# ---- design 1 ----
### Wires at chosen ports, followed through buffers, design 1

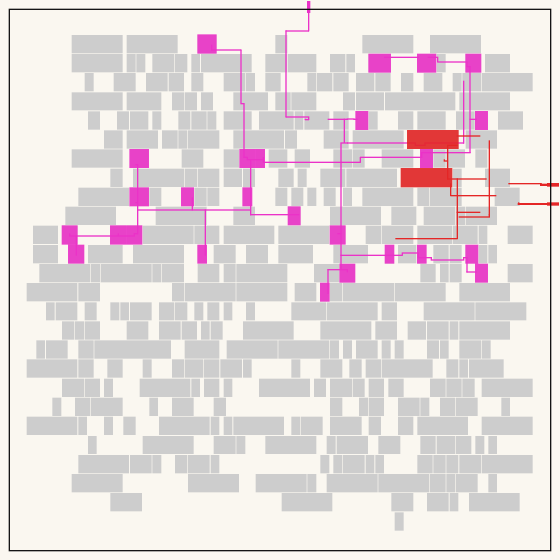
### Metal 3, design 1

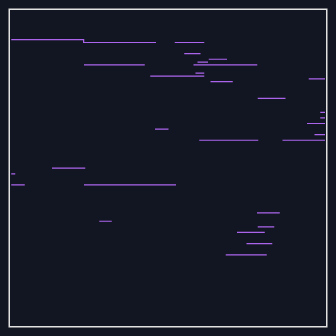
`src/rtl/sr_cmd_sequencer_if.sv`:
```
// Button inputs and latch command outputs of the SR command sequencer.
// master drives the raw buttons; slave is the sequencer itself.
interface sr_cmd_sequencer_if;
  logic       btn_set;
  logic       btn_rst;
  logic       s;
  logic       r;
  logic       e;
  logic       busy;
  logic [1:0] state_dbg;

  modport master (
    output btn_set, btn_rst,
    input  s, r, e, busy, state_dbg
  );

  modport slave (
    input  btn_set, btn_rst,
    output s, r, e, busy, state_dbg
  );
endinterface

```
`src/rtl/sr_cmd_sequencer.sv`:
```
// Debounces two raw buttons and turns each press into one s/r/e frame for a gated SR latch.
// Optional macro SR_CMD_RESET_PRIORITY_EN: a frame carrying both set and reset issues s=0, r=1.
module sr_cmd_sequencer #(
  parameter int DEBOUNCE_CYCLES = 4,
  parameter int PULSE_LEN       = 2,
  parameter int CNT_W           = 16
) (
  input logic               clk,
  input logic               rst,
  sr_cmd_sequencer_if.slave bus
);

  localparam logic [1:0] ST_IDLE   = 2'd0;
  localparam logic [1:0] ST_SETUP  = 2'd1;
  localparam logic [1:0] ST_STROBE = 2'd2;
  localparam logic [1:0] ST_HOLD   = 2'd3;

  // The sync1 sample is the first stable cycle, so DEBOUNCE_CYCLES-1 mismatches at sync2 accept a level.
  localparam logic [CNT_W-1:0] DEB_LAST   = CNT_W'(DEBOUNCE_CYCLES - 2);
  localparam logic [CNT_W-1:0] PULSE_LAST = CNT_W'(PULSE_LEN - 1);

  // Bit 0 is the set button, bit 1 the reset button throughout.
  logic [1:0]            sync1_q, sync1_d;
  logic [1:0]            sync2_q, sync2_d;
  logic [1:0]            deb_q, deb_d;
  logic [1:0]            deb_dly_q, deb_dly_d;
  logic [1:0][CNT_W-1:0] cnt_q, cnt_d;
  logic [1:0]            pend_q, pend_d;
  logic [1:0]            state_q, state_d;
  logic [CNT_W-1:0]      pcnt_q, pcnt_d;
  logic                  s_q, s_d;
  logic                  r_q, r_d;
  logic                  e_q, e_d;
  logic [1:0]            req;
  logic [1:0]            want;

  always_comb begin
    sync1_d   = {bus.btn_rst, bus.btn_set};
    sync2_d   = sync1_q;
    deb_d     = deb_q;
    deb_dly_d = deb_q;
    cnt_d     = '0;
    for (int i = 0; i < 2; i++) begin
      if (sync2_q[i] != deb_q[i]) begin
        if (cnt_q[i] == DEB_LAST) begin
          deb_d[i] = sync2_q[i];
        end else begin
          cnt_d[i] = cnt_q[i] + 1'b1;
        end
      end
    end
  end

  assign req  = deb_q & ~deb_dly_q;
  assign want = pend_q | req;

  always_comb begin
    state_d = state_q;
    pcnt_d  = pcnt_q;
    s_d     = s_q;
    r_d     = r_q;
    e_d     = e_q;
    pend_d  = pend_q | req;
    case (state_q)
      ST_IDLE: begin
        s_d = 1'b0;
        r_d = 1'b0;
        e_d = 1'b0;
        if (want != 2'b00) begin
          state_d = ST_SETUP;
          pend_d  = 2'b00;
`ifdef SR_CMD_RESET_PRIORITY_EN
          s_d     = want[0] & ~want[1];
`else
          s_d     = want[0];
`endif
          r_d     = want[1];
        end
      end
      ST_SETUP: begin
        state_d = ST_STROBE;
        pcnt_d  = '0;
        e_d     = 1'b1;
      end
      ST_STROBE: begin
        if (pcnt_q == PULSE_LAST) begin
          state_d = ST_HOLD;
          e_d     = 1'b0;
        end else begin
          pcnt_d = pcnt_q + 1'b1;
        end
      end
      ST_HOLD: begin
        state_d = ST_IDLE;
        s_d     = 1'b0;
        r_d     = 1'b0;
      end
      default: begin
        state_d = ST_IDLE;
        s_d     = 1'b0;
        r_d     = 1'b0;
        e_d     = 1'b0;
      end
    endcase
  end

  always_ff @(posedge clk) begin
    if (rst) begin
      sync1_q   <= '0;
      sync2_q   <= '0;
      deb_q     <= '0;
      deb_dly_q <= '0;
      cnt_q     <= '0;
      pend_q    <= '0;
      state_q   <= ST_IDLE;
      pcnt_q    <= '0;
      s_q       <= 1'b0;
      r_q       <= 1'b0;
      e_q       <= 1'b0;
    end else begin
      sync1_q   <= sync1_d;
      sync2_q   <= sync2_d;
      deb_q     <= deb_d;
      deb_dly_q <= deb_dly_d;
      cnt_q     <= cnt_d;
      pend_q    <= pend_d;
      state_q   <= state_d;
      pcnt_q    <= pcnt_d;
      s_q       <= s_d;
      r_q       <= r_d;
      e_q       <= e_d;
    end
  end

  assign bus.s         = s_q;
  assign bus.r         = r_q;
  assign bus.e         = e_q;
  assign bus.busy      = (state_q != ST_IDLE);
  assign bus.state_dbg = state_q;

endmodule
```
`src/flat_wrapper.sv`:
```
// flat-port wrapper written by rule: the top's interface ports become plain ports
module sr_cmd_sequencer_flat 
#(
  parameter int DEBOUNCE_CYCLES = 4,
  parameter int PULSE_LEN       = 2,
  parameter int CNT_W           = 16
)
  (clk, rst, bus_btn_set, bus_btn_rst, bus_s, bus_r, bus_e, bus_busy, bus_state_dbg);
  sr_cmd_sequencer_if bus_i ();
  input logic clk;
  input logic rst;
  input wire logic [$bits(bus_i.btn_set)-1:0] bus_btn_set;
  input wire logic [$bits(bus_i.btn_rst)-1:0] bus_btn_rst;
  output wire logic [$bits(bus_i.s)-1:0] bus_s;
  output wire logic [$bits(bus_i.r)-1:0] bus_r;
  output wire logic [$bits(bus_i.e)-1:0] bus_e;
  output wire logic [$bits(bus_i.busy)-1:0] bus_busy;
  output wire logic [$bits(bus_i.state_dbg)-1:0] bus_state_dbg;
  assign bus_i.btn_set = bus_btn_set;
  assign bus_i.btn_rst = bus_btn_rst;
  assign bus_s = bus_i.s;
  assign bus_r = bus_i.r;
  assign bus_e = bus_i.e;
  assign bus_busy = bus_i.busy;
  assign bus_state_dbg = bus_i.state_dbg;
  sr_cmd_sequencer #(.DEBOUNCE_CYCLES(DEBOUNCE_CYCLES), .PULSE_LEN(PULSE_LEN), .CNT_W(CNT_W)) u_core (.clk(clk), .rst(rst), .bus(bus_i));
endmodule
```
`config.mk`:
```
export PLATFORM = sky130hd
export DESIGN_NAME = sr_cmd_sequencer_flat
export DESIGN_NICKNAME = d
export VERILOG_FILES = /design/src/rtl/sr_cmd_sequencer_if.sv /design/src/rtl/sr_cmd_sequencer.sv /design/src/flat_wrapper.sv
export SDC_FILE = /design/constraint.sdc
export NUM_CORES = 1
export LEC_CHECK = 0
export CORE_MARGIN = 2
export CORE_UTILIZATION = 55
export CTS_BUF_LIST = sky130_fd_sc_hd__clkbuf_2 sky130_fd_sc_hd__clkbuf_4 sky130_fd_sc_hd__clkbuf_8
export CTS_CLUSTER_DIAMETER = 120
export CTS_CLUSTER_SIZE = 24
export DETAILED_ROUTE_END_ITERATION = 12
export HOLD_SLACK_MARGIN = 0.03
export PLACE_DENSITY = 0.73
export SLEW_MARGIN = 25
export SYNTH_ARGS = -nofsm -noshare
export SYNTH_HDL_FRONTEND = slang
export SYNTH_SLANG_ARGS = --single-unit
export TNS_END_PERCENT = 50
```
`constraint.sdc`:
```
create_clock -name clk -period 3.45 [get_ports clk]
set_clock_uncertainty 0.05 [all_clocks]
set_input_delay 0.5175 -clock clk [delete_from_list [all_inputs] [get_ports clk]]
set_output_delay 0.5175 -clock clk [all_outputs]
set_load 0.01 [all_outputs]
```
==> metrics.csv <==
metric,value,unit
status,completed,
Largest regs,"u_core.cnt_q x32, u_core.pcnt_q x16",
Post-Syn Area,0.00293,mm²
dpl hpwl,3.75,mm
ClkCell Share,6.04,%
antenna diode count,0,
yosys simple share,28.9,%
"Slew Viols, Final",0,
DIE AREA,0.00592,mm²
synth unique cells,45,
MI comb cells,247,
Non-Filler Instances,420,
Logic family by area,simple AND/OR/NAND/NOR gates,
Taps Inserted,70,
synthesized flop and latch total,63,
fin util,64.1,%
post-route ant nets,0,
asr flop ratio synth,0,%
filler cell count,443,
critical hold path startpoint,u_core.sync1_q[0],
number of vias per cell,5.57,
Congestion Overflow GR,0,
Flops,63,
Pre-antenna DRT Iters,5,
Reg with most FFs,u_core.cnt_q,
About 'Wires at chosen ports, followed through buffers' of design 1:
Key: magenta = rst [direction input, end cells 26, buffers 2, wire 248 µm]; red = bus_state_dbg [direction output, end cells 2, buffers 2, wire 69.2 µm]
IO Pins: 10
port bufs: 9

About 'Metal 3' of design 1:
The layer carries 215 µm of wire. The wires run mostly horizontal. The layer holds 3.9% of the routed length. The longest straight run is 22.1 µm. 23 nets have wire on it.
Routed WL: 5.45 mm
via count: 2,338
M3 GR Usage: 6.47%

## routing by layer
| layer | track usage (%) | vias up | part of all wire (%) |
|---|---|---|---|
| li1 | - | 1202 | - |
| met1 | 27.5 | 1084 | 52 |
| met2 | 29.8 | 46 | 43 |
| met3 | 6.47 | 6 | 3.9 |
| met4 | 8.00 | 0 | 1.2 |
| met5 | 0 | - | 0 |
## power by group
part           total (W)  leakage, nW  switching (W)  internal (W)
Clock           0.000634       0.0964       0.000284      0.000350
Sequential      0.000752        0.508      0.0000124      0.000740
Combinational   0.000183        0.446       0.000104     0.0000791
Total            0.00157         1.05       0.000400       0.00117

# ---- design 2 ----
`src/rtl/ex_stage_md.sv`:
```
// Registered MIPS execute stage: operand forwarding, single-cycle ALU, EX/MEM result
// register, and an iterative multiply/divide unit with HI/LO registers.
module ex_stage_md #(
  parameter int unsigned DATA_W  = 32,
  parameter int unsigned SHAMT_W = 5,
  parameter int unsigned MD_EN   = 1
) (
  input  logic               clk,
  input  logic               reset,
  input  logic               in_valid,
  input  logic               ALUSrc1,
  input  logic               ALUSrc2,
  input  logic [3:0]         ALUCtl,
  input  logic               ALU_Sign,
  input  logic [SHAMT_W-1:0] shamt,
  input  logic [DATA_W-1:0]  DataBusA,
  input  logic [DATA_W-1:0]  DataBusB,
  input  logic [DATA_W-1:0]  Imm,
  input  logic [1:0]         MemtoReg,
  input  logic [DATA_W-1:0]  PC_EX,
  input  logic [DATA_W-1:0]  MEMForwardSrc,
  input  logic [DATA_W-1:0]  WBForwardSrc,
  input  logic [1:0]         Forward1,
  input  logic [1:0]         Forward2,
  input  logic               Interrupt,
  input  logic [3:0]         md_op,
  output logic               stall,
  output logic               md_busy,
  output logic               out_valid,
  output logic [DATA_W-1:0]  MEM_ALUOut,
  output logic [DATA_W-1:0]  MEM_WrData,
  output logic [DATA_W-1:0]  hi,
  output logic [DATA_W-1:0]  lo
);

  localparam int unsigned CNT_W = $clog2(DATA_W);
  localparam logic [CNT_W-1:0] CntLast = CNT_W'(DATA_W - 1);
  localparam bit MdOn = (MD_EN != 0);

  localparam logic [3:0] MdMult  = 4'd1;
  localparam logic [3:0] MdMultu = 4'd2;
  localparam logic [3:0] MdDiv   = 4'd3;
  localparam logic [3:0] MdDivu  = 4'd4;
  localparam logic [3:0] MdMfhi  = 4'd5;
  localparam logic [3:0] MdMflo  = 4'd6;
  localparam logic [3:0] MdMthi  = 4'd7;
  localparam logic [3:0] MdMtlo  = 4'd8;

  typedef enum logic [0:0] {StIdle, StRun} md_state_e;

  md_state_e           state_q, state_d;
  logic [CNT_W-1:0]    cnt_q, cnt_d;
  logic [2*DATA_W-1:0] acc_q, acc_d;        // mult: {partial, multiplier}; div: {rem, quo}
  logic [DATA_W-1:0]   mcand_q, mcand_d;    // multiplicand or divisor magnitude
  logic [DATA_W-1:0]   dividend_q, dividend_d;
  logic                is_div_q, is_div_d;
  logic                neg_q, neg_d;        // negate product / quotient
  logic                neg_rem_q, neg_rem_d;
  logic                dz_q, dz_d;
  logic [DATA_W-1:0]   hi_q, hi_d, lo_q, lo_d;

  logic [DATA_W-1:0]   fwd_a, fwd_b, in1, in2, alu_out, result;
  logic                md_any, md_start_op, md_issue, signed_op, a_neg, b_neg;
  logic [DATA_W-1:0]   a_mag, b_mag;
  logic [DATA_W:0]     mul_sum, div_t, div_diff;
  logic                div_ge;
  logic [2*DATA_W-1:0] acc_step, prod;
  logic [DATA_W-1:0]   fin_hi, fin_lo;

  assign hi      = hi_q;
  assign lo      = lo_q;
  assign md_busy = (state_q == StRun);
  assign md_any  = MdOn && (md_op >= MdMult) && (md_op <= MdMtlo);
  assign md_start_op = MdOn && (md_op >= MdMult) && (md_op <= MdDivu);
  assign stall   = in_valid && md_busy && md_any;
  assign md_issue = in_valid && !stall && !Interrupt;

  // Operand forwarding and ALU source selection
  always_comb begin
    case (Forward1)
      2'b00:   fwd_a = DataBusA;
      2'b10:   fwd_a = WBForwardSrc;
      default: fwd_a = MEMForwardSrc;
    endcase
    case (Forward2)
      2'b00:   fwd_b = DataBusB;
      2'b10:   fwd_b = WBForwardSrc;
      default: fwd_b = MEMForwardSrc;
    endcase
    in1 = ALUSrc1 ? {{(DATA_W-SHAMT_W){1'b0}}, shamt} : fwd_a;
    in2 = ALUSrc2 ? Imm : fwd_b;
  end

  // Single-cycle ALU
  always_comb begin
    alu_out = '0;
    case (ALUCtl)
      4'd0:  alu_out = in1 + in2;
      4'd1:  alu_out = in1 - in2;
      4'd2:  alu_out = in1 & in2;
      4'd3:  alu_out = in1 | in2;
      4'd4:  alu_out = in1 ^ in2;
      4'd5:  alu_out = ~(in1 | in2);
      4'd6:  alu_out = in2 << in1[SHAMT_W-1:0];
      4'd7:  alu_out = in2 >> in1[SHAMT_W-1:0];
      4'd8:  alu_out = $signed(in2) >>> in1[SHAMT_W-1:0];
      4'd9:  begin
        if (ALU_Sign) alu_out = {{(DATA_W-1){1'b0}}, ($signed(in1) < $signed(in2))};
        else          alu_out = {{(DATA_W-1){1'b0}}, (in1 < in2)};
      end
      4'd10: alu_out = in2 << (DATA_W / 2);
      default: alu_out = '0;
    endcase
  end

  // Result priority mux
  always_comb begin
    if (Interrupt)                      result = PC_EX;
    else if (MemtoReg == 2'b10)         result = PC_EX + DATA_W'(4);
    else if (MdOn && md_op == MdMfhi)   result = hi_q;
    else if (MdOn && md_op == MdMflo)   result = lo_q;
    else                                result = alu_out;
  end

  // EX/MEM register; a stall inserts a bubble and holds the data
  always_ff @(posedge clk or posedge reset) begin
    if (reset) begin
      out_valid  <= 1'b0;
      MEM_ALUOut <= '0;
      MEM_WrData <= '0;
    end else if (stall) begin
      out_valid  <= 1'b0;
    end else begin
      out_valid  <= in_valid;
      MEM_ALUOut <= result;
      MEM_WrData <= fwd_b;
    end
  end

  // MD datapath: operand magnitudes, one iteration step, final sign fix
  always_comb begin
    signed_op = (md_op == MdMult) || (md_op == MdDiv);
    a_neg     = signed_op && fwd_a[DATA_W-1];
    b_neg     = signed_op && fwd_b[DATA_W-1];
    a_mag     = a_neg ? -fwd_a : fwd_a;
    b_mag     = b_neg ? -fwd_b : fwd_b;

    mul_sum  = {1'b0, acc_q[2*DATA_W-1:DATA_W]} + (acc_q[0] ? {1'b0, mcand_q} : '0);
    div_t    = {acc_q[2*DATA_W-1:DATA_W], acc_q[DATA_W-1]};
    div_diff = div_t - {1'b0, mcand_q};
    div_ge   = (div_t >= {1'b0, mcand_q});
    if (is_div_q) begin
      // Partial remainder stays below the divisor, so both branches fit DATA_W bits
      if (div_ge) acc_step = {div_diff[DATA_W-1:0], acc_q[DATA_W-2:0], 1'b1};
      else        acc_step = {div_t[DATA_W-1:0], acc_q[DATA_W-2:0], 1'b0};
    end else begin
      acc_step = {mul_sum, acc_q[DATA_W-1:1]};
    end

    prod = neg_q ? -acc_step : acc_step;
    if (!is_div_q) begin
      fin_hi = prod[2*DATA_W-1:DATA_W];
      fin_lo = prod[DATA_W-1:0];
    end else if (dz_q) begin
      fin_hi = dividend_q;
      fin_lo = '1;
    end else begin
      fin_hi = neg_rem_q ? -acc_step[2*DATA_W-1:DATA_W] : acc_step[2*DATA_W-1:DATA_W];
      fin_lo = neg_q ? -acc_step[DATA_W-1:0] : acc_step[DATA_W-1:0];
    end
  end

  // MD FSM next state: start/MTHI/MTLO in idle, iterate in run
  always_comb begin
    state_d    = state_q;
    cnt_d      = cnt_q;
    acc_d      = acc_q;
    mcand_d    = mcand_q;
    dividend_d = dividend_q;
    is_div_d   = is_div_q;
    neg_d      = neg_q;
    neg_rem_d  = neg_rem_q;
    dz_d       = dz_q;
    hi_d       = hi_q;
    lo_d       = lo_q;
    unique case (state_q)
      StIdle: begin
        if (md_issue && MdOn) begin
          if (md_op == MdMthi) begin
            hi_d = fwd_a;
          end else if (md_op == MdMtlo) begin
            lo_d = fwd_a;
          end else if (md_start_op) begin
            is_div_d   = (md_op == MdDiv) || (md_op == MdDivu);
            neg_d      = a_neg ^ b_neg;
            neg_rem_d  = a_neg;
            dz_d       = (fwd_b == '0);
            dividend_d = fwd_a;
            if (is_div_d) begin
              acc_d   = {{DATA_W{1'b0}}, a_mag};
              mcand_d = b_mag;
            end else begin
              acc_d   = {{DATA_W{1'b0}}, b_mag};
              mcand_d = a_mag;
            end
            cnt_d   = '0;
            state_d = StRun;
          end
        end
      end
      StRun: begin
        acc_d = acc_step;
        cnt_d = cnt_q + 1'b1;
        if (cnt_q == CntLast) begin
          hi_d    = fin_hi;
          lo_d    = fin_lo;
          cnt_d   = '0;
          state_d = StIdle;
        end
      end
      default: state_d = StIdle;
    endcase
  end

  // MD state registers
  always_ff @(posedge clk or posedge reset) begin
    if (reset) begin
      state_q    <= StIdle;
      cnt_q      <= '0;
      acc_q      <= '0;
      mcand_q    <= '0;
      dividend_q <= '0;
      is_div_q   <= 1'b0;
      neg_q      <= 1'b0;
      neg_rem_q  <= 1'b0;
      dz_q       <= 1'b0;
      hi_q       <= '0;
      lo_q       <= '0;
    end else begin
      state_q    <= state_d;
      cnt_q      <= cnt_d;
      acc_q      <= acc_d;
      mcand_q    <= mcand_d;
      dividend_q <= dividend_d;
      is_div_q   <= is_div_d;
      neg_q      <= neg_d;
      neg_rem_q  <= neg_rem_d;
      dz_q       <= dz_d;
      hi_q       <= hi_d;
      lo_q       <= lo_d;
    end
  end

endmodule

```
`config.mk`:
```
export PLATFORM = sky130hd
export DESIGN_NAME = ex_stage_md
export DESIGN_NICKNAME = d
export VERILOG_FILES = /design/src/rtl/ex_stage_md.sv
export SDC_FILE = /design/constraint.sdc
export NUM_CORES = 2
export LEC_CHECK = 0
export CAP_MARGIN = 20
export CORE_ASPECT_RATIO = 0.75
export CORE_MARGIN = 10
export CORE_UTILIZATION = 31
export CTS_CLUSTER_SIZE = 28
export DETAILED_ROUTE_END_ITERATION = 8
export SLEW_MARGIN = 5
export SYNTH_ARGS = -nofsm -noshare
export SYNTH_HDL_FRONTEND = slang
export SYNTH_SLANG_ARGS = --single-unit
```
`constraint.sdc`:
```
create_clock -name clk -period 24.1 [get_ports clk]
set_input_delay 4.82 -clock clk [delete_from_list [all_inputs] [get_ports clk]]
set_output_delay 4.82 -clock clk [all_outputs]
set_load 0.005 [all_outputs]
```
### Wires at chosen ports, followed through buffers, design 2

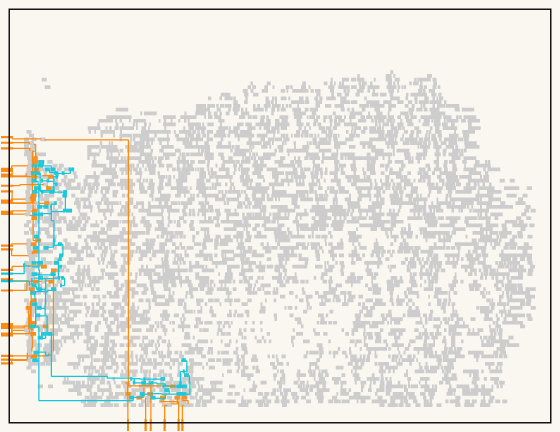
Key: cyan = Forward1 [direction input, end cells 91, buffers 4, wire 967 µm]; orange = DataBusB [direction input, end cells 32, buffers 32, wire 1,210 µm]
IO Pins: 349
port bufs: 348

### Sequential cells coloured by netlist name, design 2

Other sequential cells in the stronger grey, the rest of the logic in the fainter grey.
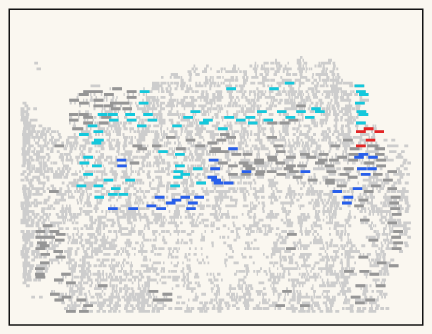
Key: cyan = acc_q [flops 64]; blue = lo [flops 32]; red = cnt_q [flops 5, where east]
flip-flop and latch power: 0.000853 W
register area: 0.00669 mm²
fraction of area in registers: 17.3%
fin util: 37.5%

==> metrics.csv <==
metric,value,unit
Latency at later pin,0.59,ns
ClkCell Share,2.91,%
Power Density,105,mW/mm²
Comb power,0.00266,W
Slew @ Worst Pin,1.26,ns
first-pass GRT wire length,262,mm
crit end category,primary output,
setup ws final,11.76,ns
cycle use final,51.2,%
M3 GR Usage,14.5,%
GRT Overall Usage,30.2,%
cts hold-fix bufs,0,
Met2 Wirelength,65.8,mm
aoi share,30.7,%
"Largest area class, layout",logic gates,
HP Class,reg2reg,
Inserted Clock Buffers,34,
synth unique cells,88,
Sink Count,267,
Congestion Overflow GR,0,
clk buf depth,3,
Pre-antenna DRT Iters,6,
CP bufs+invs,3,
clock tree from TritonCTS,built,
Post-synth seq share,20.7,%
Commonest flop,dfrtp_1,
status,completed,
Setup CP Type,in2out,
Post-Place Setup Slack,11.86,ns
chip area in the Yosys report,0.0323,mm²
asr flop ratio synth,100,%
MI comb cells,3753,
Area after DPL,0.0375,mm²
Slew HR,15.2,%
==> worst reg2reg max path, stage by stage, from the launching register on <==
cell	delay [ns]
dfrtp_1	0.38
inv_1	0.29
ha_1	0.40
a21oi_2	0.24
o21ai_0	0.17
nor2_1	0.25
or4b_1	0.48
and3_1	0.16
buf_4	0.22
o21ai_0	0.37
o21ai_0	0.35
inv_1	0.14
ha_1	0.17
nand2_1	0.09
or3_1	0.52
nor2_1	0.33
nand3_1	0.44
nor4_1	0.39
nand4_1	0.33
o21ai_0	0.31
xor2_1	0.10
a221oi_1	0.59
a21oi_1	0.14

# ---- design 3 ----
### Signal metal coverage by tile, design 3

The die is cut into 16 by 16 equal tiles; black is low, pale yellow is high, scaled to the fullest tile. Values are wire area over tile area, all layers added.
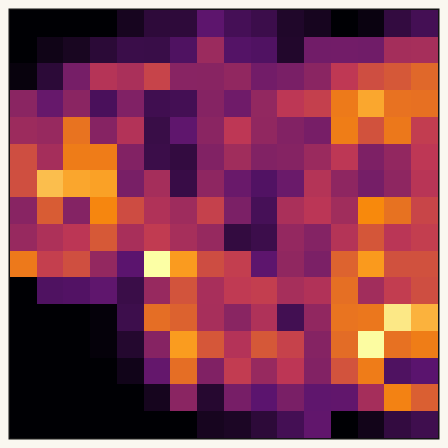
### Metal 3, design 3

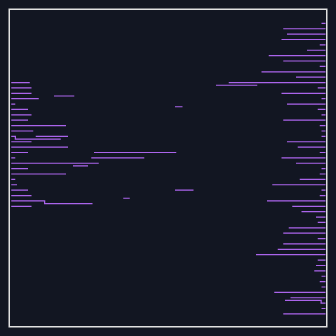
--- src/rtl/cordic_pkg.sv ---
// Shared definitions for the CORDIC request scheduler: FSM encoding and
// default word width / engine timeout.
package cordic_pkg;

    localparam int W_DEF       = 18;
    localparam int TIMEOUT_DEF = 31;

    localparam logic [1:0] ST_IDLE  = 2'd0;
    localparam logic [1:0] ST_ISSUE = 2'd1;
    localparam logic [1:0] ST_WAIT  = 2'd2;
    localparam logic [1:0] ST_RESP  = 2'd3;

endpackage

--- src/rtl/rr_arb2.sv ---
// Two-way round-robin arbiter: on contention the requester that did not win
// last time is granted; a lone request is always granted.
module rr_arb2 (
    input  logic [1:0] req,
    input  logic       last,
    output logic [1:0] gnt
);

    always_comb begin
        gnt = req;
        if (req == 2'b11)
            gnt = last ? 2'b01 : 2'b10;
    end

endmodule

--- src/rtl/cordic_sched.sv ---
// Arbitrates two requesters onto one external CORDIC engine, issues the
// angle, waits for completion (with timeout) and returns the result.
module cordic_sched
    import cordic_pkg::*;
#(
    parameter int TIMEOUT = TIMEOUT_DEF,
    parameter int W       = W_DEF
) (
    input  logic         clk,
    input  logic         rst,
    input  logic         clk_en,
    input  logic [1:0]   req_valid,
    output logic [1:0]   req_ready,
    input  logic [W-1:0] req_theta0,
    input  logic [W-1:0] req_theta1,
    input  logic [1:0]   req_cos,
    output logic [1:0]   rsp_valid,
    input  logic [1:0]   rsp_ready,
    output logic [W-1:0] rsp_data,
    output logic         rsp_err,
    output logic         eng_start,
    output logic [W-1:0] eng_theta,
    output logic         eng_cos,
    input  logic [W-1:0] eng_result,
    input  logic         eng_done
);

    localparam int CW = $clog2(TIMEOUT + 1);

    logic [1:0]    state;
    logic          last_gnt;
    logic          id;
    logic [CW-1:0] cnt;
    logic [1:0]    gnt;

    rr_arb2 u_arb (
        .req  (req_valid),
        .last (last_gnt),
        .gnt  (gnt)
    );

    // rst gate keeps req_ready low while reset is held, even though the
    // FSM is already back in IDLE.
    assign req_ready = (state == ST_IDLE && clk_en && !rst) ? gnt : 2'b00;
    assign rsp_valid = (state == ST_RESP) ? (id ? 2'b10 : 2'b01) : 2'b00;
    assign eng_start = (state == ST_ISSUE);

    always_ff @(posedge clk or posedge rst) begin
        if (rst) begin
            state     <= ST_IDLE;
            last_gnt  <= 1'b1;
            id        <= 1'b0;
            cnt       <= '0;
            eng_theta <= '0;
            eng_cos   <= 1'b0;
            rsp_data  <= '0;
            rsp_err   <= 1'b0;
        end else if (clk_en) begin
            case (state)
                ST_IDLE: begin
                    if (|req_valid) begin
                        eng_theta <= gnt[1] ? req_theta1 : req_theta0;
                        eng_cos   <= req_cos[gnt[1]];
                        id        <= gnt[1];
                        last_gnt  <= gnt[1];
                        state     <= ST_ISSUE;
                    end
                end
                ST_ISSUE: begin
                    cnt   <= '0;
                    state <= ST_WAIT;
                end
                ST_WAIT: begin
                    // Completion wins over a timeout landing on the same edge.
                    if (eng_done) begin
                        rsp_data <= eng_result;
                        rsp_err  <= 1'b0;
                        state    <= ST_RESP;
                    end else if (cnt == CW'(TIMEOUT - 1)) begin
                        rsp_data <= '0;
                        rsp_err  <= 1'b1;
                        state    <= ST_RESP;
                    end else begin
                        cnt <= cnt + CW'(1);
                    end
                end
                ST_RESP: begin
                    if (rsp_ready[id])
                        state <= ST_IDLE;
                end
                default: state <= ST_IDLE;
            endcase
        end
    end

endmodule

--- config.mk ---
export PLATFORM = sky130hd
export DESIGN_NAME = cordic_sched
export DESIGN_NICKNAME = d
export VERILOG_FILES = /design/src/rtl/cordic_pkg.sv /design/src/rtl/rr_arb2.sv /design/src/rtl/cordic_sched.sv
export SDC_FILE = /design/constraint.sdc
export NUM_CORES = 1
export LEC_CHECK = 0
export CORE_MARGIN = 4
export CORE_UTILIZATION = 44
export DETAILED_ROUTE_END_ITERATION = 16
export PLACE_DENSITY = 0.85
export SLEW_MARGIN = 20
export SYNTH_ARGS = -nofsm -noshare
export SYNTH_HDL_FRONTEND = slang
export SYNTH_SLANG_ARGS = --single-unit
--- constraint.sdc ---
create_clock -name clk -period 4 [get_ports clk]
set_input_delay 0.8 -clock clk [delete_from_list [all_inputs] [get_ports clk]]
set_output_delay 0.8 -clock clk [all_outputs]
set_load 0.02 [all_outputs]
==> metrics.csv <==
metric,value,unit
filler cell count,358,
Largest Pwr Group,combinational logic,
logic area,972,µm²
dpl hpwl,4.53,mm
Slew HR,36.9,%
status,completed,
synth unique cells,36,
Logic family by area,AND-OR/OR-AND gates,
most frequent cell on the critical path,clkdlybuf4s50_1,
nets,406,
DIE WIDTH,79.9,µm
Comb/total area,28.1,%
min Tclk post-route,3.25,ns
top cells by area,"dfrtp_1, nand2_1, mux2i_1",
Cells after Synth,233,
detailed-route DRC error count,0,
CP peak stage delay,0.65,ns
post-route ant nets,0,
Max Fclk,307,MHz
leading area contributor after synthesis,dfrtp_1,
IO Pins,107,
Crit Path Max Fanout,8,
flip-flop and latch power,0.000768,W
Clk power,0.000339,W
crit end category,primary output,
global routing usage on met2,29.2,%
critical hold path startpoint,rsp_err,
largest net degree at the start of global routing,48,
switching power total,0.000814,W
vias in the first global route,1867,
port bufs,106,
ClkCell Share,3.26,%
Power Density,623,mW/mm²
Clock Buffer Count,5,
post-cts sizing count,0,
switch share,37.8,%
register area,0.00118,mm²
setup ws final,0.746,ns
Post-Syn Area,0.00227,mm²
most numerous logic cell after layout,clkdlybuf4s50_1,
setup bufs post-CTS,0,
"EDFF count, synth",0,
syn_nets,304,
Hold Crit Endpoint,rsp_err,
chip area in the Yosys report,0.00227,mm²
most frequent cells in the layout,"clkdlybuf4s50_1, nand2_1, dfrtp_1",
final number of setup-violating endpoints,0,
clock power share,15.7,%
fin util,71.3,%
worst path required time,3.20,ns
cts hold-fix bufs,0,
clk buf depth,2,
Pwr Total,0.00215,W
Comb power,0.00105,W
Inverters,7,
fraction of layout cells with a size suffix above 1,5.95,%
"CTS clk-pin slew, worst paths",0.09,ns
Worst setup SP type,input pin,
Crit path max-delay family,buffers and inverters,
row cnt,25,
Peak VDD IR,0.000357,V
RR Endpoint,id,
Post-Place Setup Slack,0.770,ns
Area Overhead vs Synth,52.0,%
reg2reg setup slack,2.11,ns
Notes on 'Signal metal coverage by tile' of design 3 above:
28% of the tiles are over half the peak. The mean over all tiles is 0.15. The fullest tile reaches 0.42.
GRT Overall Usage: 18.4%
Routed WL: 5.90 mm
routed length per placed instance: 14.7 µm
via count: 2,009

Notes on 'Metal 3' of design 3 above:
The layer carries 581 µm of wire. 84 nets have wire on it.
M3 GR Usage: 6.21%

==> state kept, by name, summed over array words and instances, names as in the netlist <==
register,count
last_gnt,1
rsp_err,1
state,2
id,1
eng_theta,18
rsp_data,18
cnt,5
eng_cos,1
==> synth_stat cells, types with 2 or more instances <==
library cell,count
nand2_1,60
dfrtp_1,46
o21ai_0,34
mux2i_1,20
o21ai_1,8
ha_1,7
inv_1,7
a21oi_1,6
buf_6,4
clkbuf_1,4
nand3_1,4
buf_2,3
buf_4,3
a41oi_1,2
nor2_1,2
nor3_1,2
or2_1,2

# ---- design 4 ----
[src/rtl/msg_block_buffer.sv]
// msg_block_buffer: assembles the indexed host byte stream into 64-byte
// BLAKE2s message blocks. It zero-pads partial final blocks and keeps the
// 64-bit byte counter t. Each completed block is offered to the compression
// core over a valid/ack handshake.
//
// Optional build feature: define MSGBUF_IDX_CHECK_EN to enable the
// expected-index checker and its sticky err_o flag. Without the macro,
// err_o is tied to 0.
`timescale 1ns/1ps

module msg_block_buffer #(
    parameter int BB  = 64,
    parameter int T_W = 64
) (
    input  logic                   clk,
    input  logic                   nreset,
    input  logic                   data_v_i,
    input  logic [7:0]             data_i,
    input  logic [$clog2(BB)-1:0]  data_idx_i,
    input  logic                   block_first_i,
    input  logic                   block_last_i,
    input  logic [T_W-1:0]         ll_i,
    output logic                   ready_o,
    output logic                   blk_v_o,
    input  logic                   blk_ack_i,
    output logic [8*BB-1:0]        m_o,
    output logic [T_W-1:0]         t_o,
    output logic                   first_o,
    output logic                   last_o,
    output logic                   err_o
);

    localparam int IDX_W = $clog2(BB);

    localparam logic ST_FILL = 1'b0;
    localparam logic ST_FULL = 1'b1;

    logic             state;
    logic [T_W-1:0]   t_q;
    logic [T_W-1:0]   t_inc;
    logic [8*BB-1:0]  m_q;
    logic [T_W-1:0]   t_out_q;
    logic             first_q;
    logic             last_q;
    logic             accept;
    logic             complete;
    logic             take;

    // Handshake qualifiers and the block-completion decision.
    // NOTE: every always_comb output gets a default first, so no path can leave it unassigned and infer a latch.
    always_comb begin
        t_inc    = t_q + 1'b1;
        accept   = (state == ST_FILL) && data_v_i;
        take     = (state == ST_FULL) && blk_ack_i;
        complete = 1'b0;
        if (accept) begin
            // An ll_i of 0 never matches the counter, so such a message only closes on the last lane.
            if (data_idx_i == IDX_W'(BB - 1)) begin
                complete = 1'b1;
            end else if (block_last_i && (ll_i != '0) && (t_inc == ll_i)) begin
                complete = 1'b1;
            end
        end
    end

    // FILL/FULL control state: completion moves to FULL, ack returns to FILL.
    // NOTE: sequential state uses non-blocking assignments, so all registers update together at the edge.
    always_ff @(posedge clk) begin
        if (!nreset) begin
            state <= ST_FILL;
        end else if (complete) begin
            state <= ST_FULL;
        end else if (take) begin
            state <= ST_FILL;
        end
    end

    // Running byte counter t: counts accepted bytes and wraps at 2^T_W.
    // It clears only after the message's final block has been taken.
    always_ff @(posedge clk) begin
        if (!nreset) begin
            t_q <= '0;
        end else if (accept) begin
            t_q <= t_inc;
        end else if (take && last_q) begin
            t_q <= '0;
        end
    end

    // Block lanes: write a byte into its lane, and clear all lanes after an ack so a partial block is zero-padded.
    // NOTE: the lane storage is deliberately reset. A discarded partial block must never leak into the next one, and m_o is observable from reset.
    always_ff @(posedge clk) begin
        if (!nreset) begin
            m_q <= '0;
        end else if (accept) begin
            m_q[8*data_idx_i +: 8] <= data_i;
        end else if (take) begin
            m_q <= '0;
        end
    end

    // Block sideband: capture the count and the first/last flags at completion, then hold them while FULL.
    always_ff @(posedge clk) begin
        if (!nreset) begin
            t_out_q <= '0;
            first_q <= 1'b0;
            last_q  <= 1'b0;
        end else if (complete) begin
            t_out_q <= t_inc;
            first_q <= block_first_i;
            last_q  <= block_last_i;
        end
    end

`ifdef MSGBUF_IDX_CHECK_EN
    logic [IDX_W-1:0] e_q;
    logic             err_q;

    // Expected-index checker: e follows the accepted bytes, and any mismatch latches a sticky error.
    always_ff @(posedge clk) begin
        if (!nreset) begin
            e_q   <= '0;
            err_q <= 1'b0;
        end else begin
            if (take) begin
                e_q <= '0;
            end else if (accept) begin
                e_q <= e_q + 1'b1;
            end
            if (accept && (data_idx_i != e_q)) begin
                err_q <= 1'b1;
            end
        end
    end

    assign err_o = err_q;
`else
    assign err_o = 1'b0;
`endif

    assign ready_o = (state == ST_FILL);
    assign blk_v_o = (state == ST_FULL);
    assign m_o     = m_q;
    assign t_o     = t_out_q;
    assign first_o = first_q;
    assign last_o  = last_q;

endmodule

[config.mk]
export PLATFORM = sky130hd
export DESIGN_NAME = msg_block_buffer
export DESIGN_NICKNAME = d
export VERILOG_FILES = /design/src/rtl/msg_block_buffer.sv
export SDC_FILE = /design/constraint.sdc
export NUM_CORES = 1
export LEC_CHECK = 0
export ABC_AREA = 1
export CORE_AREA = 2 2 259 261
export DETAILED_ROUTE_END_ITERATION = 10
export DIE_AREA = 0 0 261 263
export PLACE_DENSITY = 0.75
export SLEW_MARGIN = 20
export SYNTH_ARGS = -nofsm -noshare
export SYNTH_HDL_FRONTEND = slang
export SYNTH_SLANG_ARGS = --single-unit
[constraint.sdc]
create_clock -name clk -period 2.8 [get_ports clk]
set_input_delay 0.42 -clock clk [delete_from_list [all_inputs] [get_ports clk]]
set_output_delay 0.42 -clock clk [all_outputs]
set_load 0.03 [all_outputs]
### Sequential cells coloured by netlist name, design 4

Other sequential cells in the stronger grey, the rest of the logic in the fainter grey.
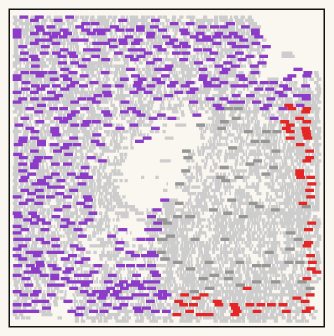
Key: purple = m_o [flops 512, where spread over the die]; red = t_o [flops 64]
Another 67 sequential cells are not coloured.
register area: 0.0129 mm²
fin util: 67.7%
flip-flop and latch power: 0.00917 W

==> metrics.csv <==
metric,value,unit
Logic family by area,simple AND/OR/NAND/NOR gates,
Comb power,0.00151,W
syn_area_per_cell,6.69,µm²
GRT Overall Usage,36.7,%
Inserted Clock Buffers,72,
global routing usage on met2,59.4,%
Clk power,0.00985,W
Post-Syn Area,0.0283,mm²
hold path cells,3,
setup bufs post-CTS,40,
Congestion Overflow GR,0,
cycle use final,111,%
crit end category,register,
Core Footprint,0.0656,mm²
clk root buf,clkbuf_16,
total negative slack,-15.08,ns
yosys adder share,0.177,%
crit-path cells,"buf_6, inv_4, nor2_8, nand2_4, buf_12, nor2_8, buf_6, nand4_1, nand3_2, nand2_1, nor2_2, nand2_1, nor2_1, nand2_1, nor2_2, nand2_2, nand2_4, buf_12, buf_12, nand2_1, a21oi_1",
CP peak stage delay,0.37,ns
failing checks,negative setup slack,
met3 wire length,13.5,mm
vias in the first global route,32400,
Latency at later pin,0.64,ns
min Tclk post-route,3.11,ns
final number of setup-violating endpoints,67,
Critical Path Sink,blk_v_o,
Largest Pwr Group,clock,
"CTS clk-pin slew, worst paths",0.06,ns
cts hold-fix bufs,0,
internal power consumption,0.0155,W
setup ws final,-0.308,ns
Worst R2R Start,t_q[0],
worst path required time,3.34,ns
Slew HR,43.3,%
syn_nets,4322,
"Slew Viols, Final",0,
leading area contributor after synthesis,dfxtp_1,
Met2 Wirelength,60.3,mm
clk buf depth,3,
status,finished with violations,
Pwr Total,0.0205,W
dpl hpwl,99.4,mm
Tool Warnings,32,
### Metal 3, design 4

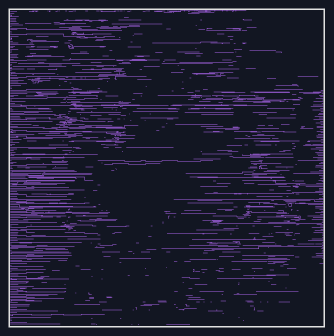
The layer carries 13,500 µm of wire. The layer holds 10% of the routed length. The longest straight run is 117 µm.
M3 GR Usage: 10.5%
via count: 34,200
Routed WL: 132 mm

==> area by class of cell <==
| cell class | instances | area (µm²) |
|---|---|---|
| clock inverter | 23 | 350 |
| fill | 5516 | 21200 |
| antenna | 5 | 12.5 |
| clock buffer | 102 | 2060 |
| inverter | 258 | 983 |
| multi-input combinational | 3183 | 14600 |
| tap | 864 | 1080 |
| timing repair buffer | 1364 | 12500 |
| sequential | 643 | 12900 |
==> registers in the layout (all words and copies together) (netlist names) <==
register / cells
blk_v_o: 1
first_o: 1
last_o: 1
m_o: 512
t_o: 64
t_q: 64

# ---- design 5 ----
### Signal metal coverage by tile, design 5

The die is cut into 24 by 24 equal tiles; black is low, pale yellow is high, scaled to the fullest tile. Values are wire area over tile area, all layers added.
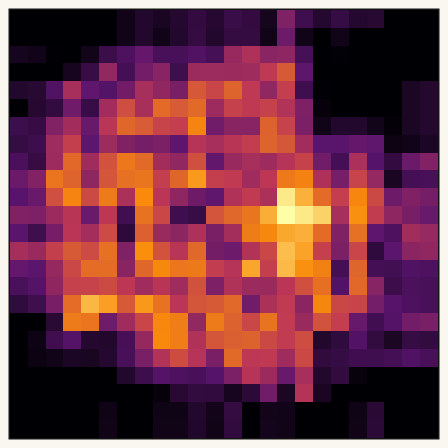
===== config.mk =====
export PLATFORM = sky130hd
export DESIGN_NAME = program_loader
export DESIGN_NICKNAME = d
export VERILOG_FILES = /design/src/rtl/program_loader.sv
export SDC_FILE = /design/constraint.sdc
export NUM_CORES = 1
export LEC_CHECK = 0
export CORE_MARGIN = 8
export CORE_UTILIZATION = 50
export CTS_BUF_LIST = sky130_fd_sc_hd__clkbuf_8
export CTS_CLUSTER_SIZE = 14
export DETAILED_ROUTE_END_ITERATION = 8
export PLACE_DENSITY = 0.84
export SLEW_MARGIN = 20
export SYNTH_ARGS = -nofsm -noshare
export SYNTH_HDL_FRONTEND = slang
export SYNTH_SLANG_ARGS = --single-unit

===== constraint.sdc =====
create_clock -name clock_i -period 3.8 [get_ports clock_i]
set_input_delay 0.38 -clock clock_i [delete_from_list [all_inputs] [get_ports clock_i]]
set_output_delay 0.38 -clock clock_i [all_outputs]
set_load 0.01 [all_outputs]

===== src/rtl/program_loader.sv =====
// Boot-time instruction-memory loader: parses a framed byte stream, writes big-endian
// words to instruction memory, and releases the CPU once a checksum-verified frame is stored.
module program_loader #(
    parameter int unsigned MEM_WORDS = 256,
    parameter logic [31:0] BASE_ADDR = 32'h0000_0000
) (
    input  logic        clock_i,
    input  logic        reset_i,
    input  logic [7:0]  in_data_i,
    input  logic        in_valid_i,
    output logic        in_ready_o,
    input  logic        start_i,
    output logic        imem_we_o,
    output logic [31:0] imem_addr_o,
    output logic [31:0] imem_wdata_o,
    output logic        cpu_hold_o,
    output logic        done_o,
    output logic        error_o,
    output logic [2:0]  dbg_state_o,
    output logic [15:0] dbg_index_o,
    output logic [7:0]  dbg_xor_o
);

    localparam logic [2:0] S_HDR0 = 3'd0;
    localparam logic [2:0] S_HDR1 = 3'd1;
    localparam logic [2:0] S_DATA = 3'd2;
    localparam logic [2:0] S_CHK  = 3'd3;
    localparam logic [2:0] S_DONE = 3'd4;
    localparam logic [2:0] S_ERR  = 3'd5;

    localparam logic [16:0] MEM_WORDS_L = 17'(MEM_WORDS);

    logic [2:0]  state_q, state_d;
    logic [15:0] count_q, count_d;
    logic [15:0] index_q, index_d;
    logic [7:0]  xor_q, xor_d;
    logic [23:0] shift_q, shift_d;
    logic [1:0]  byte_q, byte_d;
    logic        we_q, we_d;
    logic [31:0] addr_q, addr_d;
    logic [31:0] wdata_q, wdata_d;

    logic        accept;
    logic [15:0] hdr_n;
    logic        last_word;

    // Handshake: a byte transfers on a rising edge where in_valid_i && in_ready_o;
    // in_ready_o depends only on state, never on in_valid_i.
    assign in_ready_o = (state_q == S_HDR0) || (state_q == S_HDR1) ||
                        (state_q == S_DATA) || (state_q == S_CHK);
    assign accept     = in_valid_i && in_ready_o;

    // During HDR1, count_q[7:0] still holds N_hi captured in HDR0.
    assign hdr_n      = {count_q[7:0], in_data_i};
    assign last_word  = (index_q == (count_q - 16'd1));

    always_comb begin
        state_d = state_q;
        count_d = count_q;
        index_d = index_q;
        xor_d   = xor_q;
        shift_d = shift_q;
        byte_d  = byte_q;
        we_d    = 1'b0;
        addr_d  = addr_q;
        wdata_d = wdata_q;

        case (state_q)
            S_HDR0: begin
                if (accept) begin
                    count_d = {8'h00, in_data_i};
                    xor_d   = xor_q ^ in_data_i;
                    state_d = S_HDR1;
                end
            end
            S_HDR1: begin
                if (accept) begin
                    count_d = hdr_n;
                    xor_d   = xor_q ^ in_data_i;
                    if ({1'b0, hdr_n} > MEM_WORDS_L) begin
                        state_d = S_ERR;
                    end else if (hdr_n == 16'd0) begin
                        state_d = S_CHK;
                    end else begin
                        state_d = S_DATA;
                    end
                end
            end
            S_DATA: begin
                if (accept) begin
                    xor_d   = xor_q ^ in_data_i;
                    shift_d = {shift_q[15:0], in_data_i};
                    byte_d  = byte_q + 2'd1;
                    if (byte_q == 2'd3) begin
                        we_d    = 1'b1;
                        addr_d  = BASE_ADDR + {14'd0, index_q, 2'b00};
                        wdata_d = {shift_q, in_data_i};
                        // Index stops at N-1 so it never passes MEM_WORDS-1.
                        if (last_word) begin
                            state_d = S_CHK;
                        end else begin
                            index_d = index_q + 16'd1;
                        end
                    end
                end
            end
            S_CHK: begin
                if (accept) begin
                    state_d = (in_data_i == xor_q) ? S_DONE : S_ERR;
                end
            end
            S_DONE, S_ERR: begin
                if (start_i) begin
                    state_d = S_HDR0;
                    count_d = 16'd0;
                    index_d = 16'd0;
                    xor_d   = 8'd0;
                    byte_d  = 2'd0;
                end
            end
            default: begin
                state_d = S_HDR0;
            end
        endcase
    end

    always_ff @(posedge clock_i) begin
        if (reset_i) begin
            state_q <= S_HDR0;
            count_q <= 16'd0;
            index_q <= 16'd0;
            xor_q   <= 8'd0;
            shift_q <= 24'd0;
            byte_q  <= 2'd0;
            we_q    <= 1'b0;
            addr_q  <= BASE_ADDR;
            wdata_q <= 32'd0;
        end else begin
            state_q <= state_d;
            count_q <= count_d;
            index_q <= index_d;
            xor_q   <= xor_d;
            shift_q <= shift_d;
            byte_q  <= byte_d;
            we_q    <= we_d;
            addr_q  <= addr_d;
            wdata_q <= wdata_d;
        end
    end

    assign imem_we_o    = we_q;
    assign imem_addr_o  = addr_q;
    assign imem_wdata_o = wdata_q;
    assign cpu_hold_o   = (state_q != S_DONE);
    assign done_o       = (state_q == S_DONE);
    assign error_o      = (state_q == S_ERR);
    assign dbg_state_o  = state_q;
    assign dbg_index_o  = index_q;
    assign dbg_xor_o    = xor_q;

endmodule


==> metrics.csv <==
metric,value,unit
met3 wire length,1.25,mm
"slowest stage cell, crit path",nor2_1,
yosys adder share,0.902,%
yosys simple share,26.1,%
Pwr Total,0.00278,W
Core Footprint,0.0108,mm²
maxcap violations,0,
skew final,0.0101,ns
top-count cell post-synth,nand2_1,
critical hold path startpoint,reset_i,
final hold vios,0,
M3 GR Usage,6.24,%
Commonest flop,dfxtp_1,
reg2reg setup slack,0.78,ns
nets,791,
Sink Count,118,
Slew HR,38.2,%
via count,5225,
fraction of layout cells with a size suffix above 1,7.23,%
DR top layer,met4,
crit path DAT,2.67,ns
GR peak layer,met2,
row cnt,38,
leading area contributor after synthesis,dfxtp_1,
Tool Warnings,27,
grt met1 use,25.4,%
aoi share,18.1,%
"XOR-XNOR Cells, Area Fraction",3.47,%
clk root buf,clkbuf_8,
Die Y,121,µm
DIE WIDTH,121,µm
yosys cell count,711,
Reg2Reg Depth,9,
setup ws final,0.752,ns
Post-Place Setup Slack,0.735,ns
Inserted Clock Buffers,17,
top post-synthesis cells by count,"nand2_1, dfxtp_1, a21oi_1, clkbuf_1, nor2_1",
HP Class,in2reg,
Worst R2R Start,count_q[0],
RSZ-0062 raised after global routing,false,
first-pass GRT wire length,25.0,mm
synthesized flop and latch total,118,
total negative slack,0,ns
Logic family by area,simple AND/OR/NAND/NOR gates,
Worst setup SP type,register,
Clk power,0.00117,W
Area Overhead vs Synth,22.9,%
Ys Warns,0,
CP Depth,4,
Slew @ Worst Pin,0.923,ns
top cells by area,"dfxtp_1, nand2_1, a21oi_1",
most frequent cells in the layout,"nand2_1, dfxtp_1, a21oi_1",
status,completed,
GP Congestion,0.861,
clock tree from TritonCTS,built,
Routed WL,15.5,mm
most numerous logic cell after layout,nand2_1,
Congestion Overflow GR,0,
Post-synth seq share,42.6,%
Largest Pwr Group,registers,
fin util,62.9,%
Peak VDD IR,0.000233,V
worst path required time,3.42,ns
register area,0.00236,mm²
leakage,2.31,nW
global routing usage on met2,33.5,%
switch share,28.8,%
detailed-route DRC error count,0,
switching power total,0.000801,W
About 'Signal metal coverage by tile' of design 5:
25% of the tiles are over half the peak. The mean over all tiles is 0.17. The densest ninth of the die: centre. The emptiest ninth of the die: north-east.
routed length per placed instance: 16.7 µm
GRT Overall Usage: 20.9%

cell type report:
class / count / share of cell area (%)
inverters: 10 / 0.550
clock inverters: 15 / 2.48
clock buffers: 17 / 3.43
repair buffers: 98 / 14.1
flip-flops and latches: 118 / 34.6
multi-input cells: 530 / 42.2
well taps: 140 / 2.57
registers in the layout (all words and copies together) (netlist names):
| name | flops |
|---|---|
| imem_we_o | 1 |
| dbg_state_o | 3 |
| imem_addr_o | 16 |
| count_q | 16 |
| imem_wdata_o | 32 |
| shift_q | 24 |
| byte_q | 2 |
| dbg_xor_o | 8 |
| dbg_index_o | 16 |

# ---- design 6 ----
### Metal 3, design 6

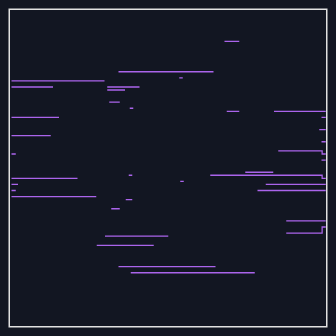
### Signal metal coverage by tile, design 6

The die is cut into 14 by 14 equal tiles; black is low, pale yellow is high, scaled to the fullest tile. Values are wire area over tile area, all layers added.
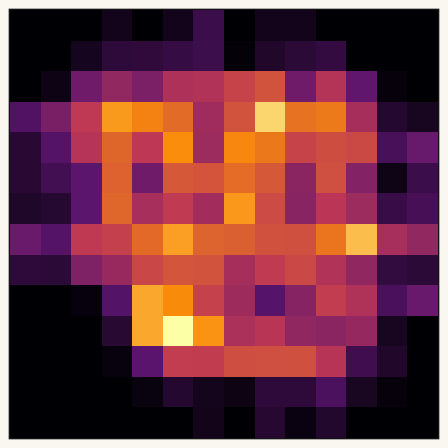
<file path="src/rtl/serial_adder.sv">
// Bit-serial adder/subtractor: one full-adder cell plus a carry flop, LSB first,
// one bit per clock under a start/busy/done handshake.
module serial_adder #(
   parameter int WIDTH = 8
) (
   input  logic             clk,
   input  logic             rst,
   input  logic             start,
   input  logic             sub,
   input  logic [WIDTH-1:0] a,
   input  logic [WIDTH-1:0] b,
   output logic             busy,
   output logic             done,
   output logic [WIDTH-1:0] sum,
   output logic             cout,
   output logic             overflow
);

   localparam int CW = (WIDTH > 1) ? $clog2(WIDTH) : 1;

   typedef enum logic {IDLE, RUN} state_t;

   state_t           state_q;
   logic [WIDTH-1:0] sa_q, sb_q;
   logic [WIDTH-1:0] sa_d;
   logic             carry_q, carry_d;
   logic             s_d;
   logic             last_d;
   logic [CW-1:0]    cnt_q;

   always_comb begin
      s_d     = sa_q[0] ^ sb_q[0] ^ carry_q;
      carry_d = (sa_q[0] & sb_q[0]) | (sa_q[0] & carry_q) | (sb_q[0] & carry_q);
      last_d  = (cnt_q == CW'(WIDTH - 1));
   end

   // SA doubles as the result shift register: each result bit fills the MSB
   // position vacated by the operand bit just consumed.
   generate
      if (WIDTH == 1) begin : g_w1
         assign sa_d = s_d;
      end else begin : g_wn
         assign sa_d = {s_d, sa_q[WIDTH-1:1]};
      end
   endgenerate

   always_ff @(posedge clk) begin
      if (rst) begin
         state_q  <= IDLE;
         sa_q     <= '0;
         sb_q     <= '0;
         carry_q  <= 1'b0;
         cnt_q    <= '0;
         busy     <= 1'b0;
         done     <= 1'b0;
         sum      <= '0;
         cout     <= 1'b0;
         overflow <= 1'b0;
      end else begin
         done <= 1'b0;
         case (state_q)
            IDLE: begin
               if (start) begin
                  sa_q    <= a;
                  sb_q    <= sub ? ~b : b;
                  carry_q <= sub;
                  cnt_q   <= '0;
                  busy    <= 1'b1;
                  state_q <= RUN;
               end
            end
            RUN: begin
               sa_q    <= sa_d;
               sb_q    <= sb_q >> 1;
               carry_q <= carry_d;
               cnt_q   <= cnt_q + 1'b1;
               if (last_d) begin
                  // carry_q here is the carry into the MSB
                  sum      <= sa_d;
                  cout     <= carry_d;
                  overflow <= carry_q ^ carry_d;
                  done     <= 1'b1;
                  busy     <= 1'b0;
                  state_q  <= IDLE;
               end
            end
            default: state_q <= IDLE;
         endcase
      end
   end

endmodule

</file>
<file path="config.mk">
export PLATFORM = sky130hd
export DESIGN_NAME = serial_adder
export DESIGN_NICKNAME = d
export VERILOG_FILES = /design/src/rtl/serial_adder.sv
export SDC_FILE = /design/constraint.sdc
export NUM_CORES = 1
export LEC_CHECK = 0
export CORE_MARGIN = 8
export CORE_UTILIZATION = 55
export DETAILED_ROUTE_END_ITERATION = 12
export DONT_BUFFER_PORTS = 1
export GPL_ROUTABILITY_DRIVEN = 0
export PLACE_DENSITY = 0.83
export SETUP_SLACK_MARGIN = 0.3
export SLEW_MARGIN = 20
export SYNTH_ARGS = -nofsm -noshare
export SYNTH_HDL_FRONTEND = slang
export SYNTH_SLANG_ARGS = --single-unit
</file>
<file path="constraint.sdc">
create_clock -name clk -period 1.4 [get_ports clk]
set_clock_uncertainty 0.2 [all_clocks]
set_input_delay 0.21 -clock clk [delete_from_list [all_inputs] [get_ports clk]]
set_output_delay 0.21 -clock clk [all_outputs]
set_load 0.02 [all_outputs]
</file>
==> metrics.csv <==
metric,value,unit
yosys adder share,3.51,%
DIE AREA,0.00498,mm²
Flops,33,
crit-path cells,"ha_4, ha_4, clkbuf_16, a21bo_2, a21oi_2",
Hold WS,-0.299,ns
Pre-antenna DRT Iters,4,
CP startpoint,cnt_q[0],
Iter 0 DRT Violations,110,
Setup CP Type,reg2reg,
reg2reg setup slack,-0.06,ns
vias in the first global route,1317,
Ys Warns,0,
Max Fclk,684,MHz
Non-Filler Instances,218,
switch share,25.4,%
Post-Syn Area,0.00164,mm²
crit end category,register,
antenna violations before repair,0,
DIE WIDTH,70.6,µm
Tool Warnings,32,
Comb/total area,47.3,%
final hold vios,33,
fraction of area in registers,29.6,%
chip area in the Yosys report,0.00164,mm²
internal power consumption,0.00164,W
"EDFF count, synth",0,
fraction of layout cells with a size suffix above 1,65.9,%
Pre-Place Util,55.5,%
min Tclk post-route,1.46,ns
setup ws final,-0.0622,ns
first-pass GRT wire length,6.11,mm
dpl hpwl,2.35,mm
syn_area_per_cell,10.3,µm²
most frequent cell on the critical path,ha_4,
Largest regs,"sa_q x8, sb_q x8, sum x8",
total negative slack,-0.349,ns
Logic family by area,AND-OR/OR-AND gates,
number of vias per cell,6.07,
final number of setup-violating endpoints,11,
crit path DAT,1.55,ns
failing checks,"negative hold slack, negative setup slack",
Crit Path Max Fanout,6,
maxcap violations,0,
Clock Buffer Count,7,
largest net degree at the start of global routing,42,
Slew @ Worst Pin,0.244,ns
clk buf depth,2,
status,finished with violations,
syn_nets,183,
Synth top area share,40.3,%
filler cell count,174,
Clk power,0.000775,W
Notes on 'Metal 3' of design 6 above:
30 nets have wire on it. The layer carries 306 µm of wire. The wires run mostly horizontal. The longest straight run is 27.4 µm.
M3 GR Usage: 6.50%
via count: 1,323
Routed WL: 4.51 mm

Notes on 'Signal metal coverage by tile' of design 6 above:
The densest ninth of the die: centre. The mean over all tiles is 0.15. The emptiest ninth of the die: south-west. 23% of the tiles are nearly empty. The fullest tile reaches 0.50. 28% of the tiles are over half the peak.
routed length per placed instance: 20.7 µm
GRT Overall Usage: 15.1%

[worst min path at each step]
| stage | to | slack, ns | depth (start not counted) |
|---|---|---|---|
| after global placement | cnt_q[1] | 0.08 | 1 |
| final | sum[0] | -0.30 | 1 |
| after global routing | sum[0] | -0.32 | 1 |
| after CTS | sum[7] | -0.29 | 1 |
| after floorplan | sb_q[7] | 0.21 | 2 |
| after detailed placement | cnt_q[1] | 0.08 | 1 |
[metal layers]
layer / part of all wire (%) / GRT usage [%]
met4: 2.5 / 4.85
met3: 6.8 / 6.50
met2: 51 / 26.0
met1: 40 / 16.1
met5: 0 / 0

# ---- design 7 ----
--- src/rtl/player_motion_pkg.sv ---
// Shared types and constants for the player motion block: FSM states,
// USB key codes and fixed-point width helpers.
package player_pkg;

  typedef enum logic [1:0] {
    GROUND = 2'd0,
    RISE   = 2'd1,
    FALL   = 2'd2
  } state_e;

  localparam logic [7:0] KEY_A = 8'h04;
  localparam logic [7:0] KEY_D = 8'h07;
  localparam logic [7:0] KEY_W = 8'h1A;

  localparam int DEF_POS_W  = 10;
  localparam int DEF_FRAC_W = 4;
  localparam int KEY_BYTES  = 4;

  // Unsigned position carries POS_W integer bits plus the fraction.
  function automatic int pos_bits(input int pos_w, input int frac_w);
    return pos_w + frac_w;
  endfunction

  // Velocity needs one extra bit for the sign.
  function automatic int vel_bits(input int pos_w, input int frac_w);
    return pos_w + frac_w + 1;
  endfunction

endpackage

--- src/rtl/player_motion_key_decoder.sv ---
// Key decoder: matches the packed keycode bytes against A/D/W and keeps the
// jump key history so a jump only fires on a fresh press.
module key_decoder
  import player_pkg::*;
(
  input  logic                   clk_i,
  input  logic                   rst_i,
  input  logic                   step_i,
  input  logic [8*KEY_BYTES-1:0] keycode_i,
  output logic                   left_o,
  output logic                   right_o,
  output logic                   jump_o,
  output logic                   jump_rise_o
);

  logic [KEY_BYTES-1:0] is_a, is_d, is_w;
  logic                 jump_q;

  for (genvar b = 0; b < KEY_BYTES; b++) begin : g_byte
    assign is_a[b] = (keycode_i[8*b +: 8] == KEY_A);
    assign is_d[b] = (keycode_i[8*b +: 8] == KEY_D);
    assign is_w[b] = (keycode_i[8*b +: 8] == KEY_W);
  end

  assign left_o  = |is_a;
  assign right_o = |is_d;
  assign jump_o  = |is_w;

  // History is the W level seen at the previous step, not the previous clock.
  always_ff @(posedge clk_i) begin
    if (rst_i)       jump_q <= 1'b0;
    else if (step_i) jump_q <= jump_o;
  end

  assign jump_rise_o = jump_o & ~jump_q;

endmodule

--- src/rtl/player_motion.sv ---
// Frame-stepped player physics: walk/jump decode, fixed-point integration
// with gravity, screen and ground clamping. Optional: PLAYER_VAR_JUMP_EN.
module player_motion
  import player_pkg::*;
#(
  parameter int POS_W     = DEF_POS_W,
  parameter int FRAC_W    = DEF_FRAC_W,
  parameter int X_MIN     = 0,
  parameter int X_MAX     = 639,
  parameter int Y_MIN     = 0,
  parameter int GROUND_Y  = 384,
  parameter int START_X   = 320,
  parameter int SIZE_X    = 8,
  parameter int SIZE_Y    = 16,
  parameter int WALK_V    = 32,
  parameter int JUMP_V    = 96,
  parameter int GRAVITY   = 4,
  parameter int VMAX_FALL = 128,
  parameter int JUMP_CUT  = 32
) (
  input  logic             Clk,
  input  logic             Reset,
  input  logic             frame_clk,
  input  logic [31:0]      keycode,
  output logic [POS_W-1:0] PosX,
  output logic [POS_W-1:0] PosY,
  output logic [POS_W-1:0] SizeX,
  output logic [POS_W-1:0] SizeY,
  output logic             airborne,
  output logic             facing_left
);

  localparam int PW = pos_bits(POS_W, FRAC_W);
  localparam int VW = vel_bits(POS_W, FRAC_W);
  localparam int SW = VW + 1;

  typedef logic        [PW-1:0] pos_t;
  typedef logic signed [VW-1:0] vel_t;
  typedef logic signed [SW-1:0] sum_t;

  localparam sum_t X_LO   = sum_t'(X_MIN << FRAC_W);
  localparam sum_t X_HI   = sum_t'((X_MAX - SIZE_X) << FRAC_W);
  localparam sum_t Y_LO   = sum_t'(Y_MIN << FRAC_W);
  localparam sum_t Y_GND  = sum_t'(GROUND_Y << FRAC_W);
  localparam vel_t V_WALK = vel_t'(WALK_V);
  localparam vel_t V_JUMP = vel_t'(JUMP_V);
  localparam vel_t V_GRAV = vel_t'(GRAVITY);
  localparam vel_t V_MAX  = vel_t'(VMAX_FALL);
`ifdef PLAYER_VAR_JUMP_EN
  localparam vel_t V_CUT  = vel_t'(JUMP_CUT);
`endif

  logic   frame_q, step;
  logic   left, right, jump, jump_rise;
  state_e state_q, state_d;
  pos_t   x_q, x_d, y_q, y_d;
  vel_t   vy_q, vy_d, vx, vy_eff, vy_grav;
  sum_t   x_sum, y_sum;
  logic   face_q, face_d;

  assign step = frame_clk & ~frame_q;

  always_ff @(posedge Clk) begin
    if (Reset) frame_q <= 1'b0;
    else       frame_q <= frame_clk;
  end

  key_decoder u_keys (
    .clk_i       (Clk),
    .rst_i       (Reset),
    .step_i      (step),
    .keycode_i   (keycode),
    .left_o      (left),
    .right_o     (right),
    .jump_o      (jump),
    .jump_rise_o (jump_rise)
  );

  // FSM state register
  always_ff @(posedge Clk) begin
    if (Reset)     state_q <= GROUND;
    else if (step) state_q <= state_d;
  end

  // FSM next state plus vertical integrator
  always_comb begin
    state_d = state_q;
    y_d     = y_q;
    vy_d    = vy_q;
    vy_eff  = vy_q;
`ifdef PLAYER_VAR_JUMP_EN
    if (state_q == RISE && !jump && vy_q < -V_CUT) vy_eff = -V_CUT;
`endif
    y_sum   = $signed({2'b00, y_q}) + sum_t'(vy_eff);
    vy_grav = vy_eff + V_GRAV;
    unique case (state_q)
      GROUND: begin
        vy_d = '0;
        if (jump_rise) begin
          vy_d    = -V_JUMP;
          state_d = RISE;
        end
      end
      RISE: begin
        if (y_sum < Y_LO) begin
          y_d     = pos_t'(Y_LO);
          vy_d    = '0;
          state_d = FALL;
        end else begin
          y_d  = pos_t'(y_sum);
          vy_d = vy_grav;
          if (!vy_grav[VW-1]) state_d = FALL;
        end
      end
      FALL: begin
        if (y_sum >= Y_GND) begin
          y_d     = pos_t'(Y_GND);
          vy_d    = '0;
          state_d = GROUND;
        end else begin
          y_d  = pos_t'(y_sum);
          vy_d = (vy_grav > V_MAX) ? V_MAX : vy_grav;
        end
      end
      default: begin
        state_d = GROUND;
        vy_d    = '0;
      end
    endcase
  end

  // Horizontal: clamp on the wide signed sum so walking left never wraps.
  always_comb begin
    vx     = '0;
    face_d = face_q;
    if (left && !right) vx = -V_WALK;
    if (right && !left) vx = V_WALK;
    if (left ^ right)   face_d = left;
    x_sum = $signed({2'b00, x_q}) + sum_t'(vx);
    if (x_sum < X_LO)      x_d = pos_t'(X_LO);
    else if (x_sum > X_HI) x_d = pos_t'(X_HI);
    else                   x_d = pos_t'(x_sum);
  end

  always_ff @(posedge Clk) begin
    if (Reset) begin
      x_q    <= pos_t'(START_X << FRAC_W);
      y_q    <= pos_t'(Y_GND);
      vy_q   <= '0;
      face_q <= 1'b0;
    end else if (step) begin
      x_q    <= x_d;
      y_q    <= y_d;
      vy_q   <= vy_d;
      face_q <= face_d;
    end
  end

  // FSM outputs
  always_comb begin
    airborne    = (state_q != GROUND);
    facing_left = face_q;
    PosX        = x_q[PW-1:FRAC_W];
    PosY        = y_q[PW-1:FRAC_W];
    SizeX       = POS_W'(SIZE_X);
    SizeY       = POS_W'(SIZE_Y);
  end

endmodule

--- config.mk ---
export PLATFORM = sky130hd
export DESIGN_NAME = player_motion
export DESIGN_NICKNAME = d
export VERILOG_FILES = /design/src/rtl/player_motion_pkg.sv /design/src/rtl/player_motion_key_decoder.sv /design/src/rtl/player_motion.sv
export SDC_FILE = /design/constraint.sdc
export NUM_CORES = 1
export LEC_CHECK = 0
export CORE_UTILIZATION = 52
export DETAILED_ROUTE_END_ITERATION = 10
export PLACE_DENSITY = 0.81
export RECOVER_POWER = 25
export SLEW_MARGIN = 15
export SYNTH_ARGS = -nofsm -noshare
export SYNTH_HDL_FRONTEND = slang
export SYNTH_SLANG_ARGS = --single-unit
--- constraint.sdc ---
create_clock -name Clk -period 4.7 [get_ports Clk]
set_clock_uncertainty 0.15 [all_clocks]
set_input_delay 0.47 -clock Clk [delete_from_list [all_inputs] [get_ports Clk]]
set_output_delay 0.47 -clock Clk [all_outputs]
set_load 0.005 [all_outputs]
### Sequential cells coloured by netlist name, design 7

Other sequential cells in the stronger grey, the rest of the logic in the fainter grey.
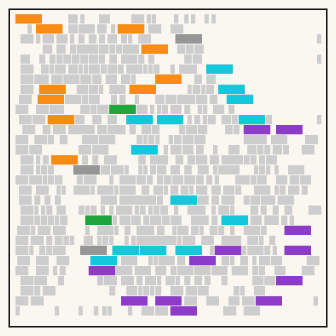
Key: orange = x_q [flops 10, where north-west]; purple = y_q [flops 12]; green = state_q [flops 2]; cyan = vy_eff [flops 13]
Another 3 sequential cells are not coloured.
fin util: 62.2%
flip-flop and latch power: 0.000351 W
fraction of area in registers: 19.0%
register area: 801 µm²

==> metrics.csv <==
metric,value,unit
status,completed,
"Largest area class, layout",logic gates,
Max Fclk,230,MHz
worst path required time,4.74,ns
GP Congestion,0.942,
cts hold-fix bufs,0,
Comb/total area,59.0,%
Post-synth seq share,22.2,%
Sink Count,40,
port bufs,56,
CP peak stage delay,0.55,ns
clock tree from TritonCTS,built,
total negative slack,0,ns
crit path DAT,4.40,ns
row cnt,30,
MI comb cells,365,
"slowest stage cell, crit path",or4_1,
synthesized flop and latch total,40,
Flop pwr share,45.1,%
Slew @ Worst Pin,0.746,ns
Routed WL,9.08,mm
IO Pins,77,
vias in the first global route,3463,
maxcap violations,0,
final number of setup-violating endpoints,0,
Iter 0 DRT Violations,289,
cell area after layout,0.00420,mm²
dpl hpwl,6.78,mm
clk root buf,clkbuf_8,
Met2 Wirelength,4.28,mm
Clk power,0.000314,W
### Placement view, design 7

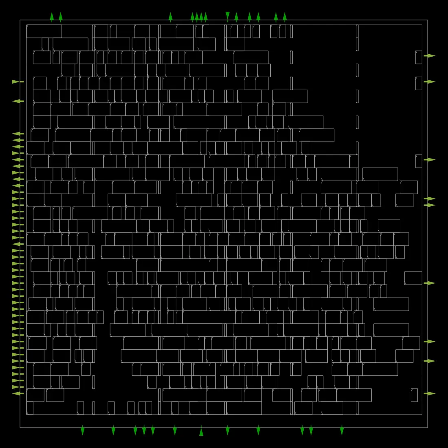
Flops: 40
Core Footprint: 0.00676 mm²
Non-Filler Instances: 578
filler cell count: 616

==> path summary, 6_finish.rpt <==
| path | cells past startpoint | slack [ns] | to |
|---|---|---|---|
| max | 18 | 0.35 | x_q[5] |
| min | 2 | 0.32 | x_q[11] |
| max reg2reg | 9 | 1.38 | state_q[0] |
| min reg2reg | 2 | 0.32 | x_q[11] |
==> worst min-delay path, stage by stage (launching register included) <==
cell and delay (ns):
dfxtp_1 0.33, nand2_1 0.05, a21oi_1 0.05
==> flip-flops by register name (all words and copies together), names as in the netlist <==
signal         count
y_q               12
facing_left        1
x_q               10
frame_q            1
vy_eff            13
u_keys.jump_q      1
state_q            2

# ---- design 8 ----
### Wires at chosen ports, followed through buffers, design 8

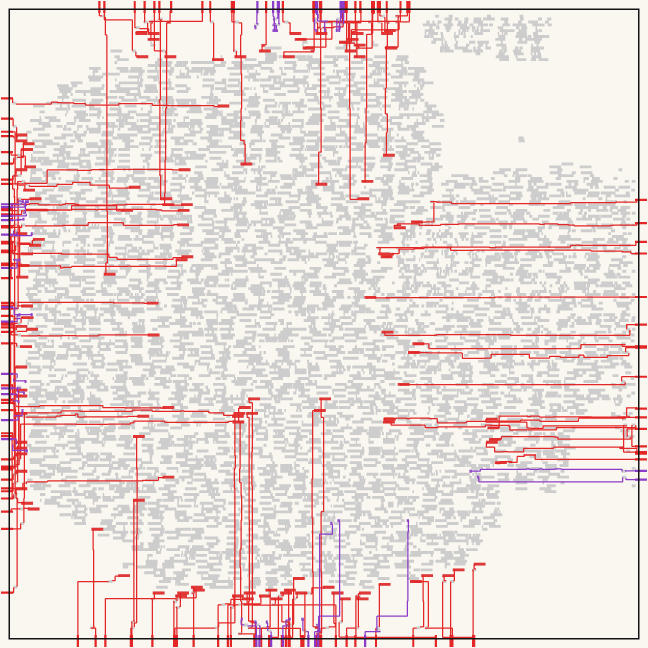
`src/rtl/icache_assoc.sv`:
```
// Set-associative (1 or 2 way) read-only instruction cache with true-LRU replacement,
// multi-cycle flush walk and saturating hit/miss counters.
module icache_assoc #(
   parameter int unsigned ADDR_WIDTH     = 32,
   parameter int unsigned DATA_WIDTH     = 32,
   parameter int unsigned WORDS_PER_LINE = 4,
   parameter int unsigned NUM_SETS       = 8,
   parameter int unsigned WAYS           = 2,
   parameter int unsigned CNT_WIDTH      = 16
) (
   input  logic                                   clock,
   input  logic                                   reset,
   input  logic                                   read,
   input  logic [ADDR_WIDTH-1:0]                  address,
   input  logic                                   flush,
   output logic [DATA_WIDTH-1:0]                  instruction,
   output logic                                   busywait,
   output logic                                   mem_read,
   output logic [ADDR_WIDTH-$clog2(DATA_WIDTH/8)-$clog2(WORDS_PER_LINE)-1:0] mem_address,
   input  logic [DATA_WIDTH*WORDS_PER_LINE-1:0]   mem_readdata,
   input  logic                                   mem_busywait,
   output logic [CNT_WIDTH-1:0]                   hit_count,
   output logic [CNT_WIDTH-1:0]                   miss_count
);

   localparam int unsigned OB = $clog2(DATA_WIDTH/8);
   localparam int unsigned WB = $clog2(WORDS_PER_LINE);
   localparam int unsigned IB = $clog2(NUM_SETS);
   localparam int unsigned MW = ADDR_WIDTH - OB - WB;
   localparam int unsigned TW = MW - IB;
   localparam int unsigned LW = DATA_WIDTH * WORDS_PER_LINE;

   typedef enum logic [1:0] {IDLE, MEM_READ, CACHE_WRITE, FLUSH} state_t;

   state_t            state, state_nxt;
   logic [TW-1:0]     tag_mem  [WAYS][NUM_SETS];
   logic [LW-1:0]     data_mem [WAYS][NUM_SETS];
   logic [NUM_SETS-1:0] valid  [WAYS];
   logic [LW-1:0]     line_buf;
   logic              mem_seen;
   logic              flush_pending;
   logic [IB-1:0]     flush_set;

   logic [TW-1:0]     req_tag;
   logic [IB-1:0]     req_idx;
   logic [WB-1:0]     req_word;
   logic [TW-1:0]     wtag;
   logic [IB-1:0]     widx;
   logic [WAYS-1:0]   hit_way;
   logic              hit_idx;
   logic [LW-1:0]     hit_line;
   logic              hit;
   logic              victim;
   logic              hit_upd, miss_upd, line_cap, fill, enter_flush;
   logic              unused_bits;

   assign req_tag     = address[ADDR_WIDTH-1 -: TW];
   assign req_idx     = address[OB+WB +: IB];
   assign req_word    = address[OB +: WB];
   assign unused_bits = ^address[OB-1:0];
   assign wtag        = mem_address[MW-1 -: TW];
   assign widx        = mem_address[IB-1:0];

   // Parallel tag compare across ways; the lowest matching way wins
   always_comb begin
      hit_way  = '0;
      hit_idx  = 1'b0;
      hit_line = '0;
      for (int w = WAYS - 1; w >= 0; w--) begin
         if (valid[w][req_idx] && tag_mem[w][req_idx] == req_tag) begin
            hit_way[w] = 1'b1;
            hit_idx    = 1'(w);
            hit_line   = data_mem[w][req_idx];
         end
      end
   end

   assign hit         = read && (|hit_way);
   assign instruction = hit ? hit_line[req_word*DATA_WIDTH +: DATA_WIDTH] : '0;
   assign mem_read    = (state == MEM_READ);
   assign busywait    = reset && ((state == IDLE && read && !hit && !flush_pending) ||
                                  state != IDLE);

   // Next-state and per-cycle control strobes
   always_comb begin
      state_nxt = state;
      hit_upd   = 1'b0;
      miss_upd  = 1'b0;
      line_cap  = 1'b0;
      fill      = 1'b0;
      case (state)
         IDLE: begin
            hit_upd = hit && !flush;
            if (flush || flush_pending) begin
               state_nxt = FLUSH;
            end else if (read && !hit) begin
               state_nxt = MEM_READ;
               miss_upd  = 1'b1;
            end
         end
         MEM_READ: begin
            if (mem_seen && !mem_busywait) begin
               state_nxt = CACHE_WRITE;
               line_cap  = 1'b1;
            end
         end
         CACHE_WRITE: begin
            fill      = 1'b1;
            state_nxt = flush_pending ? FLUSH : IDLE;
         end
         FLUSH: begin
            if (flush_set == IB'(NUM_SETS - 1)) state_nxt = IDLE;
         end
         default: state_nxt = IDLE;
      endcase
   end

   assign enter_flush = (state_nxt == FLUSH) && (state != FLUSH);

   always_ff @(posedge clock or negedge reset) begin
      if (!reset) begin
         state         <= IDLE;
         flush_pending <= 1'b0;
         mem_seen      <= 1'b0;
         flush_set     <= '0;
         mem_address   <= '0;
         hit_count     <= '0;
         miss_count    <= '0;
         for (int w = 0; w < WAYS; w++) valid[w] <= '0;
      end else begin
         state         <= state_nxt;
         flush_pending <= (flush_pending && !enter_flush) || (flush && state != IDLE);
         mem_seen      <= (state == MEM_READ && !line_cap) ? (mem_seen || mem_busywait) : 1'b0;
         if (enter_flush)         flush_set <= '0;
         else if (state == FLUSH) flush_set <= flush_set + IB'(1);
         if (miss_upd) begin
            mem_address <= {req_tag, req_idx};
            if (miss_count != '1) miss_count <= miss_count + CNT_WIDTH'(1);
         end
         if (hit_upd && hit_count != '1) hit_count <= hit_count + CNT_WIDTH'(1);
         for (int w = 0; w < WAYS; w++) begin
            if (state == FLUSH)                    valid[w][flush_set] <= 1'b0;
            else if (fill && w == int'(victim))    valid[w][widx]      <= 1'b1;
         end
      end
   end

   // Line storage is not reset; valid bits gate every use
   always_ff @(posedge clock) begin
      if (line_cap) line_buf <= mem_readdata;
      for (int w = 0; w < WAYS; w++) begin
         if (fill && w == int'(victim)) begin
            tag_mem[w][widx]  <= wtag;
            data_mem[w][widx] <= line_buf;
         end
      end
   end

   generate
      if (WAYS == 2) begin : g_lru
         logic [NUM_SETS-1:0] lru;

         // LRU bit names the way to evict next
         always_ff @(posedge clock or negedge reset) begin
            if (!reset)              lru <= '0;
            else if (state == FLUSH) lru[flush_set] <= 1'b0;
            else if (fill)           lru[widx] <= ~victim;
            else if (hit_upd)        lru[req_idx] <= ~hit_idx;
         end

         always_comb begin
            victim = 1'b0;
            if (!valid[0][widx])      victim = 1'b0;
            else if (!valid[1][widx]) victim = 1'b1;
            else                      victim = lru[widx];
         end
      end else begin : g_direct
         assign victim = 1'b0;
      end
   endgenerate

endmodule

```
`config.mk`:
```
export PLATFORM = sky130hd
export DESIGN_NAME = icache_assoc
export DESIGN_NICKNAME = d
export VERILOG_FILES = /design/src/rtl/icache_assoc.sv
export SDC_FILE = /design/constraint.sdc
export NUM_CORES = 2
export LEC_CHECK = 0
export CORE_MARGIN = 2
export CORE_UTILIZATION = 30
export CTS_BUF_LIST = sky130_fd_sc_hd__clkbuf_8
export CTS_CLUSTER_DIAMETER = 150
export DETAILED_ROUTE_END_ITERATION = 7
export PLACE_DENSITY = 0.43
export SLEW_MARGIN = 0
export SYNTH_ARGS = -nofsm -noshare
export SYNTH_HDL_FRONTEND = slang
export SYNTH_SLANG_ARGS = --single-unit
export TNS_END_PERCENT = 100
```
`constraint.sdc`:
```
create_clock -name clock -period 30.5 [get_ports clock]
set_input_delay 3.05 -clock clock [delete_from_list [all_inputs] [get_ports clock]]
set_output_delay 3.05 -clock clock [all_outputs]
set_load 0.01 [all_outputs]
```
==> metrics.csv <==
metric,value,unit
status,completed,
Sink Count,2667,
Pre-antenna DRT Iters,5,
CP bufs+invs,8,
routed length per placed instance,31.4,µm
"slowest stage cell, crit path",nand2_1,
Comb/total area,18.1,%
met3 wire length,19.3,mm
Worst setup SP type,input pin,
leakage,38.7,nW
ClkCell Share,6.88,%
Crit Path Max Fanout,91,
"Slew Viols, Final",0,
Iter 0 DRT Violations,5290,
DR top layer,met5,
number of vias per cell,5.29,
Cells after Synth,5858,
RSZ-0062 raised after global routing,false,
GRT Overall Usage,19.8,%
final number of setup-violating endpoints,0,
antenna diode count,4,
Area after DPL,0.111,mm²
Die Y,589,µm
clk buf depth,4,
most frequent cells in the layout,"edfxtp_1, clkbuf_8, o22ai_1",
Latency at later pin,1.13,ns
post-route ant nets,0,
setup bufs post-CTS,0,
Comb power,0.000750,W
Post-Place Cells,10400,
non-clock buffer share of cell area,3.23,%
total negative slack,0,ns
Met2 Wirelength,168,mm
switching power total,0.00216,W
GP Congestion,0.774,
antenna violations before repair,32,
maxcap violations,0,
fin util,35.0,%
crit end category,primary output,
clock power share,36.1,%
clock tree from TritonCTS,built,
cts hold-fix bufs,0,
skew final,0.103,ns
Hold Crit Endpoint,hit_count[9],
nets,6512,
Flop pwr share,54.8,%
top post-synthesis cells by count,"edfxtp_1, o22ai_1, nor2_1, mux2i_1, mux2_2",
Setup CP Type,in2out,
Clk power,0.00296,W
worst path required time,27.45,ns
hold path cells,1,
Synth top area share,75.3,%
synthesized flop and latch total,2667,
top cells by area,"edfxtp_1, mux2_2, mux2i_1",
"EDFF count, synth",2576,
synth unique cells,81,
Core Footprint,0.340,mm²
Post-Place Setup Slack,17.06,ns
Largest Pwr Group,registers,
Reg2Reg Depth,10,
About 'Wires at chosen ports, followed through buffers' of design 8:
Key: purple = instruction [direction output, end cells 32, buffers 32, wire 1,300 µm]; red = mem_readdata [direction input, end cells 128, buffers 128, wire 14,300 µm]
port bufs: 256
IO Pins: 259

[cell families (layout without fill, tap and decap cells)]
kind of cell,after synthesis,in the layout,synth area share (%)
compound gates,1290,1290,8.32
xor+xnor,40,40,0.341
fa+ha+maj,4,4,0.0487
buf+inv,380,1231,1.75
flops,2667,2667,77.5
mux,706,706,8.55
other cells,0,4,0
simple gates,771,771,3.48
[registers in the layout, indices dropped and copies added (netlist names), 2 cells and up]
register / count
data_mem: 2048
tag_mem: 400
line_buf: 128
mem_address: 28
hit_count: 16
miss_count: 16
valid: 16
g_lru.lru: 8
flush_set: 3
state: 2

# ---- design 9 ----
### Signal metal coverage by tile, design 9

The die is cut into 12 by 12 equal tiles; black is low, pale yellow is high, scaled to the fullest tile. Values are wire area over tile area, all layers added.
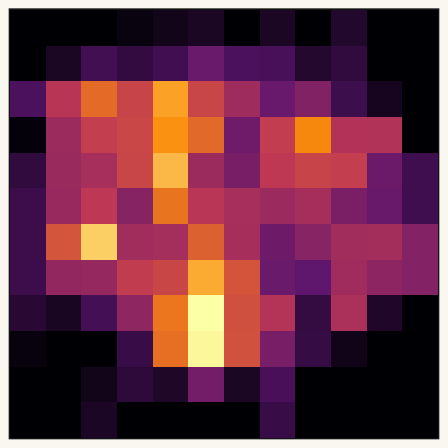
### Sequential cells coloured by netlist name, design 9

Other sequential cells in the stronger grey, the rest of the logic in the fainter grey.
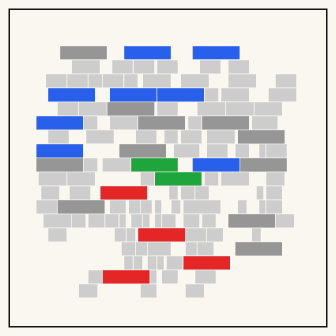
==> config.mk <==
export PLATFORM = sky130hd
export DESIGN_NAME = spi_deserializer
export DESIGN_NICKNAME = d
export VERILOG_FILES = /design/src/rtl/spi_deserializer.sv
export SDC_FILE = /design/constraint.sdc
export NUM_CORES = 1
export LEC_CHECK = 0
export ABC_AREA = 0
export ABC_CLOCK_PERIOD_IN_PS = 1400
export CAP_MARGIN = 10
export CORE_MARGIN = 5
export CORE_UTILIZATION = 45
export DETAILED_ROUTE_END_ITERATION = 8
export PLACE_DENSITY = 0.73
export SYNTH_ARGS = -nofsm -noshare
export SYNTH_HDL_FRONTEND = slang
export SYNTH_SLANG_ARGS = --single-unit
==> constraint.sdc <==
create_clock -name clk -period 1.4 [get_ports clk]
set_input_delay 0.14 -clock clk [delete_from_list [all_inputs] [get_ports clk]]
set_output_delay 0.14 -clock clk [all_outputs]
set_load 0.02 [all_outputs]
==> src/rtl/spi_deserializer.sv <==
// spi_deserializer: receive side of the SPI link. Samples mosi on rising sclk
// (MSB first), assembles DATA_WIDTH-bit words, pushes each into the receive
// FIFO with a one-cycle write strobe and reports overflow / malformed frames
// through sticky flags.
// Optional feature: define SPI_RX_TIMEOUT_EN to add an idle watchdog that
// aborts a partial word after TIMEOUT_CYCLES clk cycles without an sclk rise.
module spi_deserializer #(
  parameter int DATA_WIDTH     = 8,
  parameter int TIMEOUT_CYCLES = 64
) (
  input  logic                  clk,
  input  logic                  rst,
  input  logic                  sclk,
  input  logic                  mosi,
  input  logic                  done_in,
  input  logic                  full,
  input  logic                  clear_err,
  output logic                  write_en,
  output logic [DATA_WIDTH-1:0] write_data,
  output logic                  busy,
  output logic                  overflow,
  output logic                  frame_err
);

  localparam int CW = $clog2(DATA_WIDTH) + 1;

  typedef enum logic [1:0] {
    IDLE  = 2'd0,
    RECV  = 2'd1,
    WRITE = 2'd2
  } state_t;

  state_t                state, state_next;
  logic                  sclk_q;
  logic                  rise;
  logic [CW-1:0]         bit_cnt, cnt_next, cnt_inc;
  logic [DATA_WIDTH-1:0] shift_reg, shift_next;
  logic [DATA_WIDTH-1:0] last_word;
  logic                  capture;
  logic                  ovf_set, ferr_set;
  logic                  timeout;

  assign rise    = sclk & ~sclk_q;
  assign cnt_inc = bit_cnt + CW'(1);

`ifdef SPI_RX_TIMEOUT_EN
  localparam int TW = (TIMEOUT_CYCLES > 1) ? $clog2(TIMEOUT_CYCLES) : 1;

  logic [TW-1:0] idle_cnt;

  // Idle watchdog: counts clk cycles without a rise while a word is in flight.
  always_ff @(posedge clk or negedge rst) begin
    if (!rst) begin
      idle_cnt <= '0;
    end else if (state != RECV || rise) begin
      idle_cnt <= '0;
    end else if (idle_cnt != TW'(TIMEOUT_CYCLES - 1)) begin
      idle_cnt <= idle_cnt + TW'(1);
    end
  end

  // The TIMEOUT_CYCLES-th consecutive idle cycle aborts; a rise always wins.
  assign timeout = (state == RECV) && !rise && (idle_cnt == TW'(TIMEOUT_CYCLES - 1));
`else
  assign timeout = 1'b0;
`endif

  // Next-state, capture and flag-set decisions.
  always_comb begin
    state_next = state;
    cnt_next   = bit_cnt;
    capture    = 1'b0;
    ovf_set    = 1'b0;
    ferr_set   = 1'b0;
    case (state)
      IDLE: begin
        if (rise) begin
          capture    = 1'b1;
          cnt_next   = cnt_inc;
          state_next = (cnt_inc == CW'(DATA_WIDTH)) ? WRITE : RECV;
        end
      end
      RECV: begin
        if (done_in) begin
          // Serializer ended the word early: discard it, and any rise with it.
          ferr_set   = 1'b1;
          cnt_next   = '0;
          state_next = IDLE;
        end else if (rise) begin
          capture  = 1'b1;
          cnt_next = cnt_inc;
          if (cnt_inc == CW'(DATA_WIDTH)) state_next = WRITE;
        end else if (timeout) begin
          ferr_set   = 1'b1;
          cnt_next   = '0;
          state_next = IDLE;
        end
      end
      WRITE: begin
        ovf_set = full;
        if (rise) begin
          // Start of the next word arrives while this one is being written.
          capture    = 1'b1;
          cnt_next   = CW'(1);
          state_next = RECV;
        end else begin
          cnt_next   = '0;
          state_next = IDLE;
        end
      end
      default: begin
        cnt_next   = '0;
        state_next = IDLE;
      end
    endcase
  end

  assign shift_next = capture ? {shift_reg[DATA_WIDTH-2:0], mosi} : shift_reg;

  // FSM, bit counter, shift register and edge-detect registers.
  always_ff @(posedge clk or negedge rst) begin
    if (!rst) begin
      state     <= IDLE;
      bit_cnt   <= '0;
      shift_reg <= '0;
      sclk_q    <= 1'b0;
    end else begin
      state     <= state_next;
      bit_cnt   <= cnt_next;
      shift_reg <= shift_next;
      sclk_q    <= sclk;
    end
  end

  // Last word handed to the FIFO, so write_data holds outside WRITE.
  always_ff @(posedge clk or negedge rst) begin
    if (!rst) begin
      last_word <= '0;
    end else if (state == WRITE && !full) begin
      last_word <= shift_reg;
    end
  end

  // Sticky flags; a set in the same cycle as clear_err takes priority.
  always_ff @(posedge clk or negedge rst) begin
    if (!rst) begin
      overflow  <= 1'b0;
      frame_err <= 1'b0;
    end else begin
      overflow  <= ovf_set  | (overflow  & ~clear_err);
      frame_err <= ferr_set | (frame_err & ~clear_err);
    end
  end

  assign write_en   = (state == WRITE) && !full;
  assign write_data = (state == WRITE) ? shift_reg : last_word;
  assign busy       = (state != IDLE);

endmodule

==> metrics.csv <==
metric,value,unit
status,finished with violations,
failing checks,negative setup slack,
clk buf depth,2,
final hold vios,0,
Met2 Wirelength,1.12,mm
Ys Warns,0,
ClkCell Share,1.71,%
M3 GR Usage,3.14,%
Core Footprint,0.00250,mm²
Peak VDD IR,0.00106,V
crit path DAT,1.47,ns
Synth top area share,52.7,%
worst path required time,1.26,ns
dpl hpwl,1.63,mm
final number of setup-violating endpoints,18,
"Buffers, non-clock",35,
DRT met1 WL,998,µm
Post-Syn Area,0.00119,mm²
non-clock buffer share of cell area,20.9,%
GP Congestion,0.813,
Post-Place Setup Slack,-0.277,ns
Post-synth seq share,52.7,%
Inserted Clock Buffers,3,
post-route ant nets,0,
Comb pwr share,28.1,%
Clock Buffer Count,3,
port bufs,18,
largest net degree at the start of global routing,26,
Cells after Synth,87,
logic area,578,µm²
Comb/total area,35.8,%
HP Class,in2async,
setup ws final,-0.206,ns
RR Endpoint,last_word[4],
top post-synthesis cells by count,"dfrtp_1, mux2_2, mux2_4, o21ai_0, nand2_1",
Commonest flop,dfrtp_1,
clock power share,17.8,%
Taps Inserted,30,
Congestion Overflow GR,0,
CP startpoint,state[0],
maxcap violations,0,
Flop pwr share,54.0,%
vias in the first global route,862,
Pwr Total,0.00184,W
grt met1 use,18.5,%
reg2reg setup slack,-0.06,ns
"Largest area class, layout",sequential cells,
asr flop ratio synth,100,%
Slew @ Worst Pin,0.318,ns
clock tree from TritonCTS,built,
Max Fclk,623,MHz
leading area contributor after synthesis,dfrtp_1,
row cnt,18,
synth unique cells,26,
chip area in the Yosys report,0.00119,mm²
antenna violations before repair,0,
filler cell count,204,
Inverters,2,
About 'Signal metal coverage by tile' of design 9:
21% of the tiles are over half the peak. The fullest tile reaches 0.33. The densest ninth of the die: centre.
routed length per placed instance: 14.6 µm
via count: 786
GRT Overall Usage: 14.0%
Routed WL: 2.25 mm

About 'Sequential cells coloured by netlist name' of design 9:
Key: red = bit_cnt [flops 4, where south]; blue = shift_reg [flops 8]; green = state [flops 2]
Another 11 sequential cells are not coloured.
register area: 626 µm²
flip-flop and latch power: 0.000993 W
fraction of area in registers: 38.8%
fin util: 64.5%

## repair_timing
item,CTS,global route
hold buffers,0,0
setup endpoints to repair,28,26
buffers inserted,2,1
gates resized,76,6
## logic make-up after synthesis
family	count (synthesis)	share of synthesized area [%]
AOI/OAI and AO/OA	9	4.22
and+or+nand+nor	21	11.2
DFF	25	52.7
xor gates and xnor gates	3	2.22
muxes	24	25.3
adders and majority gates	1	1.05
buffers and inverters	4	3.27
## worst max-delay path, cell delays in order, from the launching register on
cell     delay (ns)
dfrtp_1        0.43
nor2b_4        0.14
buf_6          0.14
mux2_4         0.31
buf_6          0.13

# ---- design 10 ----
===== src/rtl/shifter_pkg.sv =====
// Shared op encodings and helpers for the pipelined barrel shifter.
// Carry support is selected by SHIFTER_BARREL_PIPE_CARRY_EN in the users of this package.
package shifter_pkg;

  localparam int SHIFT_OP_W = 3;

  typedef enum logic [SHIFT_OP_W-1:0] {
    OP_NONE = 3'b000,
    OP_LSR  = 3'b001,
    OP_ASR  = 3'b010,
    OP_ROR  = 3'b011,
    OP_LSL  = 3'b100,
    OP_ROL  = 3'b110
  } shift_op_e;

  // Reserved codes behave as OP_NONE.
  localparam logic [SHIFT_OP_W-1:0] SHIFT_OP_RSVD0 = 3'b101;
  localparam logic [SHIFT_OP_W-1:0] SHIFT_OP_RSVD1 = 3'b111;

  function automatic logic shift_is_rotate(input logic [SHIFT_OP_W-1:0] op);
    return (op == OP_ROR) || (op == OP_ROL);
  endfunction

endpackage


===== src/rtl/shifter_pipe_stage.sv =====
// One register stage of the barrel shifter: its share of mux levels plus valid/load logic.
// Carry path and carry register exist only when SHIFTER_BARREL_PIPE_CARRY_EN is defined.
module shifter_pipe_stage
  import shifter_pkg::*;
#(
  parameter int WIDTH       = 32,
  parameter int TAG_W       = 4,
  parameter int PIPE_STAGES = 2,
  parameter int STAGE       = 0,
  parameter int LOG2W       = $clog2(WIDTH)
) (
  input  logic                  clk,
  input  logic                  rst,
  input  logic                  next_load,
  output logic                  load,
  input  logic                  up_valid,
  input  logic [WIDTH-1:0]      up_data,
  input  logic [SHIFT_OP_W-1:0] up_op,
  input  logic [LOG2W-1:0]      up_amt,
  input  logic [TAG_W-1:0]      up_tag,
`ifdef SHIFTER_BARREL_PIPE_CARRY_EN
  input  logic                  up_carry,
  output logic                  dn_carry,
`endif
  output logic                  dn_valid,
  output logic [WIDTH-1:0]      dn_data,
  output logic [SHIFT_OP_W-1:0] dn_op,
  output logic [LOG2W-1:0]      dn_amt,
  output logic [TAG_W-1:0]      dn_tag
);

  logic                  valid_r;
  logic [WIDTH-1:0]      data_r;
  logic [SHIFT_OP_W-1:0] op_r;
  logic [LOG2W-1:0]      amt_r;
  logic [TAG_W-1:0]      tag_r;
  logic [WIDTH-1:0]      data_s;
  logic [LOG2W-1:0]      lo_idx_s;
  logic [LOG2W-1:0]      hi_idx_s;
  int                    sh_s;
`ifdef SHIFTER_BARREL_PIPE_CARRY_EN
  logic                  carry_r;
  logic                  carry_s;
`endif

  // Bubble collapse: an empty stage always accepts.
  assign load = !valid_r || next_load;

  // Mux levels owned by this stage; each later level overrides the carry of earlier ones.
  always_comb begin
    data_s   = up_data;
    sh_s     = 0;
    lo_idx_s = {LOG2W{1'b0}};
    hi_idx_s = {LOG2W{1'b0}};
`ifdef SHIFTER_BARREL_PIPE_CARRY_EN
    carry_s  = up_carry;
`endif
    for (int j = 0; j < LOG2W; j++) begin
      if ((((j * PIPE_STAGES) / LOG2W) == STAGE) && up_amt[j]) begin
        sh_s     = 1 << j;
        lo_idx_s = LOG2W'(sh_s - 1);
        hi_idx_s = LOG2W'(WIDTH - sh_s);
        case (up_op)
          OP_LSR: begin
`ifdef SHIFTER_BARREL_PIPE_CARRY_EN
            carry_s = data_s[lo_idx_s];
`endif
            data_s = data_s >> sh_s;
          end
          OP_ASR: begin
`ifdef SHIFTER_BARREL_PIPE_CARRY_EN
            carry_s = data_s[lo_idx_s];
`endif
            data_s = $signed(data_s) >>> sh_s;
          end
          OP_ROR: begin
            data_s = (data_s >> sh_s) | (data_s << (WIDTH - sh_s));
`ifdef SHIFTER_BARREL_PIPE_CARRY_EN
            carry_s = data_s[WIDTH-1];
`endif
          end
          OP_LSL: begin
`ifdef SHIFTER_BARREL_PIPE_CARRY_EN
            carry_s = data_s[hi_idx_s];
`endif
            data_s = data_s << sh_s;
          end
          OP_ROL: begin
            data_s = (data_s << sh_s) | (data_s >> (WIDTH - sh_s));
`ifdef SHIFTER_BARREL_PIPE_CARRY_EN
            carry_s = data_s[0];
`endif
          end
          default: begin
            data_s = data_s;
          end
        endcase
      end else begin
        data_s = data_s;
      end
    end
  end

  // Stage registers: hold while stalled, payload only captured for valid requests.
  always_ff @(posedge clk) begin
    if (rst) begin
      valid_r <= 1'b0;
      data_r  <= {WIDTH{1'b0}};
      op_r    <= {SHIFT_OP_W{1'b0}};
      amt_r   <= {LOG2W{1'b0}};
      tag_r   <= {TAG_W{1'b0}};
`ifdef SHIFTER_BARREL_PIPE_CARRY_EN
      carry_r <= 1'b0;
`endif
    end else if (load) begin
      valid_r <= up_valid;
      if (up_valid) begin
        data_r  <= data_s;
        op_r    <= up_op;
        amt_r   <= up_amt;
        tag_r   <= up_tag;
`ifdef SHIFTER_BARREL_PIPE_CARRY_EN
        carry_r <= carry_s;
`endif
      end
    end
  end

  assign dn_valid = valid_r;
  assign dn_data  = data_r;
  assign dn_op    = op_r;
  assign dn_amt   = amt_r;
  assign dn_tag   = tag_r;
`ifdef SHIFTER_BARREL_PIPE_CARRY_EN
  assign dn_carry = carry_r;
`endif

endmodule


===== src/rtl/shifter_barrel_pipe.sv =====
// Pipelined barrel shifter with valid/ready handshake and sideband tag.
// Define SHIFTER_BARREL_PIPE_CARRY_EN to build the carry-out path; otherwise o_carry is 0.
module shifter_barrel_pipe
  import shifter_pkg::*;
#(
  parameter int WIDTH       = 32,
  parameter int PIPE_STAGES = 2,
  parameter int TAG_W       = 4
) (
  input  logic                     i_clk,
  input  logic                     i_rst,
  input  logic                     i_valid,
  output logic                     o_ready,
  input  logic [WIDTH-1:0]         i_data,
  input  logic [2:0]               i_ctrl,
  input  logic [$clog2(WIDTH):0]   i_shift_amount,
  input  logic [TAG_W-1:0]         i_tag,
  output logic                     o_valid,
  input  logic                     i_ready,
  output logic [WIDTH-1:0]         o_data,
  output logic                     o_carry,
  output logic [TAG_W-1:0]         o_tag
);

  localparam int LOG2W = $clog2(WIDTH);
  localparam int AMT_W = LOG2W + 1;

  logic [PIPE_STAGES:0]  valid_s;
  logic [PIPE_STAGES:0]  load_s;
  logic [WIDTH-1:0]      data_s [PIPE_STAGES+1];
  logic [SHIFT_OP_W-1:0] op_s   [PIPE_STAGES+1];
  logic [LOG2W-1:0]      amt_s  [PIPE_STAGES+1];
  logic [TAG_W-1:0]      tag_s  [PIPE_STAGES+1];
  logic [WIDTH-1:0]      data_n_s;
  logic [LOG2W-1:0]      amt_n_s;
`ifdef SHIFTER_BARREL_PIPE_CARRY_EN
  logic [PIPE_STAGES:0]  carry_s;
  logic                  carry_n_s;
`endif

  // Saturating and no-op cases are resolved up front so the mux levels only see in-range amounts.
  always_comb begin
    data_n_s  = i_data;
    amt_n_s   = i_shift_amount[LOG2W-1:0];
`ifdef SHIFTER_BARREL_PIPE_CARRY_EN
    carry_n_s = 1'b0;
`endif
    case (i_ctrl)
      OP_LSR, OP_LSL: begin
        if (i_shift_amount[LOG2W]) begin
          data_n_s = {WIDTH{1'b0}};
          amt_n_s  = {LOG2W{1'b0}};
`ifdef SHIFTER_BARREL_PIPE_CARRY_EN
          if (i_shift_amount == AMT_W'(WIDTH)) begin
            carry_n_s = (i_ctrl == OP_LSR) ? i_data[WIDTH-1] : i_data[0];
          end else begin
            carry_n_s = 1'b0;
          end
`endif
        end else begin
          amt_n_s = i_shift_amount[LOG2W-1:0];
        end
      end
      OP_ASR: begin
        if (i_shift_amount[LOG2W]) begin
          data_n_s  = {WIDTH{i_data[WIDTH-1]}};
          amt_n_s   = {LOG2W{1'b0}};
`ifdef SHIFTER_BARREL_PIPE_CARRY_EN
          carry_n_s = i_data[WIDTH-1];
`endif
        end else begin
          amt_n_s = i_shift_amount[LOG2W-1:0];
        end
      end
      default: begin
        if (shift_is_rotate(i_ctrl)) begin
          amt_n_s = i_shift_amount[LOG2W-1:0];
        end else begin
          amt_n_s = {LOG2W{1'b0}};
        end
      end
    endcase
  end

  assign valid_s[0]           = i_valid;
  assign data_s[0]            = data_n_s;
  assign op_s[0]              = i_ctrl;
  assign amt_s[0]             = amt_n_s;
  assign tag_s[0]             = i_tag;
  assign load_s[PIPE_STAGES]  = i_ready;
`ifdef SHIFTER_BARREL_PIPE_CARRY_EN
  assign carry_s[0]           = carry_n_s;
`endif

  for (genvar k = 0; k < PIPE_STAGES; k++) begin : g_stage
    shifter_pipe_stage #(
      .WIDTH       (WIDTH),
      .TAG_W       (TAG_W),
      .PIPE_STAGES (PIPE_STAGES),
      .STAGE       (k),
      .LOG2W       (LOG2W)
    ) u_stage (
      .clk       (i_clk),
      .rst       (i_rst),
      .next_load (load_s[k+1]),
      .load      (load_s[k]),
      .up_valid  (valid_s[k]),
      .up_data   (data_s[k]),
      .up_op     (op_s[k]),
      .up_amt    (amt_s[k]),
      .up_tag    (tag_s[k]),
`ifdef SHIFTER_BARREL_PIPE_CARRY_EN
      .up_carry  (carry_s[k]),
      .dn_carry  (carry_s[k+1]),
`endif
      .dn_valid  (valid_s[k+1]),
      .dn_data   (data_s[k+1]),
      .dn_op     (op_s[k+1]),
      .dn_amt    (amt_s[k+1]),
      .dn_tag    (tag_s[k+1])
    );
  end

  assign o_ready = load_s[0];
  assign o_valid = valid_s[PIPE_STAGES];
  assign o_data  = data_s[PIPE_STAGES];
  assign o_tag   = tag_s[PIPE_STAGES];
`ifdef SHIFTER_BARREL_PIPE_CARRY_EN
  assign o_carry = carry_s[PIPE_STAGES];
`else
  assign o_carry = 1'b0;
`endif

endmodule


===== config.mk =====
export PLATFORM = sky130hd
export DESIGN_NAME = shifter_barrel_pipe
export DESIGN_NICKNAME = d
export VERILOG_FILES = /design/src/rtl/shifter_pkg.sv /design/src/rtl/shifter_pipe_stage.sv /design/src/rtl/shifter_barrel_pipe.sv
export SDC_FILE = /design/constraint.sdc
export NUM_CORES = 1
export LEC_CHECK = 0
export CORE_ASPECT_RATIO = 1.1
export CORE_MARGIN = 2
export CORE_UTILIZATION = 40
export DETAILED_ROUTE_END_ITERATION = 8
export SYNTH_ARGS = -nofsm -noshare
export SYNTH_HDL_FRONTEND = slang
export SYNTH_SLANG_ARGS = --single-unit

===== constraint.sdc =====
create_clock -name i_clk -period 3.08 [get_ports i_clk]
set_input_delay 0.616 -clock i_clk [delete_from_list [all_inputs] [get_ports i_clk]]
set_output_delay 0.616 -clock i_clk [all_outputs]
set_load 0.005 [all_outputs]

### Sequential cells coloured by netlist name, design 10

Other sequential cells in the stronger grey, the rest of the logic in the fainter grey.
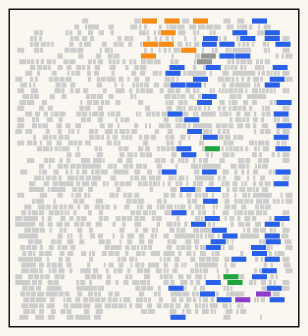
Key: green = g_stage.u_stage.dn_op [flops 3]; blue = g_stage.u_stage.dn_data [flops 64]; orange = g_stage.u_stage.dn_tag [flops 8, where north]; purple = g_stage.u_stage.dn_valid [flops 2]
Another 2 sequential cells are not coloured.
fraction of area in registers: 14.9%
register area: 0.00158 mm²
flip-flop and latch power: 0.00119 W
fin util: 57.6%

### Placement view, design 10

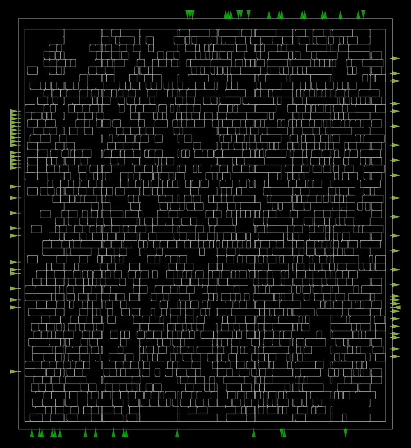
Taps Inserted: 243
Core Footprint: 0.0184 mm²
Non-Filler Instances: 1,571
row cnt: 52
filler cell count: 1,848

==> metrics.csv <==
metric,value,unit
Largest Pwr Group,combinational logic,
status,completed,
Hold WS,0.453,ns
non-clock buffer share of cell area,28.4,%
ClkCell Share,2.85,%
HP Class,reg2reg,
Flop pwr share,30.5,%
Hold Crit Endpoint,g_stage[1].u_stage.dn_data[25],
top post-synthesis cells by count,"a21oi_1, nand2_1, nor2_1, dfxtp_1, o21ai_0",
Slew @ Worst Pin,1.11,ns
CP startpoint,i_ctrl[1],
Congestion Overflow GR,0,
Area Overhead vs Synth,40.7,%
aoi share,46.3,%
setup ws final,0.102,ns
antenna violations before repair,0,
most frequent cells in the layout,"buf_4, nand2_1, a21oi_1",
Cells after Synth,1112,
number of vias per cell,6.37,
cell area after layout,0.0106,mm²
CP Depth,11,
Inserted Clock Buffers,9,
worst path required time,3.32,ns
Setup CP Type,in2reg,
crit-path cells,"clkdlybuf4s50_1, buf_4, xnor2_2, buf_4, o211ai_1, a32oi_1, a21oi_1, o211ai_1, buf_4, a221oi_1, o21ai_1",
M3 GR Usage,4.36,%
clock tree from TritonCTS,built,
port bufs,86,
Crit path max-delay family,AND-OR/OR-AND gates,
RR Endpoint,g_stage[1].u_stage.dn_data[20],
crit end category,register,
GR peak layer,met2,
Routed WL,36.9,mm
reg2reg setup slack,0.45,ns
-- stage by stage --
| stage | std cells | TNS (ns) |
|---|---|---|
| finish | 1571 | 0 |
| global route | 1571 | -0.0107 |
| CTS | 1568 | 0 |
| detailed placement | 1552 | -8.33 |
| global placement | 1552 | -7.34 |
| floorplan | 1112 | 0 |
-- state kept, by name, summed over array words and instances, names as in the netlist --
name	flops
g_stage.u_stage.dn_op	3
g_stage.u_stage.dn_tag	8
g_stage.u_stage.dn_data	64
g_stage.u_stage.dn_amt	2
g_stage.u_stage.dn_valid	2

# ---- design 11 ----
File: config.mk
export PLATFORM = sky130hd
export DESIGN_NAME = mem_access_unit
export DESIGN_NICKNAME = d
export VERILOG_FILES = /design/src/rtl/mem_pkg.sv /design/src/rtl/mem_access_unit.sv
export SDC_FILE = /design/constraint.sdc
export NUM_CORES = 1
export LEC_CHECK = 0
export ABC_CLOCK_PERIOD_IN_PS = 2009
export CAP_MARGIN = 20
export CORE_MARGIN = 5
export CORE_UTILIZATION = 43
export DETAILED_ROUTE_END_ITERATION = 10
export GPL_TIMING_DRIVEN = 0
export PLACE_DENSITY = 0.83
export SYNTH_ARGS = -nofsm -noshare
export SYNTH_HDL_FRONTEND = slang
export SYNTH_SLANG_ARGS = --single-unit
File: constraint.sdc
create_clock -name i_clk -period 2.01 [get_ports i_clk]
set_clock_uncertainty 0.15 [all_clocks]
set_input_delay 0.402 -clock i_clk [delete_from_list [all_inputs] [get_ports i_clk]]
set_output_delay 0.402 -clock i_clk [all_outputs]
set_load 0.1 [all_outputs]
File: src/rtl/mem_pkg.sv
// Shared widths, FSM state encoding and latched-request record for the MEM-stage load/store unit.
package mem_pkg;

  localparam int ADDR_W = 16;
  localparam int DATA_W = 16;
  localparam int BYTE_W = 8;

  typedef enum logic [1:0] {
    IDLE = 2'd0,
    HI   = 2'd1,
    LO   = 2'd2,
    DONE = 2'd3
  } lsu_state_t;

  typedef struct packed {
    logic              write;
    logic              byte_acc;
    logic              sgn;
    logic [ADDR_W-1:0] addr;
    logic [DATA_W-1:0] wdata;
  } mem_req_t;

endpackage

File: src/rtl/mem_access_unit.sv
// Serialises one word/byte load or store into big-endian byte-port cycles; word latency 3, byte 2, misaligned 1.
// Accepts a request only in IDLE (o_req_ready); o_busy stalls the pipeline for the whole access.
module mem_access_unit
  import mem_pkg::*;
(
  input  logic              i_clk,
  input  logic              i_rst_n,
  input  logic              i_req_valid,
  output logic              o_req_ready,
  input  logic              i_req_write,
  input  logic              i_req_byte,
  input  logic              i_req_signed,
  input  logic [ADDR_W-1:0] i_req_addr,
  input  logic [DATA_W-1:0] i_req_wdata,
  output logic              o_busy,
  output logic              o_rsp_valid,
  output logic [DATA_W-1:0] o_rsp_rdata,
  output logic              o_rsp_err,
  output logic              o_mem_we,
  output logic              o_mem_re,
  output logic [ADDR_W-1:0] o_mem_addr,
  output logic [BYTE_W-1:0] o_mem_wdata,
  input  logic [BYTE_W-1:0] i_mem_rdata
);

  lsu_state_t        state, state_nxt;
  mem_req_t          req;
  logic [DATA_W-1:0] result;
  logic              err;
  logic              misaligned;

  assign misaligned = ~i_req_byte & i_req_addr[0];

  always_ff @(posedge i_clk) begin
    if (!i_rst_n) begin
      state  <= IDLE;
      req    <= '0;
      result <= '0;
      err    <= 1'b0;
    end else begin
      state <= state_nxt;
      unique case (state)
        IDLE: begin
          if (i_req_valid) begin
            req.write    <= i_req_write;
            req.byte_acc <= i_req_byte;
            req.sgn      <= i_req_signed;
            req.addr     <= i_req_addr;
            req.wdata    <= i_req_wdata;
            // Cleared here so stores and errors report zero read data.
            result       <= '0;
            err          <= misaligned;
          end
        end
        HI: begin
          if (!req.write) result[15:8] <= i_mem_rdata;
        end
        LO: begin
          if (!req.write) begin
            if (req.byte_acc) result <= {{BYTE_W{req.sgn & i_mem_rdata[7]}}, i_mem_rdata};
            else              result[7:0] <= i_mem_rdata;
          end
        end
        DONE: ;
      endcase
    end
  end

  always_comb begin
    state_nxt = state;
    unique case (state)
      IDLE: begin
        if (i_req_valid) begin
          if (misaligned)      state_nxt = DONE;
          else if (i_req_byte) state_nxt = LO;
          else                 state_nxt = HI;
        end
      end
      HI:   state_nxt = LO;
      LO:   state_nxt = DONE;
      DONE: state_nxt = IDLE;
    endcase
  end

  always_comb begin
    o_req_ready = (state == IDLE);
    o_busy      = (state != IDLE);
    o_rsp_valid = (state == DONE);
    o_rsp_rdata = '0;
    o_rsp_err   = 1'b0;
    o_mem_we    = 1'b0;
    o_mem_re    = 1'b0;
    o_mem_addr  = '0;
    o_mem_wdata = '0;
    unique case (state)
      IDLE: ;
      HI: begin
        o_mem_we    = req.write;
        o_mem_re    = ~req.write;
        o_mem_addr  = req.addr;
        o_mem_wdata = req.wdata[15:8];
      end
      LO: begin
        o_mem_we    = req.write;
        o_mem_re    = ~req.write;
        // Aligned words have addr[0]=0, so the +1 never wraps.
        o_mem_addr  = req.byte_acc ? req.addr : req.addr + ADDR_W'(1);
        o_mem_wdata = req.wdata[7:0];
      end
      DONE: begin
        o_rsp_rdata = result;
        o_rsp_err   = err;
      end
    endcase
  end

endmodule
### Sequential cells coloured by netlist name, design 11

Other sequential cells in the stronger grey, the rest of the logic in the fainter grey.
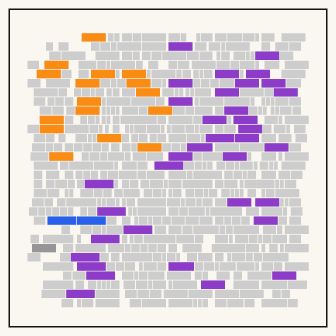
Key: orange = result [flops 16]; purple = req [flops 35]; blue = state [flops 2]
Another 1 sequential cells are not coloured.
fin util: 87.7%
flip-flop and latch power: 0.00139 W

### Signal metal coverage by tile, design 11

The die is cut into 19 by 19 equal tiles; black is low, pale yellow is high, scaled to the fullest tile. Values are wire area over tile area, all layers added.
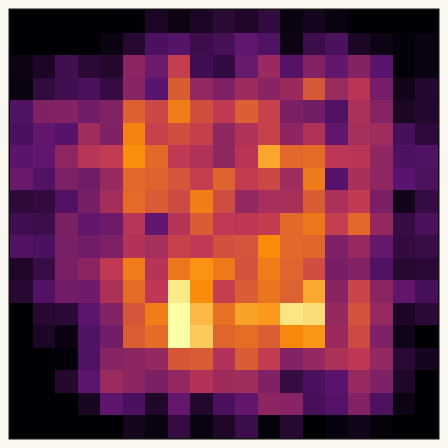
The fullest tile reaches 0.90. 26% of the tiles are over half the peak. The mean over all tiles is 0.30. 11% of the tiles are nearly empty.
Routed WL: 15.3 mm
routed length per placed instance: 23.4 µm
GRT Overall Usage: 28.0%

==> metrics.csv <==
metric,value,unit
status,finished with violations,
failing checks,negative setup slack,
Iter 0 DRT Violations,399,
asr flop ratio synth,0,%
Ys Warns,0,
Slew @ Worst Pin,0.548,ns
clk root buf,clkbuf_8,
ClkCell Share,1.94,%
non-clock buffer share of cell area,35.9,%
"Largest area class, layout",logic gates,
Non-Filler Instances,653,
"Buffers, non-clock",182,
Area Overhead vs Synth,98.3,%
syn_area_per_cell,7.74,µm²
dpl hpwl,7.13,mm
clk buf depth,2,
Hold WS,0.345,ns
leakage,2.36,nW
final hold vios,0,
Latency at later pin,0.33,ns
detailed-route DRC error count,0,
maxcap violations,0,
synth unique cells,52,
DIE AREA,0.00880,mm²
cell area after layout,0.00599,mm²
Post-synth seq share,35.8,%
top cells by area,"dfxtp_1, nand2_1, a21boi_0",
Max Fclk,377,MHz
final number of setup-violating endpoints,40,
switching power total,0.00271,W
fraction of layout cells with a size suffix above 1,46.1,%
register area,0.00113,mm²
"slowest stage cell, crit path",dfxtp_4,
"Slew Viols, Final",0,
largest net degree at the start of global routing,19,
aoi share,24.0,%
crit path DAT,2.10,ns
Worst setup SP type,register,
internal power consumption,0.00314,W
chip area in the Yosys report,0.00302,mm²
leading area contributor after synthesis,dfxtp_1,
Setup CP Type,reg2out,
number of vias per cell,6.14,
antenna diode count,0,
Peak VDD IR,0.00112,V
Slew HR,63.4,%
setup ws final,-0.641,ns
MI comb cells,306,
yosys cell count,390,
RSZ-0062 raised after global routing,true,
Inserted Clock Buffers,5,
port bufs,91,
min Tclk post-route,2.65,ns
HP Class,reg2reg,
Power Density,976,mW/mm²
top-count cell post-synth,nand2_1,
Post-Place Cells,577,
mux share,1.08,%
Congestion Overflow GR,0,
Synth top area share,35.8,%
Inverters,7,
post-route ant nets,0,
Sink Count,54,
cycle use final,132,%
crit end category,primary output,
[final timing paths]
kind / startpoint / end / slack, ns / depth (start not counted)
setup / recovery: state[1] / o_mem_addr[8] / -0.64 / 8
hold / removal: result[15] / result[15] / 0.34 / 2
setup reg to reg: state[0] / req[6] / -0.02 / 8
hold reg to reg: result[15] / result[15] / 0.34 / 2
[registers in the layout (all words and copies together) (netlist names)]
register  cells
req          35
result       16
state         2
err           1
[layer usage]
metal  track usage (%)  part of all wire, %  vias up
li1                  -                    -     1688
met5                 0                    0        -
met4              13.6                  6.3        0
met2              49.7                   49      324
met3              7.13                  8.7       86
met1              30.6                   36     1910

# ---- design 12 ----
### Sequential cells coloured by netlist name, design 12

Other sequential cells in the stronger grey, the rest of the logic in the fainter grey.
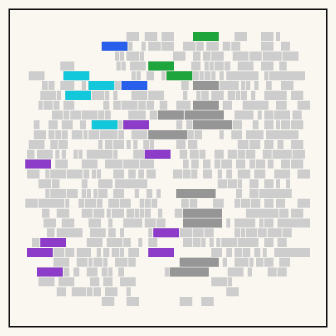
`config.mk`:
```
export PLATFORM = sky130hd
export DESIGN_NAME = fighter_physics_flat
export DESIGN_NICKNAME = d
export VERILOG_FILES = /design/src/rtl/fighter_physics_if.sv /design/src/rtl/fighter_physics.sv /design/src/flat_wrapper.sv
export SDC_FILE = /design/constraint.sdc
export NUM_CORES = 1
export LEC_CHECK = 0
export CAP_MARGIN = 10
export CORE_MARGIN = 4
export CORE_UTILIZATION = 45
export CTS_CLUSTER_DIAMETER = 150
export DETAILED_ROUTE_END_ITERATION = 6
export HOLD_SLACK_MARGIN = 0.02
export PLACE_DENSITY = 0.67
export RECOVER_POWER = 25
export SYNTH_ARGS = -nofsm -noshare
export SYNTH_HDL_FRONTEND = slang
export SYNTH_SLANG_ARGS = --single-unit
```
`constraint.sdc`:
```
create_clock -name clk -period 4.25 [get_ports clk]
set_input_delay 0.85 -clock clk [delete_from_list [all_inputs] [get_ports clk]]
set_output_delay 0.85 -clock clk [all_outputs]
set_load 0.005 [all_outputs]
```
`src/rtl/fighter_physics_if.sv`:
```
// Signal bundle between a fighter's controller/arena logic and its physics block.
// The master drives the per-frame controls; the slave reports sprite position and motion state.
interface fighter_physics_if #(
    parameter int COORD_W = 8
);
    logic               tick;
    logic               player_no;
    logic               move_left;
    logic               move_right;
    logic               jump;
    logic               blocked_left;
    logic               blocked_right;
    logic               hit;
    logic               hit_dir;
    logic [COORD_W-1:0] sprite_x_out;
    logic [COORD_W-1:0] sprite_y_out;
    logic [1:0]         v_state;
    logic               airborne;
    logic               knockback;

    modport master (
        output tick, player_no, move_left, move_right, jump,
               blocked_left, blocked_right, hit, hit_dir,
        input  sprite_x_out, sprite_y_out, v_state, airborne, knockback
    );

    modport slave (
        input  tick, player_no, move_left, move_right, jump,
               blocked_left, blocked_right, hit, hit_dir,
        output sprite_x_out, sprite_y_out, v_state, airborne, knockback
    );
endinterface

```
`src/rtl/fighter_physics.sv`:
```
// Per-frame fighter motion: walking, knockback, and a jump/fall arc under gravity.
// Position advances only on tick; a hit arriving between ticks is held until the next tick.
module fighter_physics #(
    parameter int COORD_W     = 8,
    parameter int VEL_W       = 4,
    parameter int X_MIN       = 15,
    parameter int X_MAX       = 75,
    parameter int FLOOR_Y     = 48,
    parameter int CEIL_Y      = 0,
    parameter int WALK_STEP   = 1,
    parameter int JUMP_VEL    = 6,
    parameter int GRAVITY     = 1,
    parameter int MAX_FALL    = 8,
    parameter int KNOCK_STEP  = 2,
    parameter int KNOCK_TICKS = 4
) (
    input logic              clk,
    input logic              reset,
    fighter_physics_if.slave bus
);
    localparam int XW = COORD_W + 2;
    localparam int KW = $clog2(KNOCK_TICKS + 1);

    typedef logic signed [XW-1:0] wide_t;
    typedef enum logic [1:0] {GROUND = 2'd0, RISE = 2'd1, FALL = 2'd2, ILLEGAL = 2'd3} v_state_t;

    localparam wide_t ZERO_W   = wide_t'(0);
    localparam wide_t X_MIN_W  = wide_t'(X_MIN);
    localparam wide_t X_MAX_W  = wide_t'(X_MAX);
    localparam wide_t FLOOR_W  = wide_t'(FLOOR_Y);
    localparam wide_t CEIL_W   = wide_t'(CEIL_Y);
    localparam wide_t WALK_W   = wide_t'(WALK_STEP);
    localparam wide_t KNOCK_W  = wide_t'(KNOCK_STEP);
    localparam wide_t GRAV_W   = wide_t'(GRAVITY);
    localparam wide_t MAXF_W   = wide_t'(MAX_FALL);

    logic [COORD_W-1:0] x_q, y_q, x_d, y_d;
    logic [VEL_W-1:0]   vy_q, vy_d;
    v_state_t           state_q, state_d;
    logic [KW-1:0]      knock_cnt_q, knock_cnt_d;
    logic               knock_dir_q, knock_dir_d;
    logic               hit_pending_q, pend_dir_q;

    logic  hit_now, knock_active;
    wide_t dx, x_sum, y_w, vy_w, y_t, vy_t;

    // NOTE: combinational logic uses blocking assignments, and every signal it
    // writes gets a default at the top so no latch is inferred.
    always_comb begin
        hit_now     = bus.hit | hit_pending_q;
        knock_cnt_d = knock_cnt_q;
        knock_dir_d = knock_dir_q;
        if (hit_now) begin
            knock_cnt_d = KW'(KNOCK_TICKS);
            knock_dir_d = bus.hit ? bus.hit_dir : pend_dir_q;
        end
        knock_active = (knock_cnt_d != '0);

        // Knockback overrides the walk controls but still respects collisions.
        dx = ZERO_W;
        if (knock_active) begin
            dx          = knock_dir_d ? KNOCK_W : -KNOCK_W;
            knock_cnt_d = knock_cnt_d - KW'(1);
        end else if (bus.move_right && !bus.move_left) begin
            dx = WALK_W;
        end else if (bus.move_left && !bus.move_right) begin
            dx = -WALK_W;
        end
        if ((dx > ZERO_W && bus.blocked_right) || (dx < ZERO_W && bus.blocked_left))
            dx = ZERO_W;

        x_sum = wide_t'({2'b00, x_q}) + dx;
        if (x_sum < X_MIN_W)      x_d = X_MIN_W[COORD_W-1:0];
        else if (x_sum > X_MAX_W) x_d = X_MAX_W[COORD_W-1:0];
        else                      x_d = x_sum[COORD_W-1:0];

        y_w     = wide_t'({2'b00, y_q});
        vy_w    = wide_t'({{(XW-VEL_W){1'b0}}, vy_q});
        y_t     = y_w;
        vy_t    = vy_w;
        state_d = state_q;
        y_d     = y_q;
        vy_d    = vy_q;
        case (state_q)
            GROUND: begin
                y_d = FLOOR_W[COORD_W-1:0];
                if (bus.jump && !knock_active) begin
                    state_d = RISE;
                    vy_d    = VEL_W'(JUMP_VEL);
                end
            end
            RISE: begin
                y_t  = y_w - vy_w;
                if (y_t < CEIL_W) y_t = CEIL_W;
                vy_t = (vy_w > GRAV_W) ? vy_w - GRAV_W : ZERO_W;
                y_d  = y_t[COORD_W-1:0];
                vy_d = vy_t[VEL_W-1:0];
                if (vy_t == ZERO_W || y_t == CEIL_W) begin
                    state_d = FALL;
                    vy_d    = '0;
                end
            end
            FALL: begin
                vy_t = vy_w + GRAV_W;
                if (vy_t > MAXF_W) vy_t = MAXF_W;
                y_t  = y_w + vy_t;
                if (y_t > FLOOR_W) y_t = FLOOR_W;
                y_d  = y_t[COORD_W-1:0];
                vy_d = vy_t[VEL_W-1:0];
                if (y_t == FLOOR_W) begin
                    state_d = GROUND;
                    vy_d    = '0;
                end
            end
            default: state_d = FALL;
        endcase
    end

    always_ff @(posedge clk) begin
        if (!reset) begin
            x_q           <= bus.player_no ? X_MAX_W[COORD_W-1:0] : X_MIN_W[COORD_W-1:0];
            y_q           <= FLOOR_W[COORD_W-1:0];
            vy_q          <= '0;
            state_q       <= GROUND;
            knock_cnt_q   <= '0;
            knock_dir_q   <= 1'b0;
            hit_pending_q <= 1'b0;
            pend_dir_q    <= 1'b0;
        end else if (bus.tick) begin
            x_q           <= x_d;
            y_q           <= y_d;
            vy_q          <= vy_d;
            state_q       <= state_d;
            knock_cnt_q   <= knock_cnt_d;
            knock_dir_q   <= knock_dir_d;
            hit_pending_q <= 1'b0;
        end else if (bus.hit) begin
            hit_pending_q <= 1'b1;
            pend_dir_q    <= bus.hit_dir;
        end
    end

    assign bus.sprite_x_out = x_q;
    assign bus.sprite_y_out = y_q;
    assign bus.v_state      = state_q;
    assign bus.airborne     = (state_q != GROUND);
    assign bus.knockback    = (knock_cnt_q != '0);
endmodule
```
`src/flat_wrapper.sv`:
```
// flat-port wrapper written by rule: the top's interface ports become plain ports
module fighter_physics_flat 
#(
    parameter int COORD_W     = 8,
    parameter int VEL_W       = 4,
    parameter int X_MIN       = 15,
    parameter int X_MAX       = 75,
    parameter int FLOOR_Y     = 48,
    parameter int CEIL_Y      = 0,
    parameter int WALK_STEP   = 1,
    parameter int JUMP_VEL    = 6,
    parameter int GRAVITY     = 1,
    parameter int MAX_FALL    = 8,
    parameter int KNOCK_STEP  = 2,
    parameter int KNOCK_TICKS = 4
)
  (clk, reset, bus_tick, bus_player_no, bus_move_left, bus_move_right, bus_jump, bus_blocked_left, bus_blocked_right, bus_hit, bus_hit_dir, bus_sprite_x_out, bus_sprite_y_out, bus_v_state, bus_airborne, bus_knockback);
  fighter_physics_if #(.COORD_W(COORD_W)) bus_i ();
  input logic clk;
  input logic reset;
  input wire logic [$bits(bus_i.tick)-1:0] bus_tick;
  input wire logic [$bits(bus_i.player_no)-1:0] bus_player_no;
  input wire logic [$bits(bus_i.move_left)-1:0] bus_move_left;
  input wire logic [$bits(bus_i.move_right)-1:0] bus_move_right;
  input wire logic [$bits(bus_i.jump)-1:0] bus_jump;
  input wire logic [$bits(bus_i.blocked_left)-1:0] bus_blocked_left;
  input wire logic [$bits(bus_i.blocked_right)-1:0] bus_blocked_right;
  input wire logic [$bits(bus_i.hit)-1:0] bus_hit;
  input wire logic [$bits(bus_i.hit_dir)-1:0] bus_hit_dir;
  output wire logic [$bits(bus_i.sprite_x_out)-1:0] bus_sprite_x_out;
  output wire logic [$bits(bus_i.sprite_y_out)-1:0] bus_sprite_y_out;
  output wire logic [$bits(bus_i.v_state)-1:0] bus_v_state;
  output wire logic [$bits(bus_i.airborne)-1:0] bus_airborne;
  output wire logic [$bits(bus_i.knockback)-1:0] bus_knockback;
  assign bus_i.tick = bus_tick;
  assign bus_i.player_no = bus_player_no;
  assign bus_i.move_left = bus_move_left;
  assign bus_i.move_right = bus_move_right;
  assign bus_i.jump = bus_jump;
  assign bus_i.blocked_left = bus_blocked_left;
  assign bus_i.blocked_right = bus_blocked_right;
  assign bus_i.hit = bus_hit;
  assign bus_i.hit_dir = bus_hit_dir;
  assign bus_sprite_x_out = bus_i.sprite_x_out;
  assign bus_sprite_y_out = bus_i.sprite_y_out;
  assign bus_v_state = bus_i.v_state;
  assign bus_airborne = bus_i.airborne;
  assign bus_knockback = bus_i.knockback;
  fighter_physics #(.COORD_W(COORD_W), .VEL_W(VEL_W), .X_MIN(X_MIN), .X_MAX(X_MAX), .FLOOR_Y(FLOOR_Y), .CEIL_Y(CEIL_Y), .WALK_STEP(WALK_STEP), .JUMP_VEL(JUMP_VEL), .GRAVITY(GRAVITY), .MAX_FALL(MAX_FALL), .KNOCK_STEP(KNOCK_STEP), .KNOCK_TICKS(KNOCK_TICKS)) u_core (.clk(clk), .reset(reset), .bus(bus_i));
endmodule
```
==> metrics.csv <==
metric,value,unit
Hold Crit Endpoint,u_core.bus.v_state[1],
row cnt,28,
status,completed,
synthesized flop and latch total,28,
cell area after layout,0.00366,mm²
mux share,4.35,%
yosys cell count,342,
aoi share,29.1,%
reg2reg setup slack,0.70,ns
Slew @ Worst Pin,0.535,ns
number of vias per cell,5.70,
DIE AREA,0.00767,mm²
yosys adder share,14.8,%
min Tclk post-route,3.93,ns
Cells after Synth,342,
Area after DPL,0.00346,mm²
CP Depth,15,
Logic family by area,AND-OR/OR-AND gates,
Pre-Place Util,47.3,%
"Slew Viols, Final",0,
CP bufs+invs,3,
most frequent cells in the layout,"buf_4, nand2_1, inv_1",
Comb/total area,60.0,%
"Buffers, non-clock",65,
logic area,0.00220,mm²
Commonest flop,dfxtp_1,
asr flop ratio synth,0,%
Comb pwr share,49.7,%
leading area contributor after synthesis,dfxtp_1,
worst path required time,4.29,ns
Peak VDD IR,0.000150,V
GR peak layer,met2,
top-count cell post-synth,nand2_1,
post-route ant nets,0,
Post-Place Setup Slack,-0.516,ns
Slew HR,64.3,%
setup ws final,0.318,ns
Power Density,273,mW/mm²
setup bufs post-CTS,0,
antenna diode count,0,
vias in the first global route,2734,
internal power consumption,0.000651,W
leakage,1.51,nW
routed length per placed instance,14.8,µm
CP peak stage delay,0.40,ns
synth unique cells,73,
Sink Count,28,
Worst setup SP type,input pin,
Area Overhead vs Synth,28.5,%
non-clock buffer share of cell area,15.3,%
Notes on 'Sequential cells coloured by netlist name' of design 12 above:
Key: cyan = u_core.vy_q [flops 4, where north-west]; purple = u_core.bus.sprite_y_out [flops 8]; blue = u_core.bus.v_state [flops 2]; green = u_core.knock_cnt_q [flops 3]
fin util: 60.8%
fraction of area in registers: 17.5%

## layer usage
layer	wire, µm	share of wire [%]	vias up
li1	-	-	1383
met1	3240	46	1272
met2	3530	50	41
met3	138	2.0	16
met4	151	2.1	0
met5	0	0	-
## power by group through the flow
| stage | Sequential (W) | Combinational (W) | Clock (W) |
|---|---|---|---|
| after floorplan | 0.000310 | 0.000294 | 0 |
| after global placement | 0.000318 | 0.000456 | 0 |
| after detailed placement | 0.000318 | 0.000463 | 0 |
| after CTS | 0.000315 | 0.000490 | 0.000192 |
| after global routing | 0.000318 | 0.000549 | 0.000202 |
| final | 0.000315 | 0.000497 | 0.000188 |


==> layout pictures side by side <==
Wires at chosen ports, followed through buffers.
(a)
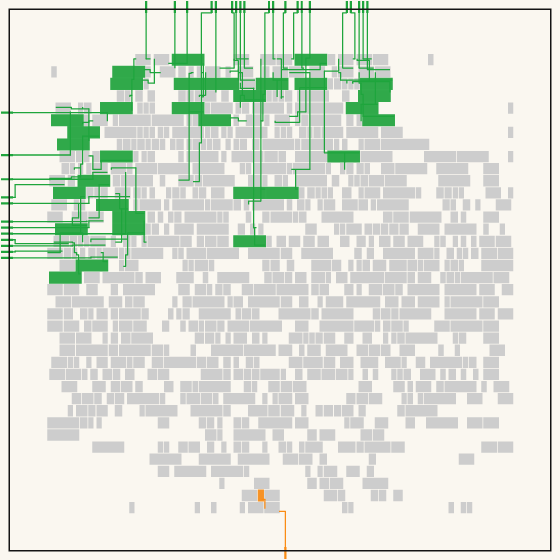
(b)
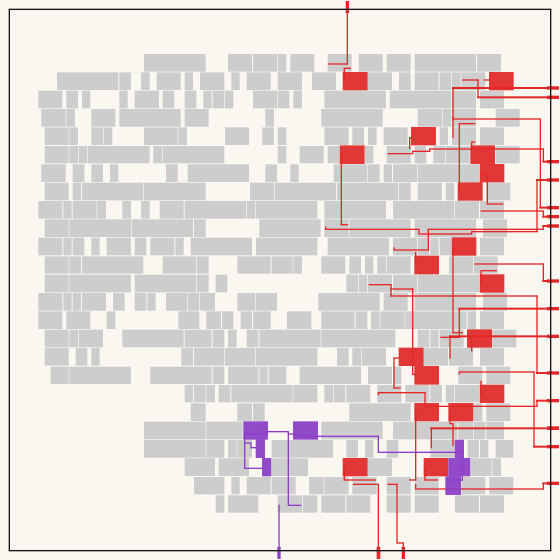
(c)
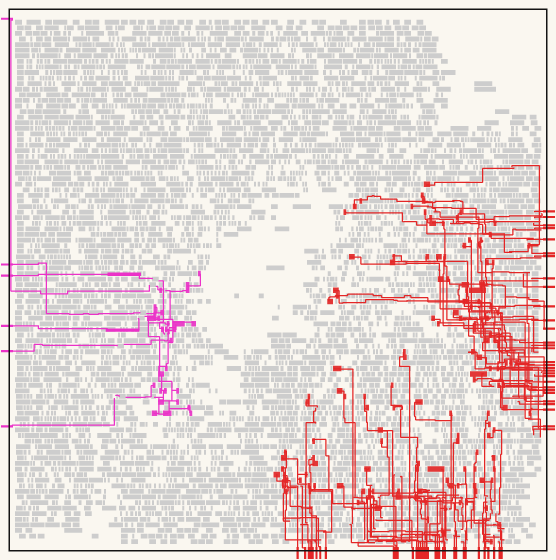
(d)
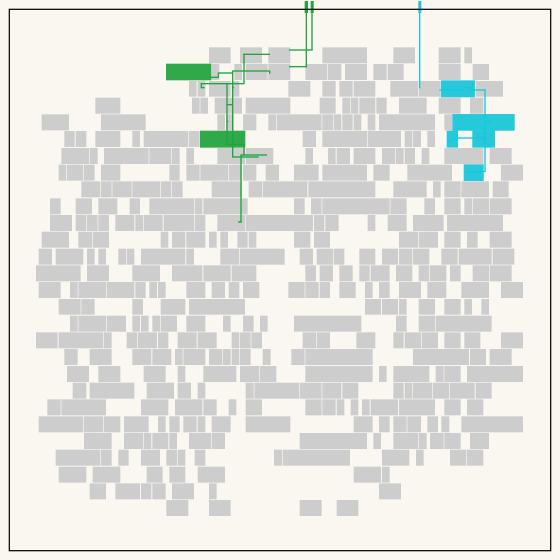
(e)
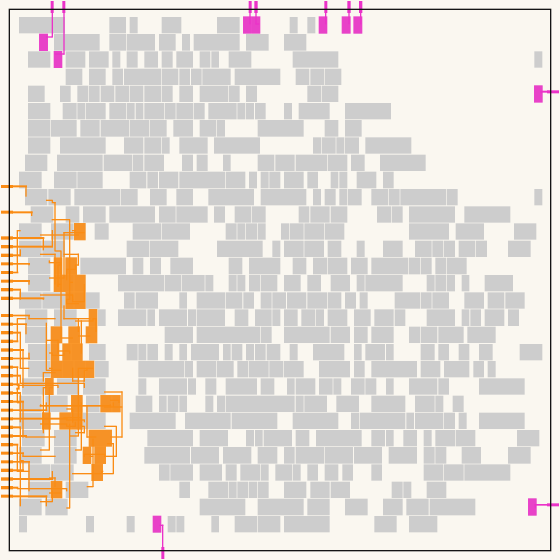
(f)
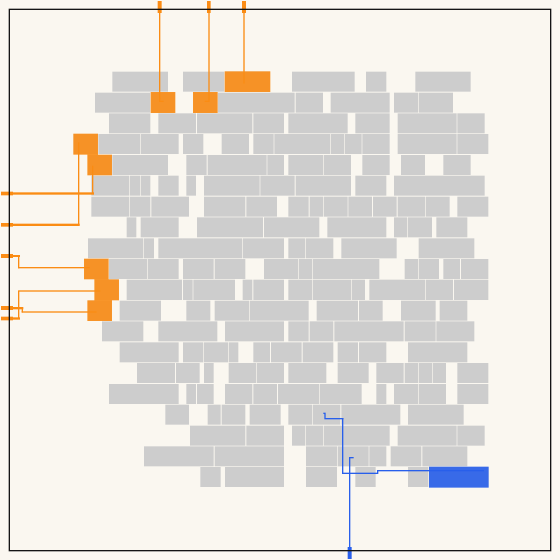
- most cells: (c)
- fewest cells: (f)
| picture | from |
|---|---|
| (a) | design 5 |
| (d) | design 12 |
| (e) | design 7 |
| (c) | design 4 |
| (b) | design 3 |
| (f) | design 6 |

Key to (c):
Key: red = ll_i [direction input, end cells 148, buffers 114, wire 5,600 µm]; magenta = data_idx_i [direction input, end cells 33, buffers 10, wire 918 µm]


==> layout pictures side by side <==
Placement view.
panel A
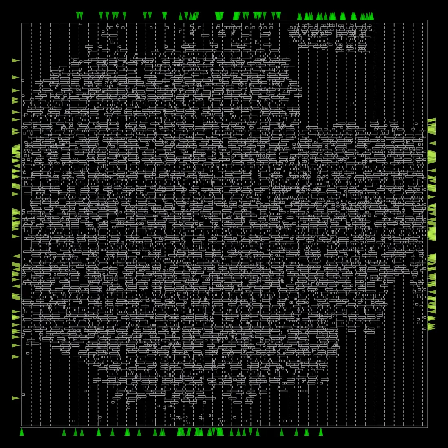
panel B
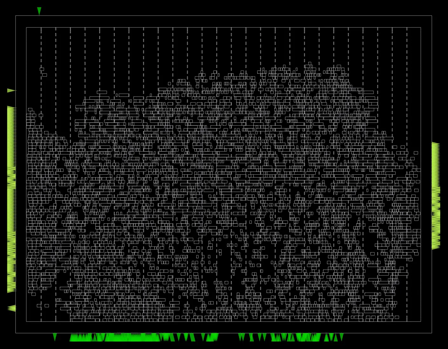
panel C
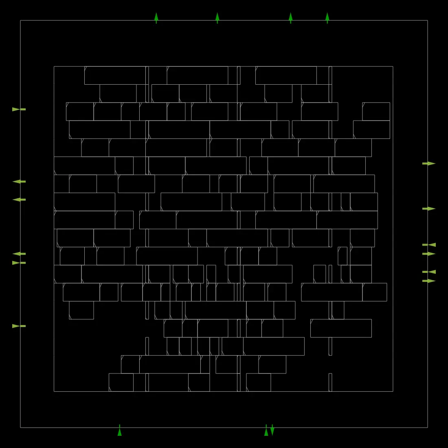
panel D
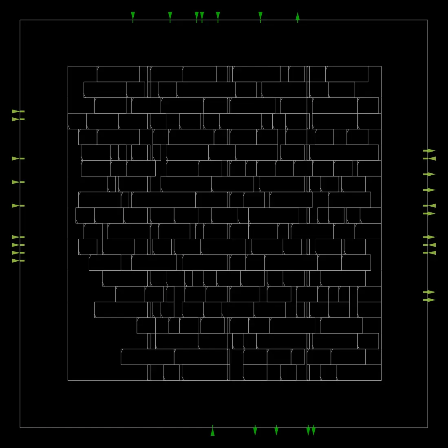
panel E
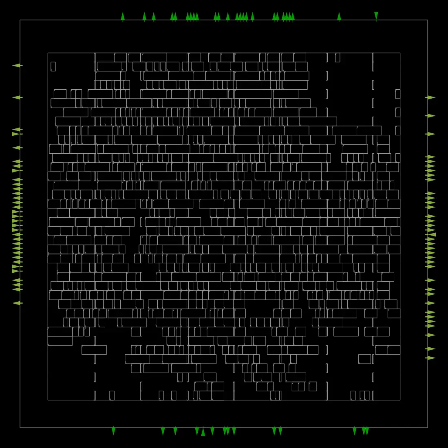
panel F
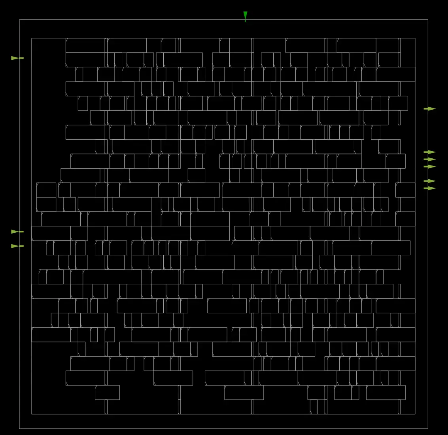
| picture | from |
|---|---|
| panel A | design 8 |
| panel F | design 1 |
| panel B | design 2 |
| panel E | design 5 |
| panel C | design 9 |
| panel D | design 6 |

Power and IR drop assume default switching activity.
